==================== golomb_result_unloader
golomb_result_unloader/placement.png
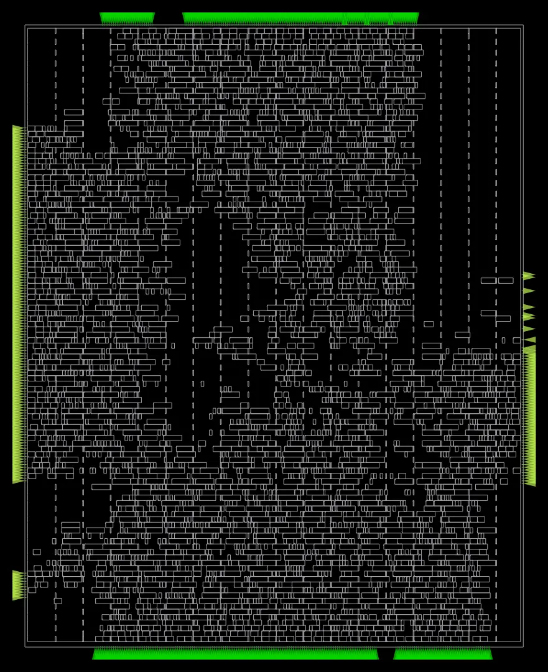
golomb_result_unloader/clk_routes.png
The bar under the picture is 50 microns long.
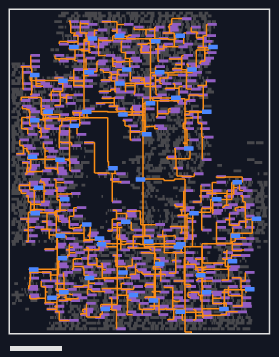
golomb_result_unloader/placement_by_type.png
The bar under the picture is 50 microns long.
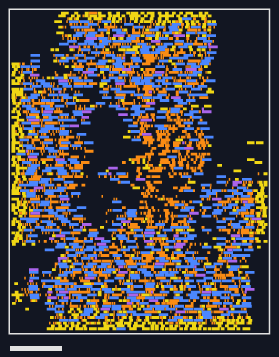
[config.mk]
export PLATFORM = sky130hd
export DESIGN_NAME = golomb_result_unloader
export DESIGN_NICKNAME = d
export VERILOG_FILES = /design/src/rtl/golomb_result_unloader.sv
export SDC_FILE = /design/constraint.sdc
export NUM_CORES = 1
export LEC_CHECK = 0
export CAP_MARGIN = 0
export CORE_ASPECT_RATIO = 1.25
export CORE_UTILIZATION = 35
export CTS_CLUSTER_SIZE = 12
export DETAILED_ROUTE_END_ITERATION = 6
export HOLD_SLACK_MARGIN = 0.05
export MAX_ROUTING_LAYER = met4
export PLACE_DENSITY = 0.68
export SYNTH_ARGS = -nofsm -noshare
export SYNTH_HDL_FRONTEND = slang
export SYNTH_SLANG_ARGS = --single-unit
export TNS_END_PERCENT = 5
[constraint.sdc]
create_clock -name FXCLK -period 5.95 [get_ports FXCLK]
set_input_delay 0.595 -clock FXCLK [delete_from_list [all_inputs] [get_ports FXCLK]]
set_output_delay 0.595 -clock FXCLK [all_outputs]
set_load 0.03 [all_outputs]
[src/rtl/golomb_result_unloader.sv]
// golomb_result_unloader: snapshots the ruler search results on done and
// streams them to the host as a framed, XOR-checksummed valid/ready byte stream.
//
// Ports:
//   FXCLK, RESET_IN_N   clock (rising edge), async active-low reset
//   done                search complete level from the mark counter assembly
//   numResults          valid result count (clamped to NUMRESULTS)
//   results             {r[1],...,r[NUMRESULTS]}, each r = {m[0],...,m[NUMPOSITIONS]}
//   tx_data/tx_valid    byte stream to host, accepted on tx_valid && tx_ready
//   tx_ready            host accept
//   busy                high from snapshot until checksum byte accepted
//   unload_done         one-cycle pulse after checksum byte accepted
module golomb_result_unloader #(
  parameter int NUMPOSITIONS = 5,
  parameter int NUMRESULTS   = 10
) (
  input  logic                                      FXCLK,
  input  logic                                      RESET_IN_N,
  input  logic                                      done,
  input  logic [5:0]                                numResults,
  input  logic [NUMRESULTS*(NUMPOSITIONS+1)*9-1:0]  results,
  output logic [7:0]                                tx_data,
  output logic                                      tx_valid,
  input  logic                                      tx_ready,
  output logic                                      busy,
  output logic                                      unload_done
);

  localparam int W  = (NUMPOSITIONS + 1) * 9;
  localparam int RW = NUMRESULTS * W;
  localparam int NM = NUMRESULTS * (NUMPOSITIONS + 1);
  localparam int SW = $clog2(NM);
  localparam int NS = 1 << SW;

  localparam logic [5:0] MAXCNT = 6'(NUMRESULTS);
  localparam logic [6:0] LASTJ  = 7'(NUMPOSITIONS);
  localparam logic [7:0] HDR_B  = 8'hA5;

  typedef enum logic [2:0] {
    S_IDLE,
    S_HDR,
    S_CNT,
    S_MHI,
    S_MLO,
    S_CSUM
  } state_e;

  state_e          state_q, state_d;
  logic            done_q;
  logic [RW-1:0]   snap_q, snap_d;
  logic [5:0]      cnt_q, cnt_d;
  logic [5:0]      k_q, k_d;
  logic [6:0]      j_q, j_d;
  logic [7:0]      csum_q, csum_d;
  logic            unload_done_q, unload_done_d;

  logic [8:0]      mark_a [NS];
  logic [SW-1:0]   sel;
  logic [8:0]      mark;
  logic            xfer;

  // Flatten the snapshot into a mark table indexed by
  // (result-1)*(NUMPOSITIONS+1)+mark; unused tail entries read zero.
  always_comb begin
    for (int i = 0; i < NS; i++) begin
      mark_a[i] = '0;
    end
    for (int r = 0; r < NUMRESULTS; r++) begin
      for (int j = 0; j < NUMPOSITIONS + 1; j++) begin
        mark_a[r*(NUMPOSITIONS+1)+j] =
          snap_q[(NUMRESULTS-1-r)*W + W-9-9*j +: 9];
      end
    end
  end

  assign sel = SW'((int'(k_q) - 1) * (NUMPOSITIONS + 1) + int'(j_q));
  assign mark = mark_a[sel];

  // Outputs decode from registered state only, so tx_ready never
  // reaches tx_valid/tx_data combinationally.
  assign tx_valid    = (state_q != S_IDLE);
  assign busy        = (state_q != S_IDLE);
  assign unload_done = unload_done_q;
  assign xfer        = tx_valid && tx_ready;

  always_comb begin
    tx_data = 8'h00;
    unique case (state_q)
      S_HDR:   tx_data = HDR_B;
      S_CNT:   tx_data = {2'b00, cnt_q};
      S_MHI:   tx_data = {7'b0, mark[8]};
      S_MLO:   tx_data = mark[7:0];
      S_CSUM:  tx_data = csum_q;
      default: tx_data = 8'h00;
    endcase
  end

  always_comb begin
    state_d       = state_q;
    snap_d        = snap_q;
    cnt_d         = cnt_q;
    k_d           = k_q;
    j_d           = j_q;
    csum_d        = csum_q;
    unload_done_d = 1'b0;

    if (state_q == S_IDLE) begin
      if (done && !done_q) begin
        snap_d  = results;
        cnt_d   = (numResults > MAXCNT) ? MAXCNT : numResults;
        csum_d  = 8'h00;
        k_d     = 6'd0;
        j_d     = 7'd0;
        state_d = S_HDR;
      end
    end else if (xfer) begin
      csum_d = csum_q ^ tx_data;
      unique case (state_q)
        S_HDR: state_d = S_CNT;
        S_CNT: begin
          if (cnt_q == 6'd0) begin
            state_d = S_CSUM;
          end else begin
            k_d     = 6'd1;
            j_d     = 7'd0;
            state_d = S_MHI;
          end
        end
        S_MHI: state_d = S_MLO;
        S_MLO: begin
          if (j_q == LASTJ) begin
            if (k_q == cnt_q) begin
              state_d = S_CSUM;
            end else begin
              k_d     = k_q + 6'd1;
              j_d     = 7'd0;
              state_d = S_MHI;
            end
          end else begin
            j_d     = j_q + 7'd1;
            state_d = S_MHI;
          end
        end
        S_CSUM: begin
          state_d       = S_IDLE;
          unload_done_d = 1'b1;
        end
        default: state_d = S_IDLE;
      endcase
    end
  end

  always_ff @(posedge FXCLK or negedge RESET_IN_N) begin
    if (!RESET_IN_N) begin
      state_q       <= S_IDLE;
      done_q        <= 1'b0;
      snap_q        <= '0;
      cnt_q         <= '0;
      k_q           <= '0;
      j_q           <= '0;
      csum_q        <= '0;
      unload_done_q <= 1'b0;
    end else begin
      state_q       <= state_d;
      done_q        <= done;
      snap_q        <= snap_d;
      cnt_q         <= cnt_d;
      k_q           <= k_d;
      j_q           <= j_d;
      csum_q        <= csum_d;
      unload_done_q <= unload_done_d;
    end
  end

endmodule
==> job_summary.md <==
## Synthesis and layout report

| Metric | Value |
|---|---|
| TNS Setup | `0 ps` |
| #FFs+latches synth | `572` |
| Largest net degree at the start of global routing | `222` |
| Placed instance area | `33,460 sq um` |
| Synth Area in XOR/XNOR | `0.9735%` |
| Number of gates resized after cts | `0` |
| FMAX | `0.1748 GHz` |
| Highest-power group | `combinational logic` |
| Dpl cells | `4,273` |
| Die width | `249.8 microns` |
| Top FF cell, synth | `dfrtp_1` |
| Insertion Delay late pin | `630 ps` |
| Final setup viols | `0` |
| Init Core Util | `35.38%` |
| Setup crit end kind | `output pin` |
| DRT Pass-1 Iters | `5` |
| Fa+ha+maj area frac | `0.7080%` |
| Largest Register | `snap_q` |
| Gr busiest metal | `met2` |
| Layout cells sized above 1 | `8.066%` |
| Top post-synthesis cells by area | `dfrtp_1 (53%), nand2_1 (24%), mux4_2 (11%)` |
| Total GRT Usage | `24.86%` |
| Post-Place Worst Slack | `659.0 ps` |
| Clock transition at path regs | `60 ps` |
| Floorplan net count | `3,444` |
| Most numerous cell in the Yosys netlist | `nand2_1` |
| CTS Sinks | `572` |
| Wire length on met2 | `46,730 microns` |
| Initial DRC count | `1,778` |
| CTS tree | `done` |
| Bufs w/o clock | `600` |
| Top Family by Delay on Critical Path | `adder cells` |
| Chip area | `77,860 sq um` |
| RSZ-0062 raised after global routing | `no` |
| Wire per inst | `21.47 microns` |
| Sequential share of power | `31.2%` |
| Synth top cells by count | `nand2_1 (1,690), dfrtp_1 (572), clkbuf_1 (139)` |
| Setup crit start | `k_q[0]` |
| Crit-path slowest cell | `mux4_2` |
| Final hold slack | `466.9 ps` |
| Largest regs | `snap_q: 540 flops, csum_q: 8 flops, j_q: 7 flops` |
| Chip Area, Yosys | `26,860 sq um` |
| Yosys top cell by area | `dfrtp_1` |
| Main logic family | `simple AND/OR/NAND/NOR gates` |
| Data buffer area share | `17.35%` |
| Largest cell class | `flip-flops and latches` |
| Sequential power | `6.81 mW` |
| Status | `complete, no violations` |
| Hold buffers post-CTS | `1` |
| Number of antenna violations at the first check in global routing | `19` |
| Cell area power density | `616.6 nW/um^2` |
| Detailed Place HPWL | `69,760 microns` |
| Combinational fraction of design power | `52.3%` |
| Total grt overflow | `0` |
| N_diodes | `18` |
| IO buf count | `560` |
| Pleak | `17.06 nW` |
| Top Layout Cells | `nand2_1 (1,690), dfrtp_1 (571), clkdlybuf4s50_1 (551)` |
| CP Data Arrival Time | `5120 ps` |
Notes on golomb_result_unloader/placement.png above:
Final Non-Filler Cells: 4,392
registers: 572
final core occ: 46.57%
Well Taps: 977

Notes on golomb_result_unloader/clk_routes.png above:
[clock wires] orange | length: 7,530 microns
[clock drivers] blue | count: 59
[flip-flops] purple | count: 572
flops lie: widely spread

Notes on golomb_result_unloader/placement_by_type.png above:
| class | colour | cells | share of their area |
|---|---|---|---|
| other buffers and delay cells | yellow | 600 | 18% |
| combinational and other logic | orange | 2,128 | 35% |
| flops | blue | 572 | 42% |
| clock drivers and dummy loads | purple | 97 | 5.3% |
cell area after layout: 35,360 sq um
Std-Cell Rows: 113
Core ar.: 75,920 sq um
sequential share of cell area: 40.49%


==================== ddr3_app_arbiter
ddr3_app_arbiter/logic_types.png
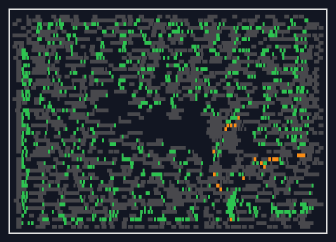
ddr3_app_arbiter/placement_by_type.png
The bar under the picture is 50 microns long.
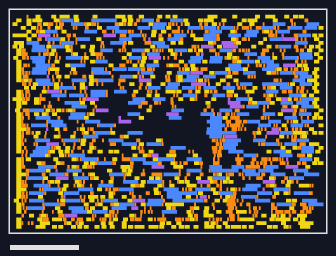
--- src/rtl/ddr3_app_arbiter.sv ---
// ddr3_app_arbiter
// Two-requester round-robin arbiter in front of a single DDR3 controller
// user interface. One single-beat command is in flight on the app_* side at
// a time; read returns are steered back to the issuing requester through an
// in-order tag FIFO that records which requester issued each read.
module ddr3_app_arbiter #(
    parameter int ADDR_WIDTH = 28,
    parameter int DATA_WIDTH = 64,
    parameter int MASK_WIDTH = 8,
    parameter int TAG_DEPTH  = 8
) (
    input  logic                  clk,
    input  logic                  rst_n,
    input  logic                  init_calib_complete,

    input  logic                  rq0_valid,
    output logic                  rq0_ready,
    input  logic [2:0]            rq0_cmd,
    input  logic [ADDR_WIDTH-1:0] rq0_addr,
    input  logic [DATA_WIDTH-1:0] rq0_wdata,
    input  logic [MASK_WIDTH-1:0] rq0_wmask,

    input  logic                  rq1_valid,
    output logic                  rq1_ready,
    input  logic [2:0]            rq1_cmd,
    input  logic [ADDR_WIDTH-1:0] rq1_addr,
    input  logic [DATA_WIDTH-1:0] rq1_wdata,
    input  logic [MASK_WIDTH-1:0] rq1_wmask,

    output logic                  rd0_valid,
    output logic [DATA_WIDTH-1:0] rd0_data,
    output logic                  rd1_valid,
    output logic [DATA_WIDTH-1:0] rd1_data,

    output logic                  app_en,
    output logic [2:0]            app_cmd,
    output logic [ADDR_WIDTH-1:0] app_addr,
    input  logic                  app_rdy,
    output logic                  app_wdf_wren,
    output logic                  app_wdf_end,
    output logic [DATA_WIDTH-1:0] app_wdf_data,
    output logic [MASK_WIDTH-1:0] app_wdf_mask,
    input  logic                  app_wdf_rdy,
    input  logic                  app_rd_data_valid,
    input  logic [DATA_WIDTH-1:0] app_rd_data,

    output logic                  rd_orphan
);

    localparam int              PTR_W    = (TAG_DEPTH > 1) ? $clog2(TAG_DEPTH) : 1;
    localparam int              CNT_W    = PTR_W + 1;
    localparam logic [CNT_W-1:0] TAG_FULL = CNT_W'(TAG_DEPTH);
    localparam logic [2:0]      CMD_WR   = 3'b000;
    localparam logic [2:0]      CMD_RD   = 3'b001;

    typedef enum logic [0:0] {
        IDLE  = 1'b0,
        ISSUE = 1'b1
    } state_t;

    state_t                  state_q, state_d;
    logic                    last_grant_q;
    logic                    cmd_done_q, data_done_q;

    // Captured request being issued
    logic                    iss_id_q;
    logic                    iss_rd_q;
    logic [ADDR_WIDTH-1:0]   iss_addr_q;
    logic [DATA_WIDTH-1:0]   iss_wdata_q;
    logic [MASK_WIDTH-1:0]   iss_wmask_q;

    // Tag FIFO: one bit per outstanding read, holding the issuing requester id
    logic                    tag_mem [TAG_DEPTH];
    logic [PTR_W-1:0]        tag_wr_ptr_q, tag_rd_ptr_q;
    logic [CNT_W-1:0]        tag_cnt_q;
    logic                    tag_full, tag_empty, tag_push, tag_pop, tag_head;

    logic                    elig0, elig1;
    logic                    accept, grant_id, acc_rd;
    logic                    cmd_hs, data_hs;

    assign tag_full  = (tag_cnt_q == TAG_FULL);
    assign tag_empty = (tag_cnt_q == '0);
    assign tag_head  = tag_mem[tag_rd_ptr_q];
    assign tag_push  = cmd_hs & iss_rd_q;
    assign tag_pop   = app_rd_data_valid & ~tag_empty;

    // Anything that is not a write travels as a read and needs a free tag.
    assign elig0 = rst_n & rq0_valid & init_calib_complete & ((rq0_cmd == CMD_WR) | ~tag_full);
    assign elig1 = rst_n & rq1_valid & init_calib_complete & ((rq1_cmd == CMD_WR) | ~tag_full);

    // Grant, handshakes, app_* drive and next state
    always_comb begin
        state_d      = state_q;
        accept       = 1'b0;
        grant_id     = 1'b0;
        acc_rd       = 1'b0;
        rq0_ready    = 1'b0;
        rq1_ready    = 1'b0;
        cmd_hs       = 1'b0;
        data_hs      = 1'b0;
        app_en       = 1'b0;
        app_cmd      = 3'b000;
        app_addr     = '0;
        app_wdf_wren = 1'b0;
        app_wdf_end  = 1'b0;
        app_wdf_data = '0;
        app_wdf_mask = '0;
        case (state_q)
            IDLE: begin
                // Requester 0 wins a tie unless it was the last one served.
                if (elig0 && (!elig1 || last_grant_q)) begin
                    accept    = 1'b1;
                    grant_id  = 1'b0;
                    rq0_ready = 1'b1;
                    acc_rd    = (rq0_cmd != CMD_WR);
                end else if (elig1) begin
                    accept    = 1'b1;
                    grant_id  = 1'b1;
                    rq1_ready = 1'b1;
                    acc_rd    = (rq1_cmd != CMD_WR);
                end
                if (accept) begin
                    state_d = ISSUE;
                end
            end
            ISSUE: begin
                if (!cmd_done_q) begin
                    app_en   = 1'b1;
                    app_cmd  = iss_rd_q ? CMD_RD : CMD_WR;
                    app_addr = iss_addr_q;
                    cmd_hs   = app_rdy;
                end
                if (!data_done_q) begin
                    app_wdf_wren = 1'b1;
                    app_wdf_end  = 1'b1;
                    app_wdf_data = iss_wdata_q;
                    app_wdf_mask = iss_wmask_q;
                    data_hs      = app_wdf_rdy;
                end
                if ((cmd_done_q || cmd_hs) && (data_done_q || data_hs)) begin
                    state_d = IDLE;
                end
            end
            default: state_d = IDLE;
        endcase
    end

    // FSM state, round-robin pointer and per-command handshake flags
    always_ff @(posedge clk or negedge rst_n) begin
        if (!rst_n) begin
            state_q      <= IDLE;
            last_grant_q <= 1'b1;
            cmd_done_q   <= 1'b0;
            data_done_q  <= 1'b0;
        end else begin
            state_q <= state_d;
            if (accept) begin
                last_grant_q <= grant_id;
                cmd_done_q   <= 1'b0;
                data_done_q  <= acc_rd;
            end else begin
                if (cmd_hs) begin
                    cmd_done_q <= 1'b1;
                end
                if (data_hs) begin
                    data_done_q <= 1'b1;
                end
            end
        end
    end

    // Issue registers load the granted request's payload on acceptance
    always_ff @(posedge clk) begin
        if (accept) begin
            iss_id_q    <= grant_id;
            iss_rd_q    <= acc_rd;
            iss_addr_q  <= grant_id ? rq1_addr  : rq0_addr;
            iss_wdata_q <= grant_id ? rq1_wdata : rq0_wdata;
            iss_wmask_q <= grant_id ? rq1_wmask : rq0_wmask;
        end
    end

    // Tag FIFO pointers and occupancy; simultaneous push and pop cancel out
    always_ff @(posedge clk or negedge rst_n) begin
        if (!rst_n) begin
            tag_wr_ptr_q <= '0;
            tag_rd_ptr_q <= '0;
            tag_cnt_q    <= '0;
        end else begin
            if (tag_push) begin
                tag_wr_ptr_q <= tag_wr_ptr_q + 1'b1;
            end
            if (tag_pop) begin
                tag_rd_ptr_q <= tag_rd_ptr_q + 1'b1;
            end
            if (tag_push && !tag_pop) begin
                tag_cnt_q <= tag_cnt_q + 1'b1;
            end else if (tag_pop && !tag_push) begin
                tag_cnt_q <= tag_cnt_q - 1'b1;
            end
        end
    end

    // Tag FIFO storage
    always_ff @(posedge clk) begin
        if (tag_push) begin
            tag_mem[tag_wr_ptr_q] <= iss_id_q;
        end
    end

    // Read return: steer one beat to the head-of-FIFO requester, flag orphans
    always_ff @(posedge clk or negedge rst_n) begin
        if (!rst_n) begin
            rd0_valid <= 1'b0;
            rd1_valid <= 1'b0;
            rd0_data  <= '0;
            rd1_data  <= '0;
            rd_orphan <= 1'b0;
        end else begin
            rd0_valid <= tag_pop & ~tag_head;
            rd1_valid <= tag_pop & tag_head;
            if (tag_pop && !tag_head) begin
                rd0_data <= app_rd_data;
            end
            if (tag_pop && tag_head) begin
                rd1_data <= app_rd_data;
            end
            if (app_rd_data_valid && tag_empty) begin
                rd_orphan <= 1'b1;
            end
        end
    end

endmodule

--- config.mk ---
export PLATFORM = sky130hd
export DESIGN_NAME = ddr3_app_arbiter
export DESIGN_NICKNAME = d
export VERILOG_FILES = /design/src/rtl/ddr3_app_arbiter.sv
export SDC_FILE = /design/constraint.sdc
export NUM_CORES = 1
export LEC_CHECK = 0
export ABC_AREA = 1
export CAP_MARGIN = 10
export CELL_PAD_IN_SITES_DETAIL_PLACEMENT = 0
export CELL_PAD_IN_SITES_GLOBAL_PLACEMENT = 1
export CORE_ASPECT_RATIO = 0.7
export CORE_MARGIN = 1.5
export CORE_UTILIZATION = 33
export DETAILED_ROUTE_END_ITERATION = 6
export GPL_ROUTABILITY_DRIVEN = 0
export PLACE_DENSITY_LB_ADDON = 0.1
export SLEW_MARGIN = 30
export SYNTH_ARGS = -nofsm -noshare
export SYNTH_HDL_FRONTEND = slang
export SYNTH_SLANG_ARGS = --single-unit
--- constraint.sdc ---
create_clock -name clk -period 8.88 [get_ports clk]
set_input_delay 1.776 -clock clk [delete_from_list [all_inputs] [get_ports clk]]
set_output_delay 1.776 -clock clk [all_outputs]
set_load 0.02 [all_outputs]
==> job_summary.md <==
## Synthesis and layout report

| Metric | Value |
|---|---|
| Sequential power | `1.83 mW` |
| Area leader share | `30.54%` |
| Met2 usage | `37.56%` |
| Ao+oa area frac | `1.029%` |
| CTS max path bufs | `3` |
| Int Pwr | `3.331 mW` |
| Nets | `2,112` |
| Setup crit end kind | `output pin` |
| Crit path capture | `rq1_ready` |
| Init Core Util | `33.76%` |
| Registers | `255` |
| Chip area | `36,910 sq um` |
| Highest-power group | `combinational logic` |
| Setup WS post-layout | `3012 ps` |
| Worst r2r src | `cmd_done_q` |
| Top Layout Cells | `nand2_1 (582), clkdlybuf4s50_1 (513), nand3_1 (171)` |
| Routed wire length | `43,670 microns` |
| Crit path kind | `in2out` |
| Maximum VDD drop | `0.1820 mV` |
| Layout cells sized above 1 | `4.113%` |
| Gr busiest metal | `met2` |
| FF-to-FF End | `tag_cnt_q[3]` |
| Clock transition at path regs | `60 ps` |
| Fa+ha+maj area frac | `0.6999%` |
| Clock network power share | `20.1%` |
| Bufs w/o clock | `530` |
| CTS tree | `done` |
| Most numerous cell in the Yosys netlist | `nand2_1` |
| Hold EP | `rd_orphan` |
| Maximum fanout along the worst path | `81` |
| Fill count | `3,324` |
| First-pass GRT wire length | `65,620 microns` |
| Simple share | `33.63%` |
| Wire length on met2 | `20,720 microns` |
| FFs w/ async S/R, synth | `56.86%` |
| HP Class | `reg2reg` |
| Hold buffers post-CTS | `0` |
| Layout clock area frac | `4.805%` |
| Pleak | `7.945 nW` |
| Data buffer area share | `29.38%` |
| Insertion Delay late pin | `540 ps` |
| Worst hold start | `rd_orphan` |
| Logic area | `4263 sq um` |
| Met1 usage | `28.37%` |
| Htree depth | `1` |
| Sw Share | `40.93%` |
| Worst slew pin tran | `952.7 ps` |
| Root buffer cell | `clkbuf_16` |
| Slew HR | `36.09%` |
| Post-synthesis sequential area ratio | `58.76%` |
| Area Overhead vs Synth | `53.38%` |
| Count of cells along the worst hold path | `1` |
| Std-Cell Rows | `57` |
| Final core occ | `51.79%` |
| Detailed Place HPWL | `30,600 microns` |
| CTS Sinks | `255` |
| Final hold slack | `467.8 ps` |
| Grt met3 use | `7.062%` |
| Status | `complete, no violations` |
| Combinational gate power | `2.68 mW` |
| Number of antenna violations at the first check in global routing | `12` |
| Io pins | `517` |
| Reg area | `6933 sq um` |
| Synth mux share | `0%` |
| Non-clk invs | `27` |
| CP cell instances | `buf_6 -> nand2_1 -> nor2_1 -> nand3_1 -> inv_2 -> nand2_4 -> inv_1 -> clkdlybuf4s50_1` |
| N_diodes | `9` |
| #FFs+latches synth | `255` |
## Picture notes: ddr3_app_arbiter/logic_types.png
| family | colour | cells | most used |
|---|---|---|---|
| NAND gates | green | 826 | nand2_1 |
| inverting AOI/OAI gates | orange | 18 | a21oi_1 |
Comb area share: 23.55%
Final Non-Filler Cells: 2,329
Commonest Layout Cell: nand2_1

## Picture notes: ddr3_app_arbiter/placement_by_type.png
| class | colour | cells | share of their area |
|---|---|---|---|
| clock drivers and dummy loads | purple | 49 | 5.0% |
| combinational and other logic | orange | 1,014 | 25% |
| flops | blue | 255 | 40% |
| other buffers and delay cells | yellow | 530 | 30% |
Core ar.: 34,950 sq um
cell area after layout: 18,100 sq um


==================== rs232_receiver
File: src/rtl/rs232_pkg.sv
// Shared RS-232 definitions used by the receiver and transmitter.
// RS232_RX_PARITY_EN adds the PARITY receiver state.
package rs232_pkg;

   typedef enum logic [2:0] {
      IDLE,
      START,
      DATA,
      STOP,
      WAIT_HIGH
`ifdef RS232_RX_PARITY_EN
      , PARITY
`endif
   } rx_state_t;

   localparam logic IDLE_LEVEL  = 1'b1;
   localparam logic START_LEVEL = 1'b0;

   // Terminal count of the per-bit counter: half a bit for the start sample,
   // a full bit for every later sample.
   function automatic int sample_offset(input int clks_per_bit, input bit half);
      return half ? (clks_per_bit / 2 - 1) : (clks_per_bit - 1);
   endfunction

endpackage

File: src/rtl/rs232_sync2.sv
// Two-flop synchronizer with asynchronous active-low reset and
// selectable reset value.
module rs232_sync2 #(
   parameter logic RESET_VAL = 1'b1
) (
   input  logic clk,
   input  logic rst_n,
   input  logic d,
   output logic q
);

   logic meta;

   always_ff @(posedge clk or negedge rst_n) begin
      if (!rst_n) begin
         meta <= RESET_VAL;
         q    <= RESET_VAL;
      end else begin
         meta <= d;
         q    <= meta;
      end
   end

endmodule

File: src/rtl/rs232_receiver.sv
// RS-232 serial receiver, LSB first, one stop bit, mid-bit sampling.
// Define RS232_RX_PARITY_EN for an even parity bit and the parity_err output.
module rs232_receiver
   import rs232_pkg::*;
#(
   parameter int CLKS_PER_BIT = 16,
   parameter int DATA_BITS    = 8
) (
   input  logic                 clk,
   input  logic                 rst_n,
   input  logic                 rx,
   output logic [DATA_BITS-1:0] data,
   output logic                 valid,
   output logic                 frame_err,
   output logic                 busy
`ifdef RS232_RX_PARITY_EN
   , output logic               parity_err
`endif
);

   localparam int CW = $clog2(CLKS_PER_BIT);
   localparam int IW = $clog2(DATA_BITS + 1);
   localparam logic [CW-1:0] HALF_LAST = CW'(sample_offset(CLKS_PER_BIT, 1'b1));
   localparam logic [CW-1:0] BIT_LAST  = CW'(sample_offset(CLKS_PER_BIT, 1'b0));
   localparam logic [IW-1:0] IDX_LAST  = IW'(DATA_BITS - 1);

   logic                 rxs;
   rx_state_t            state_q, state_d;
   logic [CW-1:0]        cnt_q, cnt_d;
   logic [IW-1:0]        idx_q, idx_d;
   logic [DATA_BITS-1:0] shreg_q, shreg_d;
   logic [DATA_BITS-1:0] data_d;
   logic                 valid_d, ferr_d;
`ifdef RS232_RX_PARITY_EN
   logic                 par_ok_q, par_ok_d;
   logic                 perr_d;
`endif

   rs232_sync2 #(.RESET_VAL(IDLE_LEVEL)) u_sync (
      .clk   (clk),
      .rst_n (rst_n),
      .d     (rx),
      .q     (rxs)
   );

   assign busy = (state_q != IDLE);

   always_ff @(posedge clk or negedge rst_n) begin
      if (!rst_n) begin
         state_q   <= IDLE;
         cnt_q     <= '0;
         idx_q     <= '0;
         shreg_q   <= '0;
         data      <= '0;
         valid     <= 1'b0;
         frame_err <= 1'b0;
`ifdef RS232_RX_PARITY_EN
         par_ok_q   <= 1'b0;
         parity_err <= 1'b0;
`endif
      end else begin
         state_q   <= state_d;
         cnt_q     <= cnt_d;
         idx_q     <= idx_d;
         shreg_q   <= shreg_d;
         data      <= data_d;
         valid     <= valid_d;
         frame_err <= ferr_d;
`ifdef RS232_RX_PARITY_EN
         par_ok_q   <= par_ok_d;
         parity_err <= perr_d;
`endif
      end
   end

   always_comb begin
      state_d = state_q;
      cnt_d   = cnt_q + 1'b1;
      idx_d   = idx_q;
      shreg_d = shreg_q;
      data_d  = data;
      valid_d = 1'b0;
      ferr_d  = 1'b0;
`ifdef RS232_RX_PARITY_EN
      par_ok_d = par_ok_q;
      perr_d   = 1'b0;
`endif
      case (state_q)
         IDLE: begin
            cnt_d = '0;
            idx_d = '0;
            if (rxs == START_LEVEL) state_d = START;
         end
         START: begin
            // A start bit that is gone by mid-bit is treated as a glitch.
            if (cnt_q == HALF_LAST) begin
               cnt_d   = '0;
               state_d = (rxs == START_LEVEL) ? DATA : IDLE;
            end
         end
         DATA: begin
            if (cnt_q == BIT_LAST) begin
               cnt_d   = '0;
               shreg_d = {rxs, shreg_q[DATA_BITS-1:1]};
               if (idx_q == IDX_LAST) begin
                  idx_d = '0;
`ifdef RS232_RX_PARITY_EN
                  state_d = PARITY;
`else
                  state_d = STOP;
`endif
               end else begin
                  idx_d = idx_q + 1'b1;
               end
            end
         end
`ifdef RS232_RX_PARITY_EN
         PARITY: begin
            if (cnt_q == BIT_LAST) begin
               cnt_d    = '0;
               par_ok_d = ~((^shreg_q) ^ rxs);
               state_d  = STOP;
            end
         end
`endif
         STOP: begin
            if (cnt_q == BIT_LAST) begin
               cnt_d = '0;
               if (rxs == IDLE_LEVEL) begin
                  state_d = IDLE;
`ifdef RS232_RX_PARITY_EN
                  if (par_ok_q) begin
                     data_d  = shreg_q;
                     valid_d = 1'b1;
                  end else begin
                     perr_d = 1'b1;
                  end
`else
                  data_d  = shreg_q;
                  valid_d = 1'b1;
`endif
               end else begin
                  ferr_d  = 1'b1;
                  state_d = WAIT_HIGH;
               end
            end
         end
         WAIT_HIGH: begin
            // Hold off until the break ends so it reports only once.
            cnt_d = '0;
            if (rxs == IDLE_LEVEL) state_d = IDLE;
         end
         default: state_d = IDLE;
      endcase
   end

endmodule

File: config.mk
export PLATFORM = sky130hd
export DESIGN_NAME = rs232_receiver
export DESIGN_NICKNAME = d
export VERILOG_FILES = /design/src/rtl/rs232_pkg.sv /design/src/rtl/rs232_sync2.sv /design/src/rtl/rs232_receiver.sv
export SDC_FILE = /design/constraint.sdc
export NUM_CORES = 1
export LEC_CHECK = 0
export CAP_MARGIN = 10
export CORE_AREA = 2 2 72 74
export CTS_BUF_LIST = sky130_fd_sc_hd__clkbuf_8 sky130_fd_sc_hd__clkbuf_16
export CTS_CLUSTER_DIAMETER = 60
export CTS_CLUSTER_SIZE = 16
export DETAILED_ROUTE_END_ITERATION = 8
export DIE_AREA = 0 0 74 76
export PLACE_DENSITY = 0.58
export REMOVE_ABC_BUFFERS = 1
export SLEW_MARGIN = 20
export SYNTH_ARGS = -nofsm -noshare
export SYNTH_HDL_FRONTEND = slang
export SYNTH_SLANG_ARGS = --single-unit
File: constraint.sdc
create_clock -name clk -period 3.3 [get_ports clk]
set_input_delay 0.825 -clock clk [delete_from_list [all_inputs] [get_ports clk]]
set_output_delay 0.825 -clock clk [all_outputs]
set_load 0.05 [all_outputs]
rs232_receiver/logic_types.png
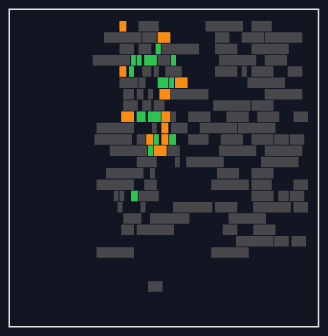
| family | colour | cells | most used |
|---|---|---|---|
| NAND gates | green | 14 | nand2_1 |
| inverting AOI/OAI gates | orange | 11 | o21ai_0 |

rs232_receiver/layer_met2.png
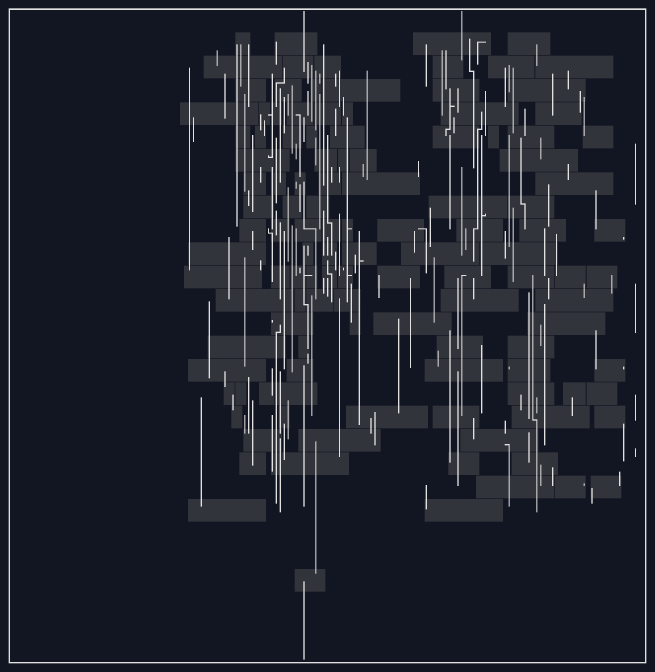
main direction: vertical
wire length on this layer: 1,080 microns

==> job_summary.md <==
## Synthesis and layout report

| Metric | Value |
|---|---|
| Status | `complete, no violations` |
| R2R cell count | `4` |
| Post-Place Worst Slack | `892.4 ps` |
| Met2 usage | `15.00%` |
| Total GRT Usage | `9.556%` |
| Detailed Place HPWL | `1561 microns` |
| HP Class | `reg2reg` |
| Pleak | `0.7431 nW` |
| Clock transition at path regs | `60 ps` |
| IO buf count | `13` |
| Crit-path slowest cell | `clkdlybuf4s50_1` |
| Chip area | `5624 sq um` |
| TNS Setup | `0 ps` |
| Combinational Gates | `66` |
| Synth mux share | `18.51%` |
| Hold violation count in the final report | `0` |
| Tool warnings | `25` |
| Final hold slack | `354.7 ps` |
| Setup crit end kind | `output pin` |
| Gr busiest metal | `met2` |
| Number of gates resized after cts | `0` |
| Well Taps | `70` |
| Io pins | `14` |
| Mapped Area | `1406 sq um` |
| Htree depth | `2` |
| Die height | `76 microns` |
| Crit path kind | `reg2out` |
| Sequential share of cell area | `46.66%` |
| First-pass GRT wire length | `4022 microns` |
| Number of flops mapped to enable cells by yosys | `0` |
| CP Data Arrival Time | `1870 ps` |
| Grt met3 use | `5.159%` |
| Postcts setup bufs | `0` |
| Largest regs | `data: 8 flops, shreg_q: 8 flops` |
| Bufs w/o clock | `14` |
| Logic area | `565.5 sq um` |
| Wire per inst | `11.85 microns` |
| Layout clock area frac | `5.476%` |
| Nets | `125` |
| Layout cells sized above 1 | `24.79%` |
| M1 WL | `1018 microns` |
| Area leader share | `51.60%` |
| Required @ worst endpoint | `2470 ps` |
| CTS tree | `done` |
| Met1 usage | `10.17%` |
| Registers | `31` |
| Chip Area, Yosys | `1406 sq um` |
| Top post-synthesis cells by area | `dfrtp_1 (52%), mux2_4 (17%), dfstp_2 (3.7%)` |
| CTS max path bufs | `2` |
| Startpoint Class | `flip-flop` |
| Sequential power | `501 uW` |
| Std-Cell Rows | `26` |
| Maximum fanout along the worst path | `12` |
| Count of cells along the worst hold path | `0` |
| Simple share | `12.19%` |
| Top Family by Delay on Critical Path | `buffers and inverters` |
| Sw Share | `32.26%` |
| Highest-power group | `sequential cells` |
| Mean Syn Cell Area | `13.39 sq um` |
rs232_receiver/clk_routes.png
The bar under the picture is 20 microns long.
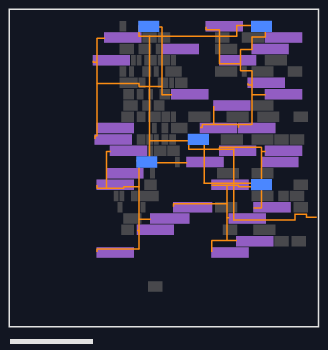
[clock wires] orange | length: 435 microns
[flip-flops] purple | count: 31
[clock drivers] blue | count: 5
routed clock nets: 6
clk pwr: 306 uW
clock network power share: 29.8%
Insertion Delay late pin: 290 ps
clk_skew: 6.455 ps


==================== instruction_issuer
instruction_issuer/logic_types.png
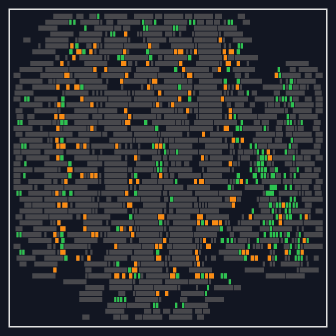
instruction_issuer/placement_by_type.png
The bar under the picture is 50 microns long.
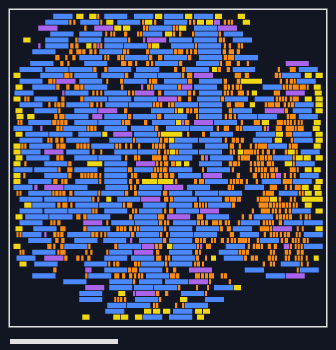
$ cat config.mk
export PLATFORM = sky130hd
export DESIGN_NAME = instruction_issuer
export DESIGN_NICKNAME = d
export VERILOG_FILES = /design/src/rtl/uc_if_pkg.sv /design/src/rtl/instr_fifo.sv /design/src/rtl/instruction_issuer.sv
export SDC_FILE = /design/constraint.sdc
export NUM_CORES = 1
export LEC_CHECK = 0
export ABC_AREA = 1
export CAP_MARGIN = 40
export CORE_MARGIN = 1
export CORE_UTILIZATION = 55
export DETAILED_ROUTE_END_ITERATION = 10
export PLACE_DENSITY = 0.77
export REMOVE_ABC_BUFFERS = 1
export SLEW_MARGIN = 30
export SYNTH_ARGS = -nofsm -noshare
export SYNTH_HDL_FRONTEND = slang
export SYNTH_SLANG_ARGS = --single-unit
$ cat constraint.sdc
create_clock -name clk -period 4.2 [get_ports clk]
set_clock_uncertainty 0.2 [all_clocks]
set_input_delay 0.84 -clock clk [delete_from_list [all_inputs] [get_ports clk]]
set_output_delay 0.84 -clock clk [all_outputs]
set_load 0.05 [all_outputs]
$ cat src/rtl/uc_if_pkg.sv
// Shared definitions for the control-unit instruction handshake: word width
// and the issuer FSM state encoding.
package uc_if_pkg;

    localparam int INSTR_W = 26;

    localparam logic [1:0] ST_IDLE_ENC    = 2'd0;
    localparam logic [1:0] ST_REQ_ENC     = 2'd1;
    localparam logic [1:0] ST_WAIT_ENC    = 2'd2;
    localparam logic [1:0] ST_RELEASE_ENC = 2'd3;

    typedef enum logic [1:0] {
        ST_IDLE    = ST_IDLE_ENC,
        ST_REQ     = ST_REQ_ENC,
        ST_WAIT    = ST_WAIT_ENC,
        ST_RELEASE = ST_RELEASE_ENC
    } state_t;

endpackage

$ cat src/rtl/instr_fifo.sv
// Synchronous FIFO; a word written at one edge is visible at the head after it.
// Backpressure: push is refused while full, even if a pop happens in the same cycle.
module instr_fifo
    import uc_if_pkg::*;
#(
    parameter int DEPTH = 8,
    parameter int WIDTH = INSTR_W
) (
    input  logic                     clk,
    input  logic                     rst_n,
    input  logic                     i_push,
    input  logic [WIDTH-1:0]         i_dat,
    input  logic                     i_pop,
    output logic [WIDTH-1:0]         o_dat,
    output logic                     o_full,
    output logic                     o_empty,
    output logic [$clog2(DEPTH):0]   o_count
);

    localparam int AW = $clog2(DEPTH);
    localparam int CW = AW + 1;

    logic [WIDTH-1:0] r_mem [DEPTH];
    logic [AW-1:0]    r_wr_ptr;
    logic [AW-1:0]    r_rd_ptr;
    logic [CW-1:0]    r_count;
    logic             w_push;
    logic             w_pop;

    assign o_full  = (r_count == CW'(DEPTH));
    assign o_empty = (r_count == '0);
    assign o_count = r_count;
    assign o_dat   = r_mem[r_rd_ptr];
    assign w_push  = i_push && !o_full;
    assign w_pop   = i_pop && !o_empty;

    // Storage is not reset; only the pointers and count define validity.
    always_ff @(posedge clk) begin
        if (w_push) begin
            r_mem[r_wr_ptr] <= i_dat;
        end
    end

    always_ff @(posedge clk or negedge rst_n) begin
        if (!rst_n) begin
            r_wr_ptr <= '0;
            r_rd_ptr <= '0;
            r_count  <= '0;
        end else begin
            if (w_push) begin
                r_wr_ptr <= r_wr_ptr + 1'b1;
            end
            if (w_pop) begin
                r_rd_ptr <= r_rd_ptr + 1'b1;
            end
            case ({w_push, w_pop})
                2'b10:   r_count <= r_count + 1'b1;
                2'b01:   r_count <= r_count - 1'b1;
                default: r_count <= r_count;
            endcase
        end
    end

endmodule

$ cat src/rtl/instruction_issuer.sv
// Queues host instruction words and issues them one at a time over the UC req/done
// handshake; first request 1 cycle after the push edge. Host backpressure: cmd_ready = !full.
module instruction_issuer
    import uc_if_pkg::*;
#(
    parameter int          DEPTH          = 8,
    parameter int          TIMEOUT_CYCLES = 4096,
    parameter logic [15:0] DONE_CNT_RST   = 16'h0000
) (
    input  logic                       clk,
    input  logic                       rst_n,
    input  logic                       cmd_valid,
    input  logic [INSTR_W-1:0]         cmd_instr,
    output logic                       cmd_ready,
    output logic [INSTR_W-1:0]         uc_instr,
    output logic                       uc_req,
    input  logic                       uc_done,
    output logic                       busy,
    output logic [$clog2(DEPTH):0]     fifo_count,
    output logic                       done_pulse,
    output logic [15:0]                done_count,
    output logic                       timeout_err,
    input  logic                       err_clr
);

    localparam int            TW       = (TIMEOUT_CYCLES > 1) ? $clog2(TIMEOUT_CYCLES) : 1;
    localparam logic [TW-1:0] TMO_LAST = TW'(TIMEOUT_CYCLES - 1);
    localparam bit            TMO_EN   = (TIMEOUT_CYCLES != 0);

    state_t               r_state;
    state_t               w_state_nxt;
    logic [INSTR_W-1:0]   r_uc_instr;
    logic [INSTR_W-1:0]   w_instr_nxt;
    logic                 r_uc_req;
    logic                 w_req_nxt;
    logic                 r_done_pulse;
    logic                 w_pulse_nxt;
    logic [15:0]          r_done_cnt;
    logic [15:0]          w_done_cnt_nxt;
    logic                 r_tmo_err;
    logic                 w_tmo_set;
    logic [TW-1:0]        r_tmo_cnt;
    logic [TW-1:0]        w_tmo_cnt_nxt;
    logic                 w_tmo_hit;

    logic                 w_fifo_pop;
    logic [INSTR_W-1:0]   w_fifo_dat;
    logic                 w_fifo_full;
    logic                 w_fifo_empty;
    logic [$clog2(DEPTH):0] w_fifo_count;

    instr_fifo #(
        .DEPTH (DEPTH),
        .WIDTH (INSTR_W)
    ) u_fifo (
        .clk     (clk),
        .rst_n   (rst_n),
        .i_push  (cmd_valid),
        .i_dat   (cmd_instr),
        .i_pop   (w_fifo_pop),
        .o_dat   (w_fifo_dat),
        .o_full  (w_fifo_full),
        .o_empty (w_fifo_empty),
        .o_count (w_fifo_count)
    );

    assign w_tmo_hit = TMO_EN && (r_tmo_cnt == TMO_LAST);

    always_comb begin
        w_state_nxt    = r_state;
        w_fifo_pop     = 1'b0;
        w_instr_nxt    = r_uc_instr;
        w_req_nxt      = r_uc_req;
        w_pulse_nxt    = 1'b0;
        w_done_cnt_nxt = r_done_cnt;
        w_tmo_set      = 1'b0;
        w_tmo_cnt_nxt  = r_tmo_cnt + 1'b1;
        case (r_state)
            ST_IDLE: begin
                w_tmo_cnt_nxt = '0;
                if (!w_fifo_empty) begin
                    w_fifo_pop  = 1'b1;
                    w_instr_nxt = w_fifo_dat;
                    w_req_nxt   = 1'b1;
                    w_state_nxt = ST_REQ;
                end
            end
            // A done level still high here is left over from the previous transfer.
            ST_REQ: begin
                if (w_tmo_hit) begin
                    w_req_nxt   = 1'b0;
                    w_tmo_set   = 1'b1;
                    w_state_nxt = ST_RELEASE;
                end else if (!uc_done) begin
                    w_state_nxt = ST_WAIT;
                end
            end
            ST_WAIT: begin
                if (uc_done) begin
                    w_req_nxt      = 1'b0;
                    w_pulse_nxt    = 1'b1;
                    w_done_cnt_nxt = r_done_cnt + 16'd1;
                    w_state_nxt    = ST_RELEASE;
                end else if (w_tmo_hit) begin
                    w_req_nxt   = 1'b0;
                    w_tmo_set   = 1'b1;
                    w_state_nxt = ST_RELEASE;
                end
            end
            ST_RELEASE: begin
                w_req_nxt     = 1'b0;
                w_tmo_cnt_nxt = '0;
                w_state_nxt   = ST_IDLE;
            end
            default: begin
                w_req_nxt   = 1'b0;
                w_state_nxt = ST_IDLE;
            end
        endcase
    end

    always_ff @(posedge clk or negedge rst_n) begin
        if (!rst_n) begin
            r_state      <= ST_IDLE;
            r_uc_instr   <= '0;
            r_uc_req     <= 1'b0;
            r_done_pulse <= 1'b0;
            r_done_cnt   <= DONE_CNT_RST;
            r_tmo_err    <= 1'b0;
            r_tmo_cnt    <= '0;
        end else begin
            r_state      <= w_state_nxt;
            r_uc_instr   <= w_instr_nxt;
            r_uc_req     <= w_req_nxt;
            r_done_pulse <= w_pulse_nxt;
            r_done_cnt   <= w_done_cnt_nxt;
            r_tmo_cnt    <= w_tmo_cnt_nxt;
            // A new timeout outranks a simultaneous clear so no event is lost.
            if (w_tmo_set) begin
                r_tmo_err <= 1'b1;
            end else if (err_clr) begin
                r_tmo_err <= 1'b0;
            end
        end
    end

    assign cmd_ready   = !w_fifo_full;
    assign uc_instr    = r_uc_instr;
    assign uc_req      = r_uc_req;
    assign busy        = (r_state != ST_IDLE) || !w_fifo_empty;
    assign fifo_count  = w_fifo_count;
    assign done_pulse  = r_done_pulse;
    assign done_count  = r_done_cnt;
    assign timeout_err = r_tmo_err;

endmodule

==> job_summary.md <==
## Synthesis and layout report

| Metric | Value |
|---|---|
| Wire length on met2 | `12,020 microns` |
| Switching power total | `3.776 mW` |
| Well Taps | `270` |
| Status | `complete, no violations` |
| Largest Register | `u_fifo.r_mem` |
| Met2 usage | `39.47%` |
| Initial DRC count | `519` |
| Number of gates resized after cts | `0` |
| Chip area | `21,240 sq um` |
| Dpl cells | `1,295` |
| Nets | `1,097` |
| Top routing layer in use | `met4` |
| Tool warnings | `31` |
| IO buf count | `81` |
| Met3 WL | `1302 microns` |
| Clock transition at path regs | `60 ps` |
| Final setup viols | `0` |
| Setup crit start | `r_state[0]` |
| Bufs w/o clock | `102` |
| FFs w/ async S/R, synth | `24.91%` |
| Number of max-cap violations | `0` |
| Sequential power | `3.78 mW` |
| CTS tree | `done` |
| Synth mux share | `0%` |
| First-pass GRT wire length | `38,380 microns` |
| Layout clock area frac | `6.887%` |
| Slew HR | `45.68%` |
| Die width | `145.7 microns` |
| Root buffer cell | `clkbuf_16` |
| Grt met3 use | `2.759%` |
| #FFs+latches synth | `277` |
Notes on instruction_issuer/logic_types.png above:
| family | colour | cells | most used |
|---|---|---|---|
| inverting AOI/OAI gates | orange | 149 | o21ai_0 |
| NAND gates | green | 202 | nand2_1 |
Comb area share: 21.95%
Final Non-Filler Cells: 1,347
Commonest Layout Cell: edfxtp_1

Notes on instruction_issuer/placement_by_type.png above:
| class | colour | cells | share of their area |
|---|---|---|---|
| combinational and other logic | orange | 646 | 24% |
| flops | blue | 277 | 61% |
| clock drivers and dummy loads | purple | 52 | 7.1% |
| other buffers and delay cells | yellow | 102 | 8.1% |
final core occ: 66.18%
cell area after layout: 13,390 sq um
Std-Cell Rows: 52
Core ar.: 20,230 sq um


==================== int_req_arbiter
File: config.mk
export PLATFORM = sky130hd
export DESIGN_NAME = int_req_arbiter
export DESIGN_NICKNAME = d
export VERILOG_FILES = /design/src/rtl/int_req_arbiter.sv
export SDC_FILE = /design/constraint.sdc
export NUM_CORES = 1
export LEC_CHECK = 0
export CAP_MARGIN = 20
export CORE_AREA = 2 2 193 195
export CTS_CLUSTER_SIZE = 16
export DETAILED_ROUTE_END_ITERATION = 10
export DIE_AREA = 0 0 195 197
export PLACE_DENSITY = 0.54
export SYNTH_ARGS = -nofsm -noshare
export SYNTH_HDL_FRONTEND = slang
export SYNTH_SLANG_ARGS = --single-unit
File: constraint.sdc
create_clock -name dma_clk -period 2.8 [get_ports dma_clk]
set_clock_uncertainty 0.2 [all_clocks]
set_input_delay 0.56 -clock dma_clk [delete_from_list [all_inputs] [get_ports dma_clk]]
set_output_delay 0.56 -clock dma_clk [all_outputs]
set_load 0.02 [all_outputs]
File: src/rtl/int_req_arbiter.sv
// Round-robin arbiter sharing one MSI-X interrupt request channel among NUM_SRC
// requesters, with per-source masking and a single registered output slot.
module int_req_arbiter #(
    parameter int NUM_SRC   = 4,
    parameter int SRC_IDX_W = 2
) (
    input  logic                    dma_clk,
    input  logic                    rst_n,
    input  logic [NUM_SRC-1:0]      src_valid,
    input  logic [NUM_SRC*64-1:0]   src_addr,
    input  logic [NUM_SRC*32-1:0]   src_data,
    input  logic [NUM_SRC-1:0]      src_mask,
    output logic [NUM_SRC-1:0]      src_ready,
    output logic                    int_req_valid,
    output logic [63:0]             int_req_addr,
    output logic [31:0]             int_req_data,
    input  logic                    int_req_ready,
    output logic [SRC_IDX_W-1:0]    int_grant_idx,
    output logic                    int_busy
);

    // Handshake: a transfer happens on a rising edge where valid and ready are both
    // high; valid is held with stable payload until then and never depends on ready.

    logic [NUM_SRC-1:0]   eligible;
    logic                 any_eligible;
    logic                 load_en;
    logic                 accept;
    logic [SRC_IDX_W-1:0] rr_ptr;
    logic [SRC_IDX_W-1:0] winner;
    logic                 found;
    int                   scan_idx;

    assign eligible     = src_valid & ~src_mask;
    assign any_eligible = |eligible;
    assign load_en      = ~int_req_valid | int_req_ready;
    // Gating with rst_n keeps a source from seeing an accept that reset would discard.
    assign accept       = rst_n & load_en & any_eligible;
    assign int_busy     = int_req_valid | any_eligible;

    // First eligible index at or after rr_ptr, wrapping modulo NUM_SRC.
    always_comb begin
        winner   = '0;
        found    = 1'b0;
        scan_idx = 0;
        for (int k = 0; k < NUM_SRC; k++) begin
            scan_idx = int'(rr_ptr) + k;
            if (scan_idx >= NUM_SRC) begin
                scan_idx = scan_idx - NUM_SRC;
            end
            if (!found && eligible[scan_idx]) begin
                found  = 1'b1;
                winner = SRC_IDX_W'(scan_idx);
            end
        end
    end

    always_comb begin
        src_ready = '0;
        if (accept) begin
            src_ready[winner] = 1'b1;
        end
    end

    always_ff @(posedge dma_clk or negedge rst_n) begin
        if (!rst_n) begin
            int_req_valid <= 1'b0;
            int_req_addr  <= '0;
            int_req_data  <= '0;
            int_grant_idx <= '0;
            rr_ptr        <= '0;
        end else if (accept) begin
            int_req_valid <= 1'b1;
            int_req_addr  <= src_addr[int'(winner)*64 +: 64];
            int_req_data  <= src_data[int'(winner)*32 +: 32];
            int_grant_idx <= winner;
            rr_ptr        <= (winner == SRC_IDX_W'(NUM_SRC - 1)) ? '0 : winner + 1'b1;
        end else if (int_req_ready) begin
            int_req_valid <= 1'b0;
        end
    end

endmodule
==> job_summary.md <==
## Synthesis and layout report

| Metric | Value |
|---|---|
| Status | `complete, no violations` |
| Max reg flops | `64` |
| Synth top cells by count | `a211oi_1 (164), dfrtp_1 (101), nor2_1 (100)` |
| Largest net degree at the start of global routing | `77` |
| Combinational fraction of design power | `56.6%` |
| Placed instance area | `12,720 sq um` |
| HP Class | `in2async` |
| Crit path capture | `src_ready[3]` |
| Detailed Place HPWL | `26,610 microns` |
| Commonest Layout Cell | `clkdlybuf4s50_1` |
| Pleak | `5.081 nW` |
| Setup WS post-layout | `14.23 ps` |
| Floorplan net count | `1,209` |
| Hold violation count in the final report | `0` |
| Int Pwr | `4.841 mW` |
| Hold buffers post-CTS | `0` |
| Slew HR | `43.93%` |
| Dpl cells | `1,729` |
| Largest regs | `int_req_addr: 64 flops, int_req_data: 32 flops` |
| Io pins | `499` |
| Number of flops mapped to enable cells by yosys | `0` |
| Chip area | `38,420 sq um` |
| M1 WL | `15,630 microns` |
| Insertion Delay late pin | `360 ps` |
| Final period util | `99.49%` |
| Top post-synthesis cells by area | `dfrtp_1 (36%), a211oi_1 (17%), mux2i_1 (14%)` |
| Total GRT Usage | `18.47%` |
| Layout cells sized above 1 | `9.766%` |
| Fa+ha+maj area frac | `0.1763%` |
| Worst r2r src | `rr_ptr[0]` |
| Comb area share | `32.27%` |
| Final setup viols | `0` |
| Registers | `101` |
| CP max stage delay | `400 ps` |
| Maximum VDD drop | `0.2844 mV` |
| Final Critical Period | `2786 ps` |
| Non-clk invs | `4` |
| Largest cell class | `non-clock buffers` |
int_req_arbiter/logic_types.png
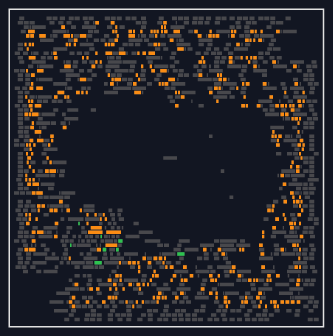
| family | colour | cells | most used |
|---|---|---|---|
| inverting AOI/OAI gates | orange | 391 | a211oi_1 |
| NAND gates | green | 8 | nand2_1 |

int_req_arbiter/placement.png
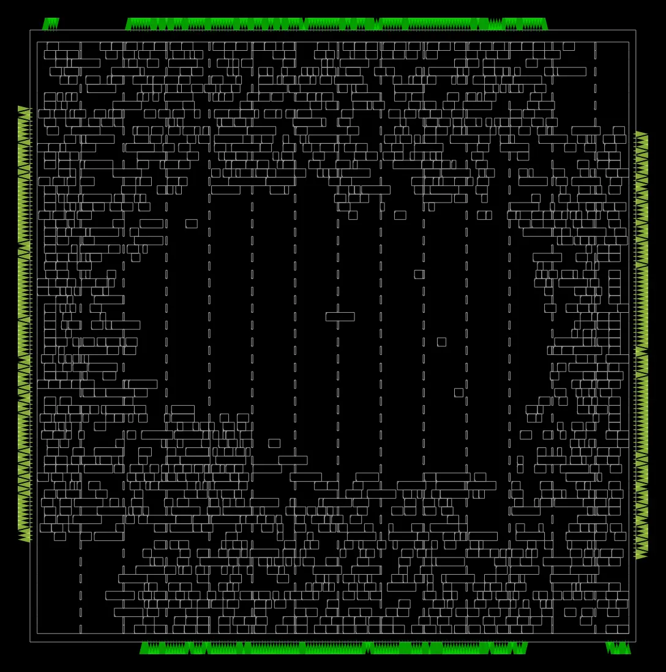
fill count: 3,773
Core ar.: 36,260 sq um

int_req_arbiter/layer_met2.png
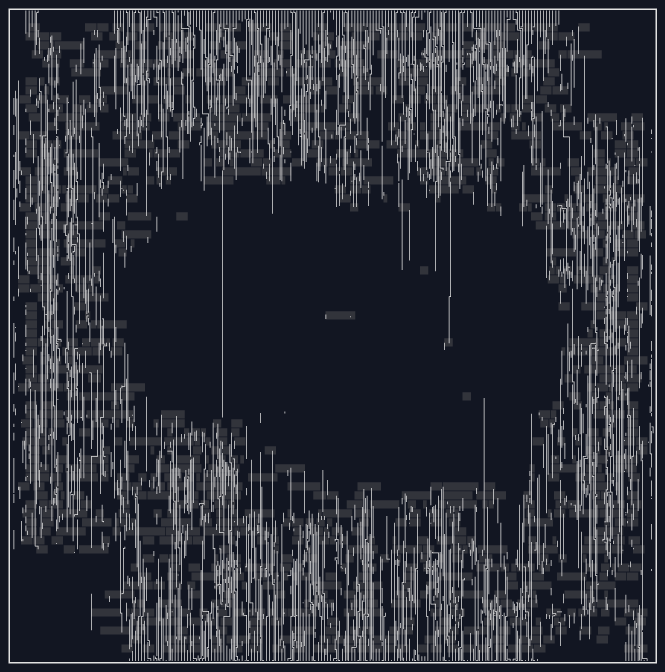
share of all routed wire: 49%
nets with wire on the layer: 1,365
main direction: vertical
wire length on this layer: 18,000 microns
longest straight run: 85.0 microns


==================== ahb_arbiter_flat
--- src/rtl/ahb_arbiter_if.sv ---
// AHB arbitration signal bundle: master requests and muxed bus status in, grant/ownership out.
interface ahb_arbiter_if;
  logic [3:0] HBUSREQ;
  logic [3:0] HLOCK;
  logic [1:0] HTRANS;
  logic [2:0] HBURST;
  logic       HREADY;
  logic [1:0] HRESP;
  logic [3:0] HSPLIT;
  logic [3:0] HGRANT;
  logic [1:0] HMASTER;
  logic       HMASTLOCK;

  modport slave (
    input  HBUSREQ, HLOCK, HTRANS, HBURST, HREADY, HRESP, HSPLIT,
    output HGRANT, HMASTER, HMASTLOCK
  );

  modport master (
    output HBUSREQ, HLOCK, HTRANS, HBURST, HREADY, HRESP, HSPLIT,
    input  HGRANT, HMASTER, HMASTLOCK
  );
endinterface

--- src/rtl/ahb_arbiter.sv ---
// Four-master round-robin AHB arbiter with burst/lock hold and SPLIT masking.
// Grant registered, one edge of latency; all state stalls while HREADY=0 (only HSPLIT unmasking proceeds).
module ahb_arbiter #(
  parameter int unsigned DEF_MST = 0
) (
  input  logic          HCLK,
  input  logic          HRESET,
  ahb_arbiter_if.slave  bus
);

  localparam logic [1:0] L_DEF      = DEF_MST[1:0];
  localparam logic [1:0] TR_IDLE    = 2'b00;
  localparam logic [1:0] TR_NONSEQ  = 2'b10;
  localparam logic [1:0] TR_SEQ     = 2'b11;
  localparam logic [1:0] RESP_OKAY  = 2'b00;
  localparam logic [1:0] RESP_SPLIT = 2'b11;

  logic [3:0] r_grant;
  logic [3:0] r_mask;
  logic [3:0] r_cnt;
  logic [1:0] r_master;
  logic       r_mastlock;

  logic [1:0] w_gidx;
  logic [1:0] w_pick;
  logic       w_found;
  logic       w_split;
  logic       w_hold;
  logic [3:0] w_cnt_nxt;
  logic [3:0] w_elig;
  logic [3:0] w_mask_nxt;

  always_comb begin
    w_gidx = 2'd0;
    for (int i = 0; i < 4; i++) begin
      if (r_grant[i]) w_gidx = 2'(i);
    end
  end

  assign w_split = bus.HREADY && (bus.HRESP == RESP_SPLIT);

  // Remaining-beat counter; any non-OKAY response abandons the burst.
  always_comb begin
    w_cnt_nxt = r_cnt;
    if (bus.HREADY) begin
      if (bus.HRESP != RESP_OKAY) begin
        w_cnt_nxt = 4'd0;
      end else begin
        case (bus.HTRANS)
          TR_IDLE: w_cnt_nxt = 4'd0;
          TR_NONSEQ: begin
            case (bus.HBURST)
              3'b010, 3'b011: w_cnt_nxt = 4'd3;
              3'b100, 3'b101: w_cnt_nxt = 4'd7;
              3'b110, 3'b111: w_cnt_nxt = 4'd15;
              default:        w_cnt_nxt = 4'd0;
            endcase
          end
          TR_SEQ:  if (r_cnt != 4'd0) w_cnt_nxt = r_cnt - 4'd1;
          default: w_cnt_nxt = r_cnt;
        endcase
      end
    end
  end

  // Holding while the counter stays above 1 lets the grant move with the last address phase.
  assign w_hold = !w_split && (bus.HLOCK[w_gidx] || (w_cnt_nxt > 4'd1));

  always_comb begin
    w_elig = bus.HBUSREQ & ~r_mask;
    if (w_split) w_elig[r_master] = 1'b0;
  end

  always_comb begin
    w_pick  = L_DEF;
    w_found = 1'b0;
    for (int k = 1; k <= 4; k++) begin
      if (!w_found && w_elig[w_gidx + 2'(k)]) begin
        w_pick  = w_gidx + 2'(k);
        w_found = 1'b1;
      end
    end
  end

  assign w_mask_nxt = (r_mask | (w_split ? (4'b0001 << r_master) : 4'b0000)) & ~bus.HSPLIT;

  always_ff @(posedge HCLK) begin
    if (HRESET) begin
      r_grant    <= 4'b0001 << L_DEF;
      r_master   <= L_DEF;
      r_mastlock <= 1'b0;
      r_mask     <= 4'b0000;
      r_cnt      <= 4'd0;
    end else begin
      r_cnt  <= w_cnt_nxt;
      r_mask <= w_mask_nxt;
      if (bus.HREADY) begin
        r_master   <= w_gidx;
        r_mastlock <= bus.HLOCK[w_gidx];
        if (!w_hold) r_grant <= 4'b0001 << w_pick;
      end
    end
  end

  assign bus.HGRANT    = r_grant;
  assign bus.HMASTER   = r_master;
  assign bus.HMASTLOCK = r_mastlock;

endmodule

--- src/flat_wrapper.sv ---
// flat-port wrapper written by rule: the top's interface ports become plain ports
module ahb_arbiter_flat 
#(
  parameter int unsigned DEF_MST = 0
)
  (HCLK, HRESET, bus_HBUSREQ, bus_HLOCK, bus_HTRANS, bus_HBURST, bus_HREADY, bus_HRESP, bus_HSPLIT, bus_HGRANT, bus_HMASTER, bus_HMASTLOCK);
  ahb_arbiter_if bus_i ();
  input  logic HCLK;
  input  logic HRESET;
  input wire logic [$bits(bus_i.HBUSREQ)-1:0] bus_HBUSREQ;
  input wire logic [$bits(bus_i.HLOCK)-1:0] bus_HLOCK;
  input wire logic [$bits(bus_i.HTRANS)-1:0] bus_HTRANS;
  input wire logic [$bits(bus_i.HBURST)-1:0] bus_HBURST;
  input wire logic [$bits(bus_i.HREADY)-1:0] bus_HREADY;
  input wire logic [$bits(bus_i.HRESP)-1:0] bus_HRESP;
  input wire logic [$bits(bus_i.HSPLIT)-1:0] bus_HSPLIT;
  output wire logic [$bits(bus_i.HGRANT)-1:0] bus_HGRANT;
  output wire logic [$bits(bus_i.HMASTER)-1:0] bus_HMASTER;
  output wire logic [$bits(bus_i.HMASTLOCK)-1:0] bus_HMASTLOCK;
  assign bus_i.HBUSREQ = bus_HBUSREQ;
  assign bus_i.HLOCK = bus_HLOCK;
  assign bus_i.HTRANS = bus_HTRANS;
  assign bus_i.HBURST = bus_HBURST;
  assign bus_i.HREADY = bus_HREADY;
  assign bus_i.HRESP = bus_HRESP;
  assign bus_i.HSPLIT = bus_HSPLIT;
  assign bus_HGRANT = bus_i.HGRANT;
  assign bus_HMASTER = bus_i.HMASTER;
  assign bus_HMASTLOCK = bus_i.HMASTLOCK;
  ahb_arbiter #(.DEF_MST(DEF_MST)) u_core (.HCLK(HCLK), .HRESET(HRESET), .bus(bus_i));
endmodule
--- config.mk ---
export PLATFORM = sky130hd
export DESIGN_NAME = ahb_arbiter_flat
export DESIGN_NICKNAME = d
export VERILOG_FILES = /design/src/rtl/ahb_arbiter_if.sv /design/src/rtl/ahb_arbiter.sv /design/src/flat_wrapper.sv
export SDC_FILE = /design/constraint.sdc
export NUM_CORES = 1
export LEC_CHECK = 0
export ABC_AREA = 1
export CAP_MARGIN = 20
export CORE_MARGIN = 3
export CORE_UTILIZATION = 48
export DETAILED_ROUTE_END_ITERATION = 8
export PLACE_DENSITY = 0.86
export SYNTH_ARGS = -nofsm -noshare
export SYNTH_HDL_FRONTEND = slang
export SYNTH_SLANG_ARGS = --single-unit
--- constraint.sdc ---
create_clock -name HCLK -period 1.95 [get_ports HCLK]
set_input_delay 0.195 -clock HCLK [delete_from_list [all_inputs] [get_ports HCLK]]
set_output_delay 0.195 -clock HCLK [all_outputs]
set_load 0.02 [all_outputs]
ahb_arbiter_flat/placement_by_type.png
The bar under the picture is 20 microns long.
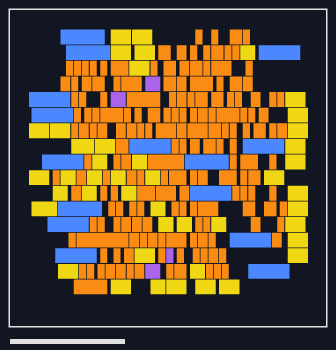
| class | colour | cells | share of their area |
|---|---|---|---|
| flops | blue | 15 | 19% |
| other buffers and delay cells | yellow | 44 | 25% |
| clock drivers and dummy loads | purple | 4 | 1.6% |
| combinational and other logic | orange | 175 | 55% |

ahb_arbiter_flat/clk_routes.png
The bar under the picture is 20 microns long.
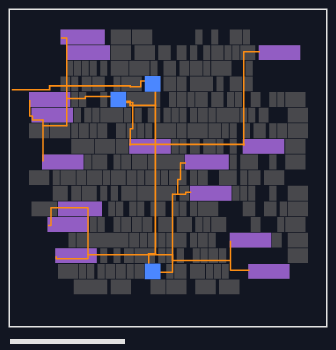
[clock wires] orange | length: 246 microns
[clock drivers] blue | count: 3
[flip-flops] purple | count: 15
routed clock nets: 4

==> job_summary.md <==
## Synthesis and layout report

| Metric | Value |
|---|---|
| Status | `complete, no violations` |
| Post-DR vias/cell | `5.248` |
| Fin. max-slew vios | `0` |
| Hold EP | `u_core.bus.HMASTER[1]` |
| Clk pwr | `196 uW` |
| FMAX | `0.5459 GHz` |
| Total grt overflow | `0` |
| Crit path kind | `reg2reg` |
| Synth top cells by count | `nand2_1 (49), inv_1 (28), nor2_1 (23)` |
| Sequential share of cell area | `18.26%` |
| Root buffer cell | `clkbuf_4` |
| CTS max path bufs | `2` |
| Detailed Place HPWL | `2277 microns` |
| Synth mux share | `0%` |
| Number of antenna violations at the first check in global routing | `0` |
| Sequential share of power | `22.9%` |
| Count of cells along the worst hold path | `3` |
| Reg area | `305.3 sq um` |
| Clock transition at path regs | `100 ps` |
| Postcts setup bufs | `0` |
| Yosys top cell by area | `dfxtp_1` |
| Final Critical Period | `1832 ps` |
| Fa+ha+maj area frac | `1.085%` |
| Std-Cell Rows | `17` |
| Sw Share | `50.01%` |
| Cell Type Count | `23` |
| Layout cells sized above 1 | `25.63%` |
| Clock buffers | `4` |
| HP Class | `in2reg` |
| Internal reg-to-reg setup slack | `120 ps` |
| Insertion Delay late pin | `300 ps` |
| Combinational Gates | `144` |
| Met2 usage | `35.04%` |
| Number of max-cap violations | `0` |
| Int Pwr | `894.8 uW` |
| Top FF cell, synth | `dfxtp_1` |
| N_diodes | `0` |
| IO buf count | `27` |
| CP max stage delay | `340 ps` |
| CP Data Arrival Time | `2070 ps` |
| Critical Path Stages | `17` |
| Initial DRC count | `48` |
| Htree depth | `1` |
| Crit-path slowest cell | `dfxtp_2` |
| Synth warn | `0` |
| Tool warnings | `28` |
| Top Family by Delay on Critical Path | `simple AND/OR/NAND/NOR gates` |
| Setup crit end kind | `flip-flop` |
| M1 WL | `1408 microns` |
| Wire length on met2 | `1442 microns` |
| Worst r2r src | `u_core.r_cnt[1]` |
| Clock network power share | `10.9%` |
| Worst hold start | `bus_HREADY` |
| #FFs+latches synth | `15` |
| DRT Pass-1 Iters | `4` |
| Hold violation count in the final report | `0` |
| Fill count | `177` |
| Yosys cell count | `191` |
| Global placement routability congestion | `0.8540` |
| Ao+oa area frac | `15.94%` |
| Area Overhead vs Synth | `44.90%` |
| FFs w/ async S/R, synth | `0%` |
ahb_arbiter_flat/logic_types.png
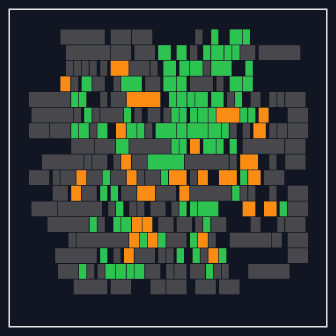
| family | colour | cells | most used |
|---|---|---|---|
| inverting AOI/OAI gates | orange | 28 | a21oi_1 |
| NAND gates | green | 82 | nand2_1 |


==================== twiddle_fetch_seq
## src/rtl/twiddle_fetch_seq.sv

```systemverilog
// Read-side sequencer for a twiddle ROM: walks an address window, absorbs the
// registered ROM latency and streams coefficients over valid/ready with last/done.
module twiddle_fetch_seq #(
  parameter int ADDR_W = 5,
  parameter int DATA_W = 16,
  parameter int DEPTH  = 28
) (
  input  logic              clk,
  input  logic              rst_n,
  input  logic              start,
  input  logic [ADDR_W-1:0] base,
  input  logic [ADDR_W:0]   count,
  output logic [ADDR_W-1:0] rom_addr,
  input  logic [DATA_W-1:0] rom_data,
  output logic              tw_valid,
  input  logic              tw_ready,
  output logic [DATA_W-1:0] tw_data,
  output logic              tw_last,
  output logic              busy,
  output logic              done,
  output logic              err
);

  typedef enum logic [1:0] {IDLE, FETCH, DRAIN} state_t;

  state_t state, state_nx;

  logic [ADDR_W-1:0] addr_ptr;
  logic [ADDR_W:0]   remaining;
  // s1: address sits on rom_addr; s2: its data sits on rom_data.
  logic              s1, s1_last, s2, s2_last;

  logic [DATA_W-1:0] fifo_data [2];
  logic              fifo_last [2];
  logic              wr_ptr, rd_ptr;
  logic [1:0]        occ;

  logic              pop, push, issue, last_issue, credit, head_last;
  logic              cmd_bad, accept;
  logic [2:0]        outstanding;
  logic [ADDR_W+1:0] win_end;

  assign tw_valid  = (occ != 2'd0);
  assign tw_data   = fifo_data[rd_ptr];
  assign head_last = fifo_last[rd_ptr];
  assign tw_last   = tw_valid & head_last;
  assign busy      = (state != IDLE);

  assign pop  = tw_valid & tw_ready;
  // With the FIFO full and no pop, the s2 word waits on the ROM output: rom_addr
  // is held (no credit), so the ROM keeps re-reading the same entry.
  assign push = s2 & ((occ != 2'd2) | pop);

  assign win_end = {2'b00, base} + {1'b0, count};
  assign cmd_bad = (count == '0) || (win_end > (ADDR_W+2)'(DEPTH));
  assign accept  = (state == IDLE) && start && !cmd_bad;

  // Words in the system after this edge (before any new issue) must leave room for one more.
  assign outstanding = {1'b0, occ} + {2'b00, s1} + {2'b00, s2};
  assign credit      = (outstanding <= (3'd2 + {2'b00, pop}));
  assign issue       = (state == FETCH) && (remaining != '0) && credit;
  assign last_issue  = issue && (remaining == (ADDR_W+1)'(1));

  // NOTE: every signal written in always_comb gets a default first, so no path infers a latch.
  always_comb begin
    state_nx = state;
    unique case (state)
      IDLE:    if (accept) state_nx = FETCH;
      FETCH:   if (last_issue) state_nx = DRAIN;
      DRAIN:   if (pop && head_last) state_nx = IDLE;
      default: state_nx = IDLE;
    endcase
  end

  // NOTE: sequential state uses non-blocking assignments so every register sees pre-edge values.
  always_ff @(posedge clk) begin
    if (!rst_n) begin
      state     <= IDLE;
      rom_addr  <= '0;
      addr_ptr  <= '0;
      remaining <= '0;
      s1        <= 1'b0;
      s1_last   <= 1'b0;
      s2        <= 1'b0;
      s2_last   <= 1'b0;
      wr_ptr    <= 1'b0;
      rd_ptr    <= 1'b0;
      occ       <= 2'd0;
      done      <= 1'b0;
      err       <= 1'b0;
      // NOTE: the two FIFO slots are reset too, so tw_data/tw_last read zero out of reset.
      for (int i = 0; i < 2; i++) begin
        fifo_data[i] <= '0;
        fifo_last[i] <= 1'b0;
      end
    end else begin
      state <= state_nx;
      err   <= (state == IDLE) && start && cmd_bad;
      done  <= (state == DRAIN) && pop && head_last;

      if (accept) begin
        addr_ptr  <= base;
        remaining <= count;
      end else if (issue) begin
        rom_addr  <= addr_ptr;
        addr_ptr  <= addr_ptr + ADDR_W'(1);
        remaining <= remaining - (ADDR_W+1)'(1);
      end

      s1      <= issue;
      s1_last <= last_issue;
      s2      <= s1 | (s2 & !push);
      s2_last <= s1 ? s1_last : s2_last;

      if (push) begin
        fifo_data[wr_ptr] <= rom_data;
        fifo_last[wr_ptr] <= s2_last;
        wr_ptr            <= ~wr_ptr;
      end
      if (pop) rd_ptr <= ~rd_ptr;
      occ <= occ + {1'b0, push} - {1'b0, pop};
    end
  end

endmodule

```

## config.mk

```make
export PLATFORM = sky130hd
export DESIGN_NAME = twiddle_fetch_seq
export DESIGN_NICKNAME = d
export VERILOG_FILES = /design/src/rtl/twiddle_fetch_seq.sv
export SDC_FILE = /design/constraint.sdc
export NUM_CORES = 1
export LEC_CHECK = 0
export CORE_MARGIN = 3
export CORE_UTILIZATION = 28
export DETAILED_ROUTE_END_ITERATION = 10
export DONT_BUFFER_PORTS = 1
export GPL_TIMING_DRIVEN = 0
export PLACE_DENSITY = 0.48
export REMOVE_ABC_BUFFERS = 1
export SETUP_SLACK_MARGIN = 0.05
export SYNTH_ARGS = -nofsm -noshare
export SYNTH_HDL_FRONTEND = slang
export SYNTH_SLANG_ARGS = --single-unit
```

## constraint.sdc

```tcl
create_clock -name clk -period 8.1 [get_ports clk]
set_clock_uncertainty 0.05 [all_clocks]
set_input_delay 1.62 -clock clk [delete_from_list [all_inputs] [get_ports clk]]
set_output_delay 1.62 -clock clk [all_outputs]
set_load 0.05 [all_outputs]
```

twiddle_fetch_seq/placement.png
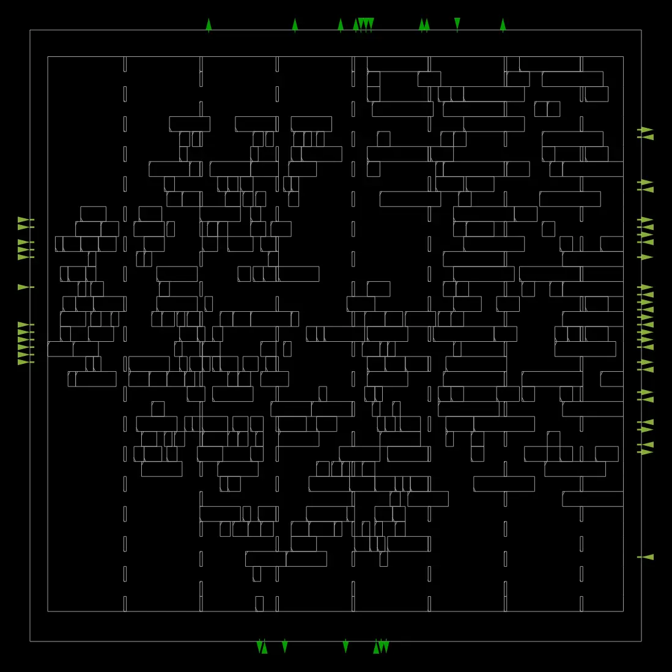
fill count: 1,100
Core ar.: 10,510 sq um
registers: 63

==> job_summary.md <==
## Synthesis and layout report

| Metric | Value |
|---|---|
| Status | `complete, no violations` |
| Highest-power group | `sequential cells` |
| Top routing layer in use | `met4` |
| Total grt overflow | `0` |
| Synth warn | `0` |
| Routed wire length | `6658 microns` |
| Crit-path slowest cell | `dfxtp_1` |
| Sequential share of power | `46.8%` |
| Total GRT Usage | `11.22%` |
| Placed instance area | `3256 sq um` |
| Number of gates resized after cts | `0` |
| Number of antenna violations at the first check in global routing | `0` |
| Required @ worst endpoint | `6430 ps` |
| Main logic family | `simple AND/OR/NAND/NOR gates` |
| Worst slew pin tran | `988.5 ps` |
| Post-Place Worst Slack | `4046 ps` |
| Pleak | `1.279 nW` |
| Gr busiest metal | `met2` |
| HP Class | `reg2reg` |
| Top FF cell, synth | `edfxtp_1` |
| Dpl cells | `416` |
| Non-clk invs | `15` |
| Hold violation count in the final report | `0` |
| Max reg flops | `32` |
| Commonest Layout Cell | `and2_1` |
| Vias in the first global route | `2,105` |
| DR DRC count | `0` |
| Comb area share | `41.18%` |
| R2R cell count | `11` |
| FFs w/ async S/R, synth | `0%` |
| Sw Share | `34.44%` |
| Setup crit end kind | `output pin` |
| Maximum fanout along the worst path | `17` |
| Grt met3 use | `4.203%` |
| Data buffer area share | `1.096%` |
| FF-to-FF End | `remaining[5]` |
| Int Pwr | `538.4 uW` |
| Hold EP | `fifo_last[0]` |
| Yosys cell count | `288` |
| Clock buffers | `13` |
| Post-synthesis sequential area ratio | `51.32%` |
| Final hold slack | `416.0 ps` |
| Final Critical Period | `3797 ps` |
| FMAX | `0.2634 GHz` |
| Maximum VDD drop | `0.08242 mV` |
| Root buffer cell | `clkbuf_8` |
| RSZ-0062 raised after global routing | `no` |
| M1 WL | `2913 microns` |
| First-pass GRT wire length | `10,890 microns` |
| TNS Setup | `0 ps` |
| Critical Path Stages | `2` |
| Area Overhead vs Synth | `11.12%` |
| Met1 usage | `13.21%` |
| Reg area | `1582 sq um` |
| Setup WS post-layout | `4303 ps` |
| Cells after Synth | `288` |
| Wire length on met2 | `3127 microns` |
| N_diodes | `0` |
| Slew HR | `34.10%` |
| Cell area after layout | `3425 sq um` |
| DRT Pass-1 Iters | `4` |
| Clock transition at path regs | `70 ps` |
| Std-Cell Rows | `37` |
| Global placement routability congestion | `0.7436` |
| Internal reg-to-reg setup slack | `4800 ps` |
| Simple share | `18.92%` |
| Top Family by Delay on Critical Path | `flip-flops` |
twiddle_fetch_seq/placement_by_type.png
The bar under the picture is 20 microns long.
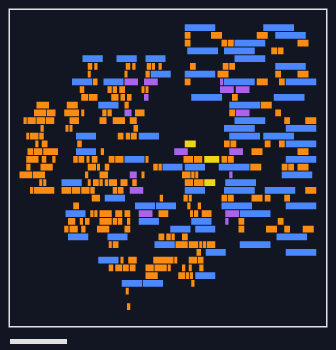
| class | colour | cells | share of their area |
|---|---|---|---|
| other buffers and delay cells | yellow | 3 | 1.2% |
| combinational and other logic | orange | 214 | 45% |
| flops | blue | 63 | 49% |
| clock drivers and dummy loads | purple | 16 | 5.2% |
final core occ: 32.59%
sequential share of cell area: 46.18%


==================== mt9v034_serializer_tx
mt9v034_serializer_tx/logic_types.png
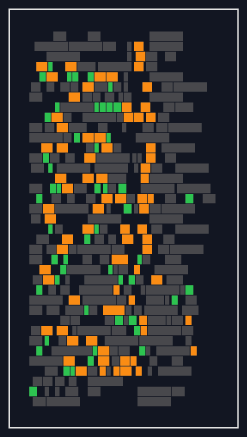
### config.mk
export PLATFORM = sky130hd
export DESIGN_NAME = mt9v034_serializer_tx
export DESIGN_NICKNAME = d
export VERILOG_FILES = /design/src/rtl/mt9v034_serializer_tx.sv
export SDC_FILE = /design/constraint.sdc
export NUM_CORES = 1
export LEC_CHECK = 0
export CAP_MARGIN = 20
export CORE_ASPECT_RATIO = 2
export CORE_MARGIN = 5
export CORE_UTILIZATION = 56
export DETAILED_ROUTE_END_ITERATION = 7
export PLACE_DENSITY = 0.77
export SETUP_SLACK_MARGIN = 0.1
export SLEW_MARGIN = 5
export SYNTH_ARGS = -nofsm -noshare
export SYNTH_HDL_FRONTEND = slang
export SYNTH_SLANG_ARGS = --single-unit
### constraint.sdc
create_clock -name TxClk -period 5 [get_ports TxClk]
set_input_delay 0.5 -clock TxClk [delete_from_list [all_inputs] [get_ports TxClk]]
set_output_delay 0.5 -clock TxClk [all_outputs]
set_load 0.05 [all_outputs]
### src/rtl/mt9v034_serializer_tx.sv
// Serializer for the MT9V034 LVDS stream: framed words with line/frame sync insertion.
// Define TX_UNDERRUN_CNT_EN to add the saturating underrun_count output.
module mt9v034_serializer_tx #(
  parameter int unsigned STEREO_MODE = 1,
  parameter logic [7:0]  IDLE_CODE   = 8'h00
) (
  input  logic       TxClk,
  input  logic       Reset,
  input  logic       vid_valid,
  output logic       vid_ready,
  input  logic [7:0] vid_data,
  input  logic [7:0] vid2_data,
  input  logic       vid_active_video,
  input  logic       vid_vblank,
  output logic       ser_out,
  output logic       underrun
`ifdef TX_UNDERRUN_CNT_EN
  ,
  output logic [15:0] underrun_count
`endif
);

  localparam int unsigned W        = (STEREO_MODE != 0) ? 18 : 12;
  localparam logic [4:0]  LAST_BIT = 5'(W - 1);

  typedef enum logic [2:0] {StBlank, StActive, StSync1, StSync2, StSync3} state_e;
  typedef enum logic [1:0] {SyFrameStart, SyLineStart, SyLineEnd, SyFrameEnd} sync_e;

  state_e      r_state, w_state_d;
  sync_e       r_sync, w_sync_d;
  logic [4:0]  r_bit_cnt;
  logic [17:0] r_shift;
  logic        r_hold_valid, r_hold_act, r_hold_vb;
  logic [7:0]  r_hold_d1, r_hold_d2;
  logic        r_frame_start;
  logic        r_underrun;

  logic        w_boundary, w_consume, w_underrun_d, w_accept;
  logic [7:0]  w_pay1, w_pay2, w_held1, w_held2;
  logic [17:0] w_word;

  // Active pixels must never collide with the 00/FF sync codes.
  function automatic logic [7:0] clip_px(input logic [7:0] px);
    if (px == 8'h00) return 8'h01;
    if (px == 8'hFF) return 8'hFE;
    return px;
  endfunction

  assign w_boundary = (r_bit_cnt == LAST_BIT);
  assign w_accept   = vid_valid && vid_ready;
  assign vid_ready  = !Reset && (!r_hold_valid || w_consume);
  assign w_held1    = r_hold_act ? clip_px(r_hold_d1) : IDLE_CODE;
  assign w_held2    = r_hold_act ? clip_px(r_hold_d2) : IDLE_CODE;

  always_ff @(posedge TxClk or posedge Reset) begin
    if (Reset) begin
      r_state <= StBlank;
      r_sync  <= SyFrameStart;
    end else begin
      r_state <= w_state_d;
      r_sync  <= w_sync_d;
    end
  end

  always_comb begin
    w_state_d = r_state;
    w_sync_d  = r_sync;
    if (w_boundary) begin
      unique case (r_state)
        StBlank: begin
          if (r_hold_valid && r_hold_act) begin
            w_state_d = StSync1;
            w_sync_d  = r_frame_start ? SyFrameStart : SyLineStart;
          end
        end
        StActive: begin
          if (r_hold_valid && !r_hold_act) begin
            w_state_d = StSync1;
            w_sync_d  = r_hold_vb ? SyFrameEnd : SyLineEnd;
          end
        end
        StSync1: w_state_d = StSync2;
        StSync2: w_state_d = StSync3;
        StSync3: w_state_d = r_hold_act ? StActive : StBlank;
        default: w_state_d = StBlank;
      endcase
    end
  end

  always_comb begin
    w_consume    = 1'b0;
    w_underrun_d = 1'b0;
    w_pay1       = IDLE_CODE;
    w_pay2       = IDLE_CODE;
    if (w_boundary) begin
      unique case (r_state)
        StBlank, StActive: begin
          if (!r_hold_valid) begin
            w_underrun_d = 1'b1;
          end else if (r_hold_act == (r_state == StActive)) begin
            w_consume = 1'b1;
            w_pay1    = w_held1;
            w_pay2    = w_held2;
          end else begin
            w_pay1 = 8'hFF;
            w_pay2 = 8'hFF;
          end
        end
        StSync1: begin
          w_pay1 = (r_sync == SyLineEnd || r_sync == SyFrameEnd) ? 8'hFF : 8'h00;
          w_pay2 = w_pay1;
        end
        StSync2: begin
          w_pay1 = (r_sync == SyFrameStart || r_sync == SyLineEnd) ? 8'hFF : 8'h00;
          w_pay2 = w_pay1;
        end
        StSync3: begin
          w_consume = 1'b1;
          w_pay1    = w_held1;
          w_pay2    = w_held2;
        end
        default: ;
      endcase
    end
  end

  // Bit 0 goes out first: start bit, ch1 LSB first, ch2 LSB first, stop bit.
  assign w_word = (STEREO_MODE != 0) ? {1'b0, w_pay2, w_pay1, 1'b1}
                                     : {6'b0, 1'b0, 2'b00, w_pay1, 1'b1};

  always_ff @(posedge TxClk or posedge Reset) begin
    if (Reset) begin
      r_bit_cnt     <= '0;
      r_shift       <= '0;
      r_underrun    <= 1'b0;
      r_hold_valid  <= 1'b0;
      r_hold_act    <= 1'b0;
      r_hold_vb     <= 1'b0;
      r_hold_d1     <= '0;
      r_hold_d2     <= '0;
      r_frame_start <= 1'b1;
    end else begin
      r_bit_cnt  <= w_boundary ? 5'd0 : r_bit_cnt + 5'd1;
      r_shift    <= w_boundary ? w_word : {1'b0, r_shift[17:1]};
      r_underrun <= w_underrun_d;
      if (w_accept) begin
        r_hold_valid <= 1'b1;
        r_hold_act   <= vid_active_video;
        r_hold_vb    <= vid_vblank;
        r_hold_d1    <= vid_data;
        r_hold_d2    <= vid2_data;
      end else if (w_consume) begin
        r_hold_valid <= 1'b0;
      end
      if (w_consume) r_frame_start <= r_hold_act ? 1'b0 : r_hold_vb;
    end
  end

  assign ser_out  = r_shift[0];
  assign underrun = r_underrun;

`ifdef TX_UNDERRUN_CNT_EN
  logic [15:0] r_underrun_cnt;

  always_ff @(posedge TxClk or posedge Reset) begin
    if (Reset) begin
      r_underrun_cnt <= '0;
    end else if (w_underrun_d && (r_underrun_cnt != 16'hFFFF)) begin
      r_underrun_cnt <= r_underrun_cnt + 16'd1;
    end
  end

  assign underrun_count = r_underrun_cnt;
`endif

endmodule

==> job_summary.md <==
## Synthesis and layout report

| Metric | Value |
|---|---|
| HP Class | `reg2reg` |
| DR DRC count | `0` |
| Top Family by Delay on Critical Path | `buffers and inverters` |
| Area leader share | `40.57%` |
| Sequential share of power | `52.2%` |
| Required @ worst endpoint | `4500 ps` |
| Status | `complete, no violations` |
| CTS tree | `done` |
| Sequential share of cell area | `37.82%` |
| Synth warn | `0` |
| Critical Path Stages | `8` |
| TNS Setup | `0 ps` |
| Clock buffers | `7` |
| Cell area power density | `234.3 nW/um^2` |
| Total power | `744.8 uW` |
| Fill count | `466` |
| Final Critical Period | `3340 ps` |
| Final core occ | `62.43%` |
| Int Pwr | `589.5 uW` |
| Cell Type Count | `46` |
| Placed instance area | `3053 sq um` |
| Hold buffers post-CTS | `0` |
| Yosys cell count | `305` |
| Largest Register | `r_shift` |
| #FFs+latches synth | `48` |
| Combinational fraction of design power | `6.6%` |
| FMAX | `0.2994 GHz` |
| Die width | `60.88 microns` |
| Top post-synthesis cells by area | `dfrtp_1 (41%), a221oi_1 (5.4%), o311ai_0 (5.1%)` |
| FFs w/ async S/R, synth | `100.0%` |
Notes on mt9v034_serializer_tx/logic_types.png above:
| family | colour | cells | most used |
|---|---|---|---|
| inverting AOI/OAI gates | orange | 75 | a221oi_1 |
| NAND gates | green | 51 | nand3_1 |


==================== rom_bus_controller
--- src/rtl/rom_bus_controller.sv ---
// rtl/rom_bus_controller.sv - memory-side sequencer for the 4-bit multiplexed instruction bus
module rom_bus_controller #(
  parameter logic [3:0] ROM_BANK = 4'h0
) (
  input  logic       clock,
  input  logic       reset,
  input  logic       sync,
  input  logic [3:0] data_in,
  output logic [3:0] data_out,
  output logic       data_oe,
  output logic       mem_rd,
  output logic [7:0] mem_addr,
  input  logic [7:0] mem_rdata,
  output logic [2:0] phase,
  output logic       locked,
  output logic       selected,
  output logic       sync_err
);

  typedef enum logic [2:0] {
    PH_A1 = 3'd0,
    PH_A2 = 3'd1,
    PH_A3 = 3'd2,
    PH_M1 = 3'd3,
    PH_M2 = 3'd4,
    PH_X1 = 3'd5,
    PH_X2 = 3'd6,
    PH_X3 = 3'd7
  } phase_t;

  phase_t     phase_q, phase_d;
  logic       locked_q, locked_d;
  // Set for the X3 slot inserted after a (re)lock: the sync that framed it
  // was already consumed, so a missing sync there is not a violation.
  logic       reframe_q, reframe_d;
  logic       selected_q, selected_d;
  logic       sync_err_q, sync_err_d;
  logic [3:0] addr_lo_q;
  logic [3:0] addr_hi_q;
  logic [3:0] opa_q;
  logic       bank_hit;

  assign bank_hit = (data_in == ROM_BANK);

  // Control state register: phase, lock, selection and error pulse.
  always_ff @(posedge clock or negedge reset) begin
    if (!reset) begin
      phase_q    <= PH_X3;
      locked_q   <= 1'b0;
      reframe_q  <= 1'b0;
      selected_q <= 1'b0;
      sync_err_q <= 1'b0;
    end else begin
      phase_q    <= phase_d;
      locked_q   <= locked_d;
      reframe_q  <= reframe_d;
      selected_q <= selected_d;
      sync_err_q <= sync_err_d;
    end
  end

  // Phase sequencing, sync framing checks and bank selection.
  always_comb begin
    phase_d    = phase_q;
    locked_d   = locked_q;
    reframe_d  = reframe_q;
    selected_d = selected_q;
    sync_err_d = 1'b0;
    if (!locked_q) begin
      if (sync) begin
        locked_d  = 1'b1;
        phase_d   = PH_X3;
        reframe_d = 1'b1;
      end
    end else if (sync && (phase_q != PH_X3)) begin
      // Early sync: re-frame and drop whatever fetch was in flight.
      sync_err_d = 1'b1;
      phase_d    = PH_X3;
      reframe_d  = 1'b1;
      selected_d = 1'b0;
    end else if ((phase_q == PH_X3) && !sync && !reframe_q) begin
      // Missing sync: framing lost, wait for the next sync to relock.
      sync_err_d = 1'b1;
      locked_d   = 1'b0;
      selected_d = 1'b0;
      phase_d    = PH_X3;
    end else begin
      phase_d   = phase_t'(phase_q + 3'd1);
      reframe_d = 1'b0;
      if (phase_q == PH_A3) begin
        selected_d = bank_hit;
      end else if (phase_q == PH_X3) begin
        selected_d = 1'b0;
      end
    end
  end

  // Address nibble capture and OPA latch.
  always_ff @(posedge clock or negedge reset) begin
    if (!reset) begin
      addr_lo_q <= 4'h0;
      addr_hi_q <= 4'h0;
      opa_q     <= 4'h0;
    end else if (locked_q) begin
      if (phase_q == PH_A1) begin
        addr_lo_q <= data_in;
      end
      if (phase_q == PH_A2) begin
        addr_hi_q <= data_in;
      end
      if (phase_q == PH_M1) begin
        opa_q <= mem_rdata[3:0];
      end
    end
  end

  // Memory strobe in A3 and bus drive in M1/M2.
  always_comb begin
    mem_rd   = locked_q && (phase_q == PH_A3) && bank_hit;
    mem_addr = {addr_hi_q, addr_lo_q};
    data_oe  = 1'b0;
    data_out = 4'h0;
    if (selected_q && (phase_q == PH_M1)) begin
      data_oe  = 1'b1;
      data_out = mem_rdata[7:4];
    end else if (selected_q && (phase_q == PH_M2)) begin
      data_oe  = 1'b1;
      data_out = opa_q;
    end
  end

  assign phase    = phase_q;
  assign locked   = locked_q;
  assign selected = selected_q;
  assign sync_err = sync_err_q;

endmodule

--- config.mk ---
export PLATFORM = sky130hd
export DESIGN_NAME = rom_bus_controller
export DESIGN_NICKNAME = d
export VERILOG_FILES = /design/src/rtl/rom_bus_controller.sv
export SDC_FILE = /design/constraint.sdc
export NUM_CORES = 1
export LEC_CHECK = 0
export CAP_MARGIN = 0
export CORE_ASPECT_RATIO = 0.9
export CORE_UTILIZATION = 35
export CTS_CLUSTER_DIAMETER = 50
export DETAILED_ROUTE_END_ITERATION = 12
export PLACE_DENSITY = 0.65
export SLEW_MARGIN = 20
export SYNTH_ARGS = -nofsm -noshare
export SYNTH_HDL_FRONTEND = slang
export SYNTH_SLANG_ARGS = --single-unit
--- constraint.sdc ---
create_clock -name clock -period 1.6 [get_ports clock]
set_input_delay 0.32 -clock clock [delete_from_list [all_inputs] [get_ports clock]]
set_output_delay 0.32 -clock clock [all_outputs]
set_load 0.02 [all_outputs]
==> job_summary.md <==
## Synthesis and layout report

| Metric | Value |
|---|---|
| Setup WS post-layout | `-419.3 ps` |
| Critical Path Stages | `6` |
| Mapped Area | `983.4 sq um` |
| CTS max path bufs | `2` |
| Top routing layer in use | `met4` |
| Setup crit start | `phase[1]` |
| Met1 usage | `24.69%` |
| Sw Share | `37.71%` |
| Post-DR vias/cell | `4.778` |
| Registers | `19` |
| DR DRC count | `4` |
| Sequential power | `861 uW` |
| Final Critical Period | `2019 ps` |
| N_diodes | `0` |
| TritonCTS Buffers | `3` |
| Met3 WL | `105 microns` |
| Floorplan net count | `104` |
| Fa+ha+maj area frac | `7.634%` |
| Clock buffers | `4` |
| Synth Area in XOR/XNOR | `0%` |
| Failing checks | `design-rule violations, negative setup slack` |
| Top Layout Cells | `buf_4 (24), dfrtp_1 (15), clkdlybuf4s50_1 (15)` |
| Switching power total | `1.065 mW` |
| TNS Setup | `-2467 ps` |
| Startpoint Class | `flip-flop` |
| Gr busiest metal | `met2` |
| Number of gates resized after cts | `56` |
| Number of max-cap violations | `0` |
| Nets | `165` |
| Total GRT Usage | `17.71%` |
| CP cell instances | `ha_4 -> ha_4 -> a21o_1 -> nand2_4 -> a21oi_4 -> buf_6` |
| WP buf/inv | `1` |
| FFs w/ async S/R, synth | `100.0%` |
| Dpl cells | `161` |
| Worst r2r src | `phase[1]` |
| Status | `complete, but fails checks` |
| Hold buffers post-CTS | `0` |
| Insertion Delay late pin | `290 ps` |
| Commonest Layout Cell | `buf_4` |
| Pleak | `0.8876 nW` |
| Simple share | `13.87%` |
| R2R cell count | `6` |
| Final setup viols | `7` |
| Largest net degree at the start of global routing | `20` |
rom_bus_controller/placement_by_type.png
The bar under the picture is 20 microns long.
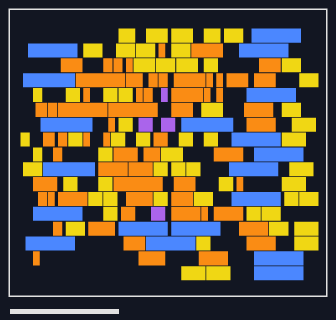
| class | colour | cells | share of their area |
|---|---|---|---|
| flops | blue | 19 | 29% |
| other buffers and delay cells | yellow | 58 | 32% |
| clock drivers and dummy loads | purple | 4 | 1.6% |
| combinational and other logic | orange | 62 | 37% |
sequential share of cell area: 28.40%
cell area after layout: 1692 sq um
Core ar.: 2552 sq um
final core occ: 66.27%
Std-Cell Rows: 17

rom_bus_controller/layer_met2.png
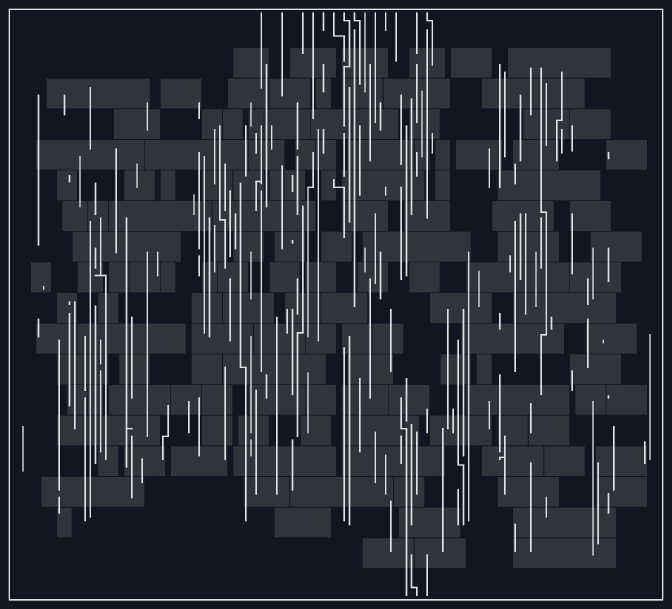
wire length on this layer: 1,180 microns
longest straight run: 26.2 microns
via count: 817
routed wire length: 2435 microns
met2 usage: 28.74%


==================== gt_victim_buf
gt_victim_buf/placement_by_type.png
The bar under the picture is 100 microns long.
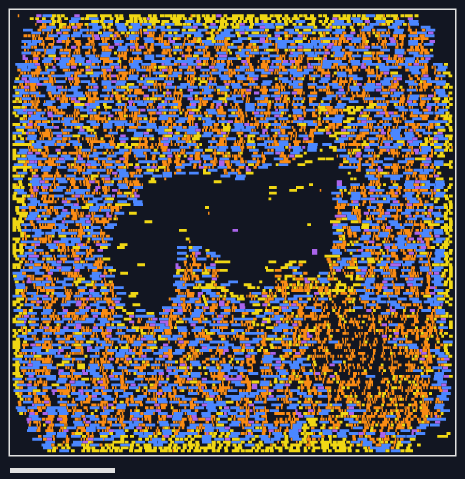
<file path="config.mk">
export PLATFORM = sky130hd
export DESIGN_NAME = gt_victim_buf
export DESIGN_NICKNAME = d
export VERILOG_FILES = /design/src/rtl/gt_victim_buf.sv
export SDC_FILE = /design/constraint.sdc
export NUM_CORES = 2
export LEC_CHECK = 0
export ABC_AREA = 1
export CORE_MARGIN = 2
export CORE_UTILIZATION = 45
export CTS_BUF_LIST = sky130_fd_sc_hd__clkbuf_4 sky130_fd_sc_hd__clkbuf_8
export DETAILED_ROUTE_END_ITERATION = 7
export HOLD_SLACK_MARGIN = 0.1
export PLACE_DENSITY = 0.66
export SLEW_MARGIN = 20
export SYNTH_ARGS = -nofsm -noshare
export SYNTH_HDL_FRONTEND = slang
export SYNTH_SLANG_ARGS = --single-unit
</file>
<file path="constraint.sdc">
create_clock -name CLK -period 3.6 [get_ports CLK]
set_input_delay 0.72 -clock CLK [delete_from_list [all_inputs] [get_ports CLK]]
set_output_delay 0.72 -clock CLK [all_outputs]
set_load 0.03 [all_outputs]
</file>
<file path="src/rtl/gt_victim_buf.sv">
// rtl/gt_victim_buf.sv - fully-associative victim buffer with a single-line writeback buffer
// Lookups hit-and-invalidate (swap to L1); dirty round-robin victims drain through wb_*.
module gt_victim_buf #(
  parameter int ENTRIES = 4,
  parameter int LINE_W  = 256,
  parameter int ADDR_W  = 32,
  parameter int OFF_W   = 5
) (
  input  logic                         CLK,
  input  logic                         RST_N,
  input  logic                         lk_valid,
  input  logic [ADDR_W-1:0]            lk_addr,
  output logic                         lk_done,
  output logic                         lk_hit,
  output logic                         lk_dirty,
  output logic [LINE_W-1:0]            lk_data,
  input  logic                         ins_valid,
  output logic                         ins_ready,
  input  logic [ADDR_W-1:0]            ins_addr,
  input  logic [LINE_W-1:0]            ins_data,
  input  logic                         ins_dirty,
  output logic                         wb_valid,
  input  logic                         wb_ready,
  output logic [ADDR_W-1:0]            wb_addr,
  output logic [LINE_W-1:0]            wb_data,
  output logic [$clog2(ENTRIES):0]     occupancy
);

  localparam int TAG_W = ADDR_W - OFF_W;
  localparam int IDX_W = $clog2(ENTRIES);
  localparam int OCC_W = IDX_W + 1;

  typedef enum logic {S_IDLE, S_WB_WAIT} state_t;

  state_t              r_state;
  state_t              w_state_nxt;

  logic [ENTRIES-1:0]  r_valid;
  logic [ENTRIES-1:0]  r_dirty;
  logic [TAG_W-1:0]    r_tag  [ENTRIES];
  logic [LINE_W-1:0]   r_data [ENTRIES];
  logic [IDX_W-1:0]    r_rr_ptr;

  logic [ADDR_W-1:0]   r_wb_addr;
  logic [LINE_W-1:0]   r_wb_data;

  logic                r_lk_done;
  logic                r_lk_hit;
  logic                r_lk_dirty;
  logic [LINE_W-1:0]   r_lk_data;

  logic [TAG_W-1:0]    w_lk_tag;
  logic [TAG_W-1:0]    w_ins_tag;
  logic                w_lk_ent_hit;
  logic [IDX_W-1:0]    w_lk_idx;
  logic                w_lk_wb_hit;
  logic                w_lk_kill;
  logic [ENTRIES-1:0]  w_free;
  logic                w_ins_fire;
  logic                w_merge;
  logic [IDX_W-1:0]    w_merge_idx;
  logic                w_has_free;
  logic [IDX_W-1:0]    w_free_idx;
  logic [IDX_W-1:0]    w_ins_idx;
  logic                w_replace;
  logic                w_wb_load;
  logic [OCC_W-1:0]    w_occ;
  logic                w_unused;

  assign w_lk_tag   = lk_addr[ADDR_W-1:OFF_W];
  assign w_ins_tag  = ins_addr[ADDR_W-1:OFF_W];
  assign w_unused   = ^{lk_addr[OFF_W-1:0], ins_addr[OFF_W-1:0]};

  assign wb_valid   = (r_state == S_WB_WAIT);
  assign ins_ready  = !wb_valid;
  assign w_ins_fire = ins_valid && ins_ready;

  // Tags are unique among valid entries, so the lowest matching index is the only one.
  always_comb begin
    w_lk_ent_hit = 1'b0;
    w_lk_idx     = '0;
    for (int i = ENTRIES - 1; i >= 0; i--) begin
      if (r_valid[i] && (r_tag[i] == w_lk_tag)) begin
        w_lk_ent_hit = 1'b1;
        w_lk_idx     = IDX_W'(i);
      end
    end
  end

  assign w_lk_wb_hit = wb_valid && (r_wb_addr[ADDR_W-1:OFF_W] == w_lk_tag);
  assign w_lk_kill   = lk_valid && w_lk_ent_hit;

  // An entry being swapped out by this cycle's lookup is already free for the insert.
  always_comb begin
    for (int i = 0; i < ENTRIES; i++) begin
      w_free[i] = !r_valid[i] || (w_lk_kill && (w_lk_idx == IDX_W'(i)));
    end
  end

  always_comb begin
    w_merge     = 1'b0;
    w_merge_idx = '0;
    w_has_free  = 1'b0;
    w_free_idx  = '0;
    for (int i = ENTRIES - 1; i >= 0; i--) begin
      if (!w_free[i] && (r_tag[i] == w_ins_tag)) begin
        w_merge     = 1'b1;
        w_merge_idx = IDX_W'(i);
      end
      if (w_free[i]) begin
        w_has_free = 1'b1;
        w_free_idx = IDX_W'(i);
      end
    end
  end

  always_comb begin
    w_ins_idx = r_rr_ptr;
    if (w_merge) begin
      w_ins_idx = w_merge_idx;
    end else if (w_has_free) begin
      w_ins_idx = w_free_idx;
    end
  end

  assign w_replace = w_ins_fire && !w_merge && !w_has_free;
  assign w_wb_load = w_replace && r_dirty[r_rr_ptr];

  always_comb begin
    w_occ = '0;
    for (int i = 0; i < ENTRIES; i++) begin
      w_occ = w_occ + OCC_W'(r_valid[i]);
    end
  end
  assign occupancy = w_occ;

  always_comb begin
    w_state_nxt = r_state;
    case (r_state)
      S_IDLE:    if (w_wb_load) w_state_nxt = S_WB_WAIT;
      S_WB_WAIT: if (wb_ready)  w_state_nxt = S_IDLE;
      default:   w_state_nxt = S_IDLE;
    endcase
  end

  always_ff @(posedge CLK or negedge RST_N) begin
    if (!RST_N) begin
      r_state <= S_IDLE;
    end else begin
      r_state <= w_state_nxt;
    end
  end

  // Invalidate-on-hit is written first so an insert into the same slot wins.
  always_ff @(posedge CLK or negedge RST_N) begin
    if (!RST_N) begin
      r_valid  <= '0;
      r_dirty  <= '0;
      r_rr_ptr <= '0;
      for (int i = 0; i < ENTRIES; i++) begin
        r_tag[i]  <= '0;
        r_data[i] <= '0;
      end
    end else begin
      if (w_lk_kill) begin
        r_valid[w_lk_idx] <= 1'b0;
      end
      if (w_ins_fire) begin
        r_valid[w_ins_idx] <= 1'b1;
        r_tag[w_ins_idx]   <= w_ins_tag;
        r_data[w_ins_idx]  <= ins_data;
        r_dirty[w_ins_idx] <= w_merge ? (r_dirty[w_ins_idx] | ins_dirty) : ins_dirty;
      end
      if (w_replace) begin
        r_rr_ptr <= r_rr_ptr + IDX_W'(1);
      end
    end
  end

  always_ff @(posedge CLK or negedge RST_N) begin
    if (!RST_N) begin
      r_wb_addr <= '0;
      r_wb_data <= '0;
    end else if (w_wb_load) begin
      r_wb_addr <= {r_tag[r_rr_ptr], {OFF_W{1'b0}}};
      r_wb_data <= r_data[r_rr_ptr];
    end
  end

  always_ff @(posedge CLK or negedge RST_N) begin
    if (!RST_N) begin
      r_lk_done  <= 1'b0;
      r_lk_hit   <= 1'b0;
      r_lk_dirty <= 1'b0;
      r_lk_data  <= '0;
    end else begin
      r_lk_done  <= lk_valid;
      r_lk_hit   <= lk_valid && (w_lk_ent_hit || w_lk_wb_hit);
      r_lk_dirty <= w_lk_kill && r_dirty[w_lk_idx];
      if (w_lk_kill) begin
        r_lk_data <= r_data[w_lk_idx];
      end else if (lk_valid && w_lk_wb_hit) begin
        r_lk_data <= r_wb_data;
      end else begin
        r_lk_data <= '0;
      end
    end
  end

  assign lk_done  = r_lk_done;
  assign lk_hit   = r_lk_hit;
  assign lk_dirty = r_lk_dirty;
  assign lk_data  = r_lk_data;
  assign wb_addr  = r_wb_addr;
  assign wb_data  = r_wb_data;

endmodule

</file>
==> job_summary.md <==
## Synthesis and layout report

| Metric | Value |
|---|---|
| Total power | `93.44 mW` |
| CTS tree | `done` |
| Hold violation count in the final report | `0` |
| Data buffer area share | `15.98%` |
| Setup WS post-layout | `100.7 ps` |
| FF-to-FF End | `lk_data[13]` |
| Number of antenna violations at the first check in global routing | `16` |
| Tool warnings | `53` |
| Synth Area in XOR/XNOR | `1.286%` |
| Layout clock area frac | `6.152%` |
| Clk pwr | `18.6 mW` |
| CTS Sinks | `1,685` |
| Reg area | `42,170 sq um` |
| Met1 usage | `41.17%` |
| Status | `complete, no violations` |
| Post-Place Worst Slack | `-778.8 ps` |
| Antenna Nets Post-Route | `0` |
| Bufs w/o clock | `1,535` |
| DRT Pass-1 Iters | `6` |
| M1 WL | `115,500 microns` |
| Core ar. | `174,200 sq um` |
| Top Layout Cells | `nand2_1 (2,741), dfrtp_1 (1,684), o21ai_1 (870)` |
| Simple share | `17.07%` |
About gt_victim_buf/placement_by_type.png:
| class | colour | cells | share of their area |
|---|---|---|---|
| other buffers and delay cells | yellow | 1,535 | 16% |
| combinational and other logic | orange | 6,649 | 34% |
| flops | blue | 1,685 | 43% |
| clock drivers and dummy loads | purple | 503 | 6.3% |
cell area after layout: 100,700 sq um
sequential share of cell area: 41.89%


==================== ceres_rst_seq
ceres_rst_seq/placement.png
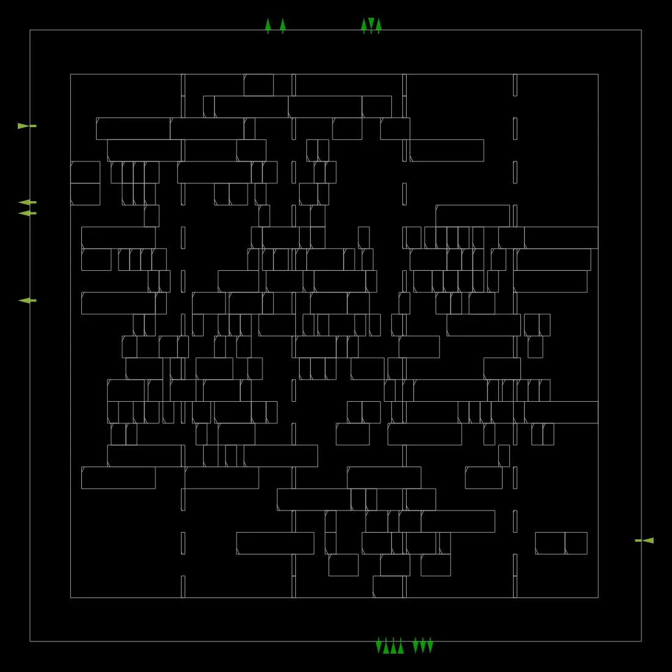
ceres_rst_seq/placement_by_type.png
The bar under the picture is 20 microns long.
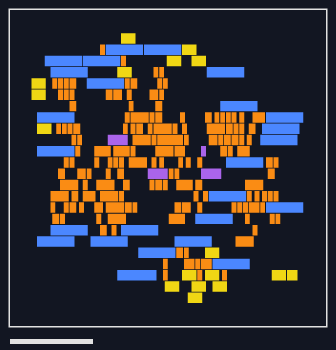
<file path="src/rtl/ceres_rst_seq.sv">
// ceres_rst_seq: reset / clock-status sequencer for the SoC top.
//   Qualifies PLL lock (synchroniser + consecutive-sample filter), merges
//   PLL-loss, watchdog and software reset requests, and releases
//   NUM_DOMAINS active-low domain resets one after another (bit 0 first).
//   A sticky cause register records why the last reset happened.
//
// Ports:
//   clk_i          in   system clock (PLL output)
//   rst_ni         in   asynchronous active-low reset
//   pll_locked_i   in   PLL lock, asynchronous to clk_i
//   wdt_reset_i    in   watchdog reset request (synchronous, level or pulse)
//   sw_reset_i     in   software reset request (synchronous, level or pulse)
//   cause_clr_i    in   clear sticky cause bits (synchronous pulse)
//   rst_domain_no  out  per-domain active-low resets, bit 0 released first
//   rst_done_o     out  high once every domain is released
//   state_o        out  FSM state: 0=HOLD 1=STRETCH 2=RELEASE 3=RUN
//   reset_cause_o  out  sticky cause: [0] power-on [1] lock loss [2] wdt [3] sw
module ceres_rst_seq #(
    parameter int NUM_DOMAINS    = 4,
    parameter int SYNC_STAGES    = 2,
    parameter int LOCK_FILTER    = 4,
    parameter int STRETCH_CYCLES = 16,
    parameter int STAGGER_CYCLES = 8
) (
    input  logic                   clk_i,
    input  logic                   rst_ni,
    input  logic                   pll_locked_i,
    input  logic                   wdt_reset_i,
    input  logic                   sw_reset_i,
    input  logic                   cause_clr_i,
    output logic [NUM_DOMAINS-1:0] rst_domain_no,
    output logic                   rst_done_o,
    output logic [1:0]             state_o,
    output logic [3:0]             reset_cause_o
);

    localparam int FW = $clog2(LOCK_FILTER + 1);
    localparam int SW = (STRETCH_CYCLES > 1) ? $clog2(STRETCH_CYCLES) : 1;
    localparam int GW = (STAGGER_CYCLES > 1) ? $clog2(STAGGER_CYCLES) : 1;
    localparam int IW = (NUM_DOMAINS > 1) ? $clog2(NUM_DOMAINS) : 1;

    localparam logic [FW-1:0] FILT_MAX = FW'(LOCK_FILTER);
    localparam logic [SW-1:0] STR_LAST = SW'(STRETCH_CYCLES - 1);
    localparam logic [GW-1:0] STG_LAST = GW'(STAGGER_CYCLES - 1);
    localparam logic [IW-1:0] IDX_LAST = IW'(NUM_DOMAINS - 1);

    typedef enum logic [1:0] {
        S_HOLD    = 2'd0,
        S_STRETCH = 2'd1,
        S_RELEASE = 2'd2,
        S_RUN     = 2'd3
    } state_t;

    logic [SYNC_STAGES-1:0] r_sync;
    logic [FW-1:0]          r_filt;
    state_t                 r_state;
    logic [SW-1:0]          r_str_cnt;
    logic [GW-1:0]          r_stg_cnt;
    logic [IW-1:0]          r_idx;
    logic [NUM_DOMAINS-1:0] r_dom;
    logic                   r_done;
    logic [3:0]             r_cause;

    logic                   w_lock_s;
    logic                   w_lock_q;
    logic                   w_lock_loss;
    logic                   w_req;
    logic [FW-1:0]          w_filt_nxt;
    state_t                 w_state_nxt;
    logic [SW-1:0]          w_str_cnt_nxt;
    logic [GW-1:0]          w_stg_cnt_nxt;
    logic [IW-1:0]          w_idx_nxt;
    logic [NUM_DOMAINS-1:0] w_dom_nxt;
    logic                   w_done_nxt;
    logic [3:0]             w_cause_nxt;

    always_ff @(posedge clk_i or negedge rst_ni) begin
        if (!rst_ni) begin
            r_sync    <= '0;
            r_filt    <= '0;
            r_state   <= S_HOLD;
            r_str_cnt <= '0;
            r_stg_cnt <= '0;
            r_idx     <= '0;
            r_dom     <= '0;
            r_done    <= 1'b0;
            r_cause   <= 4'b0001;
        end else begin
            r_sync    <= {r_sync[SYNC_STAGES-2:0], pll_locked_i};
            r_filt    <= w_filt_nxt;
            r_state   <= w_state_nxt;
            r_str_cnt <= w_str_cnt_nxt;
            r_stg_cnt <= w_stg_cnt_nxt;
            r_idx     <= w_idx_nxt;
            r_dom     <= w_dom_nxt;
            r_done    <= w_done_nxt;
            r_cause   <= w_cause_nxt;
        end
    end

    always_comb begin
        w_lock_s = r_sync[SYNC_STAGES-1];

        if (!w_lock_s)
            w_filt_nxt = '0;
        else if (r_filt != FILT_MAX)
            w_filt_nxt = r_filt + FW'(1);
        else
            w_filt_nxt = r_filt;

        // Lock qualifies on the count being loaded this edge, so HOLD leaves
        // on the same edge the filter saturates (all terms are registered).
        w_lock_q    = (w_filt_nxt == FILT_MAX);
        w_lock_loss = !w_lock_s && (r_state != S_HOLD);
        w_req       = wdt_reset_i | sw_reset_i | w_lock_loss;

        w_state_nxt   = r_state;
        w_str_cnt_nxt = r_str_cnt;
        w_stg_cnt_nxt = r_stg_cnt;
        w_idx_nxt     = r_idx;
        w_dom_nxt     = r_dom;
        w_done_nxt    = r_done;

        if (w_req && (r_state != S_HOLD)) begin
            w_state_nxt   = S_HOLD;
            w_str_cnt_nxt = '0;
            w_stg_cnt_nxt = '0;
            w_idx_nxt     = '0;
            w_dom_nxt     = '0;
            w_done_nxt    = 1'b0;
        end else begin
            case (r_state)
                S_HOLD: begin
                    w_dom_nxt  = '0;
                    w_done_nxt = 1'b0;
                    if (w_lock_q && !w_req) begin
                        w_state_nxt   = S_STRETCH;
                        w_str_cnt_nxt = '0;
                    end
                end
                S_STRETCH: begin
                    if (r_str_cnt == STR_LAST) begin
                        w_dom_nxt     = '0;
                        w_dom_nxt[0]  = 1'b1;
                        w_stg_cnt_nxt = '0;
                        w_idx_nxt     = IW'(1);
                        if (NUM_DOMAINS == 1) begin
                            w_state_nxt = S_RUN;
                            w_done_nxt  = 1'b1;
                        end else begin
                            w_state_nxt = S_RELEASE;
                        end
                    end else begin
                        w_str_cnt_nxt = r_str_cnt + SW'(1);
                    end
                end
                S_RELEASE: begin
                    if (r_stg_cnt == STG_LAST) begin
                        for (int unsigned d = 0; d < NUM_DOMAINS; d++) begin
                            if (r_idx == IW'(d))
                                w_dom_nxt[d] = 1'b1;
                        end
                        w_stg_cnt_nxt = '0;
                        if (r_idx == IDX_LAST) begin
                            w_state_nxt = S_RUN;
                            w_done_nxt  = 1'b1;
                        end else begin
                            w_idx_nxt = r_idx + IW'(1);
                        end
                    end else begin
                        w_stg_cnt_nxt = r_stg_cnt + GW'(1);
                    end
                end
                S_RUN: begin
                    w_dom_nxt  = '1;
                    w_done_nxt = 1'b1;
                end
                default: w_state_nxt = S_HOLD;
            endcase
        end

        // A source asserted on the clearing edge survives; others clear.
        w_cause_nxt = (cause_clr_i ? 4'b0000 : r_cause) |
                      {sw_reset_i, wdt_reset_i, w_lock_loss, 1'b0};
    end

    assign rst_domain_no = r_dom;
    assign rst_done_o    = r_done;
    assign state_o       = r_state;
    assign reset_cause_o = r_cause;

endmodule

</file>
<file path="config.mk">
export PLATFORM = sky130hd
export DESIGN_NAME = ceres_rst_seq
export DESIGN_NICKNAME = d
export VERILOG_FILES = /design/src/rtl/ceres_rst_seq.sv
export SDC_FILE = /design/constraint.sdc
export NUM_CORES = 1
export LEC_CHECK = 0
export ABC_AREA = 1
export CAP_MARGIN = 20
export CORE_MARGIN = 5
export CORE_UTILIZATION = 33
export DETAILED_ROUTE_END_ITERATION = 10
export PLACE_DENSITY_LB_ADDON = 0.12
export SETUP_SLACK_MARGIN = 0.15
export SYNTH_ARGS = -nofsm -noshare
export SYNTH_HDL_FRONTEND = slang
export SYNTH_SLANG_ARGS = --single-unit
</file>
<file path="constraint.sdc">
create_clock -name clk_i -period 5.1 [get_ports clk_i]
set_clock_uncertainty 0.05 [all_clocks]
set_input_delay 0.765 -clock clk_i [delete_from_list [all_inputs] [get_ports clk_i]]
set_output_delay 0.765 -clock clk_i [all_outputs]
set_load 0.03 [all_outputs]
</file>
==> job_summary.md <==
## Synthesis and layout report

| Metric | Value |
|---|---|
| Status | `complete, no violations` |
| Io pins | `17` |
| Largest net degree at the start of global routing | `26` |
| Maximum fanout along the worst path | `2` |
| Area Overhead vs Synth | `19.19%` |
| Top routing layer in use | `met4` |
| FF-to-FF End | `state_o[0]` |
| Well Taps | `52` |
| Hold EP | `r_sync[1]` |
| Die width | `76.23 microns` |
| Non-clk invs | `25` |
| Worst hold start | `r_sync[0]` |
| FFs w/ async S/R, synth | `100.0%` |
| Setup WS post-layout | `2820 ps` |
| Total grt overflow | `0` |
| HP Class | `reg2reg` |
| Setup crit start | `reset_cause_o[0]` |
| Main logic family | `simple AND/OR/NAND/NOR gates` |
| Final setup viols | `0` |
| Layout clock area frac | `2.611%` |
| Largest cell class | `multi-input combinational cells` |
| Chip area | `5811 sq um` |
| Synth warn | `0` |
| Hold buffers post-CTS | `0` |
| Required @ worst endpoint | `4280 ps` |
| Wire per inst | `11.08 microns` |
| CTS max path bufs | `2` |
| Global placement routability congestion | `0.7886` |
## Picture notes: ceres_rst_seq/placement.png
fill count: 453
registers: 25
final core occ: 40.18%

## Picture notes: ceres_rst_seq/placement_by_type.png
| class | colour | cells | share of their area |
|---|---|---|---|
| clock drivers and dummy loads | purple | 4 | 2.7% |
| combinational and other logic | orange | 153 | 49% |
| flops | blue | 25 | 38% |
| other buffers and delay cells | yellow | 17 | 10% |


==================== tpu_job_sequencer
tpu_job_sequencer/placement.png
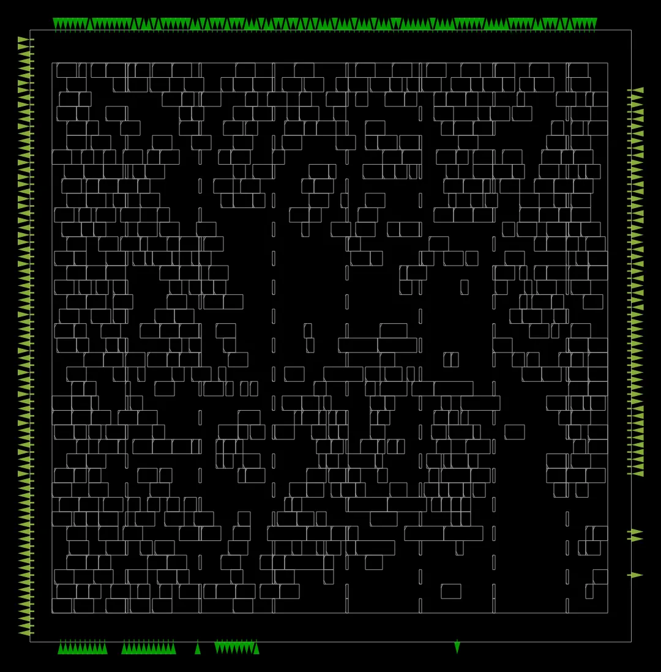
tpu_job_sequencer/layer_met2.png
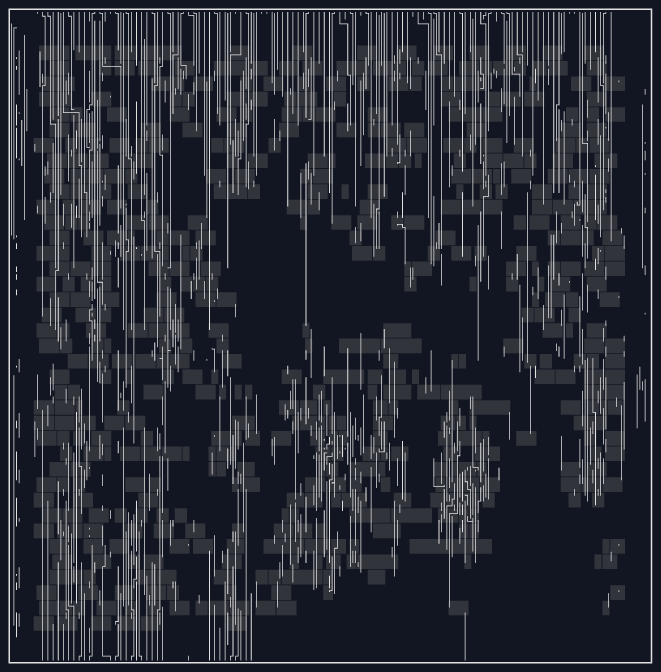
tpu_job_sequencer/placement_by_type.png
The bar under the picture is 20 microns long.
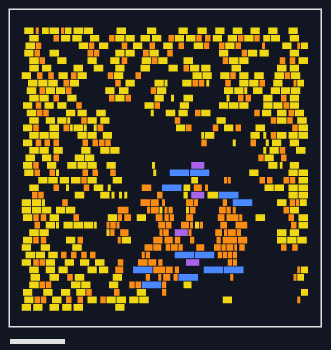
File: src/rtl/tpu_job_sequencer.sv
// tpu_job_sequencer: runs one matmul job on the tpuv1 memory-mapped bus.
// It loads DIM A rows and DIM B rows from an input stream and writes the
// start command. It then waits out the compute latency and streams the
// 2*DIM C half-rows to an output stream.
module tpu_job_sequencer #(
  parameter int DIM     = 8,
  parameter int ADDRW   = 16,
  parameter int DATAW   = 64,
  parameter int MM_WAIT = 3*DIM
) (
  input  logic             clk,
  input  logic             rst,
  input  logic             start,
  output logic             busy,
  output logic             done,
  input  logic             in_valid,
  output logic             in_ready,
  input  logic [DATAW-1:0] in_data,
  output logic             out_valid,
  input  logic             out_ready,
  output logic [DATAW-1:0] out_data,
  output logic             out_last,
  output logic             tpu_r_w,
  output logic [ADDRW-1:0] tpu_addr,
  output logic [DATAW-1:0] tpu_dataIn,
  input  logic [DATAW-1:0] tpu_dataOut
);

  localparam int CW = $clog2(2*DIM);
  localparam int WW = $clog2(MM_WAIT+1);

  localparam logic [2:0] S_IDLE     = 3'd0;
  localparam logic [2:0] S_LOAD_A   = 3'd1;
  localparam logic [2:0] S_LOAD_B   = 3'd2;
  localparam logic [2:0] S_START_MM = 3'd3;
  localparam logic [2:0] S_WAIT_MM  = 3'd4;
  localparam logic [2:0] S_READ_C   = 3'd5;
  localparam logic [2:0] S_DONE     = 3'd6;

  localparam logic [CW-1:0]    C_LAST_ROW  = CW'(DIM-1);
  localparam logic [CW-1:0]    C_LAST_BEAT = CW'(2*DIM-1);
  localparam logic [WW-1:0]    W_INIT      = WW'(MM_WAIT-1);
  localparam logic [ADDRW-1:0] A_BASE      = ADDRW'(16'h0100);
  localparam logic [ADDRW-1:0] B_ADDR      = ADDRW'(16'h0200);
  localparam logic [ADDRW-1:0] C_BASE      = ADDRW'(16'h0300);
  localparam logic [ADDRW-1:0] MM_ADDR     = ADDRW'(16'h0400);

  logic [2:0]       r_state;
  logic [CW-1:0]    r_cnt;    // A row in LOAD_A, B beats in LOAD_B, C beat k in READ_C
  logic [WW-1:0]    r_wait;
  logic [ADDRW-1:0] w_cnt_addr;

  // Beat counter scaled to an 8-byte stride. The C address 0x0300|(row<<4)|(half<<3) equals 0x0300|(k<<3).
  assign w_cnt_addr = ADDRW'({r_cnt, 3'b000});

  // Job state machine and counters. The beat counter clears on every state change.
  always_ff @(posedge clk) begin
    if (rst) begin
      r_state <= S_IDLE;
      r_cnt   <= '0;
      r_wait  <= '0;
    end else begin
      case (r_state)
        S_IDLE: begin
          if (start) begin
            r_state <= S_LOAD_A;
            r_cnt   <= '0;
          end
        end
        S_LOAD_A: begin
          if (in_valid) begin
            if (r_cnt == C_LAST_ROW) begin
              r_state <= S_LOAD_B;
              r_cnt   <= '0;
            end else begin
              r_cnt <= r_cnt + CW'(1);
            end
          end
        end
        S_LOAD_B: begin
          if (in_valid) begin
            if (r_cnt == C_LAST_ROW) begin
              r_state <= S_START_MM;
              r_cnt   <= '0;
            end else begin
              r_cnt <= r_cnt + CW'(1);
            end
          end
        end
        S_START_MM: begin
          r_state <= S_WAIT_MM;
          r_wait  <= W_INIT;
        end
        S_WAIT_MM: begin
          if (r_wait == '0) begin
            r_state <= S_READ_C;
            r_cnt   <= '0;
          end else begin
            r_wait <= r_wait - WW'(1);
          end
        end
        S_READ_C: begin
          if (out_ready) begin
            if (r_cnt == C_LAST_BEAT) begin
              r_state <= S_DONE;
              r_cnt   <= '0;
            end else begin
              r_cnt <= r_cnt + CW'(1);
            end
          end
        end
        S_DONE: begin
          r_state <= S_IDLE;
          r_cnt   <= '0;
        end
        default: begin
          r_state <= S_IDLE;
          r_cnt   <= '0;
          r_wait  <= '0;
        end
      endcase
    end
  end

  // Bus and stream outputs decoded from state. Any cycle without a write or C read drives the idle bus.
  always_comb begin
    busy       = 1'b0;
    done       = 1'b0;
    in_ready   = 1'b0;
    out_valid  = 1'b0;
    out_data   = '0;
    out_last   = 1'b0;
    tpu_r_w    = 1'b0;
    tpu_addr   = '0;
    tpu_dataIn = '0;
    case (r_state)
      S_IDLE: begin
        busy = 1'b0;
      end
      S_LOAD_A: begin
        busy     = 1'b1;
        in_ready = 1'b1;
        if (in_valid) begin
          tpu_r_w    = 1'b1;
          tpu_addr   = A_BASE | w_cnt_addr;
          tpu_dataIn = in_data;
        end else begin
          tpu_r_w = 1'b0;
        end
      end
      S_LOAD_B: begin
        busy     = 1'b1;
        in_ready = 1'b1;
        // B shifts on every write, so a bubble must leave the bus idle.
        if (in_valid) begin
          tpu_r_w    = 1'b1;
          tpu_addr   = B_ADDR;
          tpu_dataIn = in_data;
        end else begin
          tpu_r_w = 1'b0;
        end
      end
      S_START_MM: begin
        busy     = 1'b1;
        tpu_r_w  = 1'b1;
        tpu_addr = MM_ADDR;
      end
      S_WAIT_MM: begin
        busy = 1'b1;
      end
      S_READ_C: begin
        busy      = 1'b1;
        out_valid = 1'b1;
        tpu_addr  = C_BASE | w_cnt_addr;
        out_data  = tpu_dataOut;
        out_last  = (r_cnt == C_LAST_BEAT);
      end
      S_DONE: begin
        busy = 1'b1;
        done = 1'b1;
      end
      default: begin
        busy = 1'b0;
      end
    endcase
  end

endmodule
File: config.mk
export PLATFORM = sky130hd
export DESIGN_NAME = tpu_job_sequencer
export DESIGN_NICKNAME = d
export VERILOG_FILES = /design/src/rtl/tpu_job_sequencer.sv
export SDC_FILE = /design/constraint.sdc
export NUM_CORES = 1
export LEC_CHECK = 0
export CORE_AREA = 4 4 109 111
export CTS_CLUSTER_SIZE = 25
export DETAILED_ROUTE_END_ITERATION = 10
export DIE_AREA = 0 0 113 115
export GPL_TIMING_DRIVEN = 0
export PLACE_DENSITY_LB_ADDON = 0.08
export SYNTH_ARGS = -nofsm -noshare
export SYNTH_HDL_FRONTEND = slang
export SYNTH_SLANG_ARGS = --single-unit
File: constraint.sdc
create_clock -name clk -period 5.1 [get_ports clk]
set_input_delay 0.51 -clock clk [delete_from_list [all_inputs] [get_ports clk]]
set_output_delay 0.51 -clock clk [all_outputs]
set_load 0.02 [all_outputs]
==> job_summary.md <==
## Synthesis and layout report

| Metric | Value |
|---|---|
| Status | `complete, no violations` |
| Io pins | `283` |
| Internal reg-to-reg setup slack | `3080 ps` |
| Routed wire length | `12,560 microns` |
| Count of cells along the worst hold path | `2` |
| Cell Type Count | `45` |
| DR DRC count | `0` |
| Worst slew pin tran | `516.9 ps` |
| Clock transition at path regs | `50 ps` |
| Number of max-cap violations | `0` |
| Mean Syn Cell Area | `6.689 sq um` |
| Main logic family | `simple AND/OR/NAND/NOR gates` |
| Die width | `113 microns` |
| RSZ-0062 raised after global routing | `no` |
| Startpoint Class | `primary input` |
| Most numerous cell in the Yosys netlist | `and3_1` |
| Synth top cells by count | `and3_1 (129), clkbuf_1 (30), dfxtp_1 (12)` |
| Setup crit end kind | `output pin` |
| CP cell instances | `clkdlybuf4s50_1 -> clkbuf_1 -> clkbuf_1 -> and3_1 -> clkdlybuf4s50_1` |
| DRT Pass-1 Iters | `4` |
| CP Data Arrival Time | `2620 ps` |
| Number of antenna violations at the first check in global routing | `1` |
| TNS Setup | `0 ps` |
| Switching power total | `793.6 uW` |
| Final Critical Period | `3128 ps` |
| Commonest Layout Cell | `clkdlybuf4s50_1` |
| CP max stage delay | `610 ps` |
| Fin. max-slew vios | `0` |
| Fill count | `1,125` |
| Crit path capture | `tpu_dataIn[38]` |
| Crit path kind | `in2out` |
| Post-synthesis sequential area ratio | `12.83%` |
| Area Overhead vs Synth | `159.9%` |
| Vias in the first global route | `3,208` |
| Required @ worst endpoint | `4590 ps` |
| Largest cell class | `non-clock buffers` |
| Final core occ | `45.11%` |
| Top routing layer in use | `met4` |
| Non-clk invs | `5` |
| Int Pwr | `774.5 uW` |
| Hold violation count in the final report | `0` |
| M1 WL | `4422 microns` |
| Layout clock area frac | `1.131%` |
| Ao+oa area frac | `12.69%` |
| N_diodes | `1` |
| Final period util | `61.32%` |
| FMAX | `0.3197 GHz` |
| CTS max path bufs | `2` |
| Critical Path Stages | `5` |
| Mapped Area | `1873 sq um` |
| Sw Share | `50.61%` |
| Layout cells sized above 1 | `3.363%` |
| WP buf/inv | `4` |
| CTS Sinks | `12` |
| Nets | `702` |
| Comb area share | `29.14%` |
| Htree depth | `1` |
| Sequential share of cell area | `4.934%` |
| Max reg flops | `5` |
| Final setup viols | `0` |
| Fa+ha+maj area frac | `2.004%` |
| Post-Place Worst Slack | `1932 ps` |
| FF-to-FF End | `r_wait[3]` |
| HP Class | `reg2reg` |
| Cell area after layout | `4868 sq um` |
| Die height | `115 microns` |
| Placed instance area | `4811 sq um` |
| Bufs w/o clock | `318` |
Notes on tpu_job_sequencer/placement.png above:
Std-Cell Rows: 38
registers: 12

Notes on tpu_job_sequencer/layer_met2.png above:
wire length on this layer: 6,540 microns
share of all routed wire: 52%
nets with wire on the layer: 600
longest straight run: 55.9 microns

Notes on tpu_job_sequencer/placement_by_type.png above:
| class | colour | cells | share of their area |
|---|---|---|---|
| other buffers and delay cells | yellow | 318 | 63% |
| clock drivers and dummy loads | purple | 4 | 1.2% |
| flops | blue | 12 | 5.1% |
| combinational and other logic | orange | 231 | 31% |



==> gallery <==
Logic cells by family.
shot_01.png
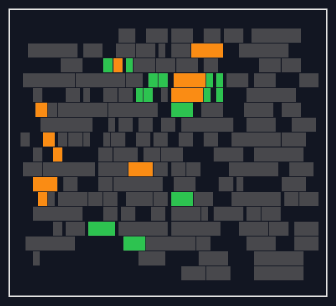
shot_02.png
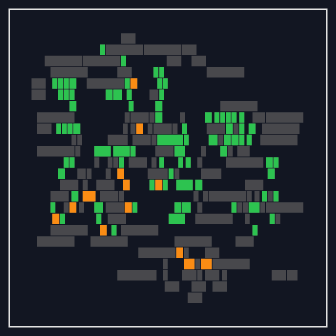
shot_03.png
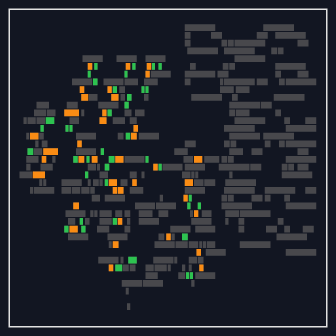
shot_04.png
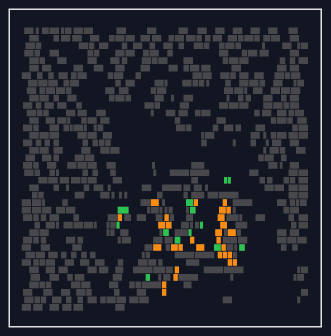
- twiddle_fetch_seq = shot_03.png
- tpu_job_sequencer = shot_04.png
- rom_bus_controller = shot_01.png
- ceres_rst_seq = shot_02.png
The one with the most cells is shot_04.png.

Key to shot_01.png:
| family | colour | cells | most used |
|---|---|---|---|
| NAND gates | green | 14 | nand2_1 |
| inverting AOI/OAI gates | orange | 10 | a21oi_4 |


==> layout pictures side by side <==
Cell classes on the final placement.
Plate I
The bar under the picture is 20 microns long.
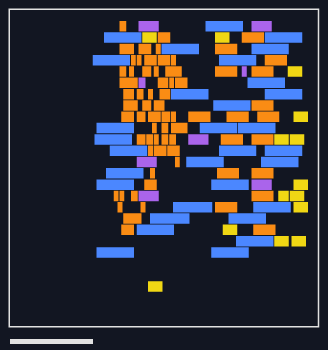
Plate II
The bar under the picture is 20 microns long.
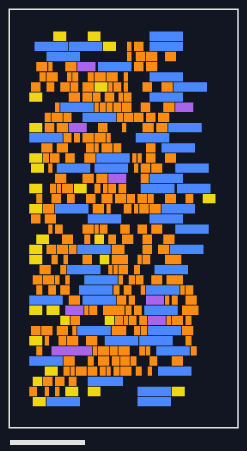
Plate III
The bar under the picture is 50 microns long.
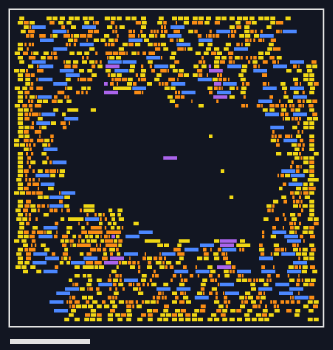
Plate III comes from int_req_arbiter.
Plate II comes from mt9v034_serializer_tx.
Plate I comes from rs232_receiver.
- most cells: Plate III

Power is estimated from default activity; no workload was simulated.
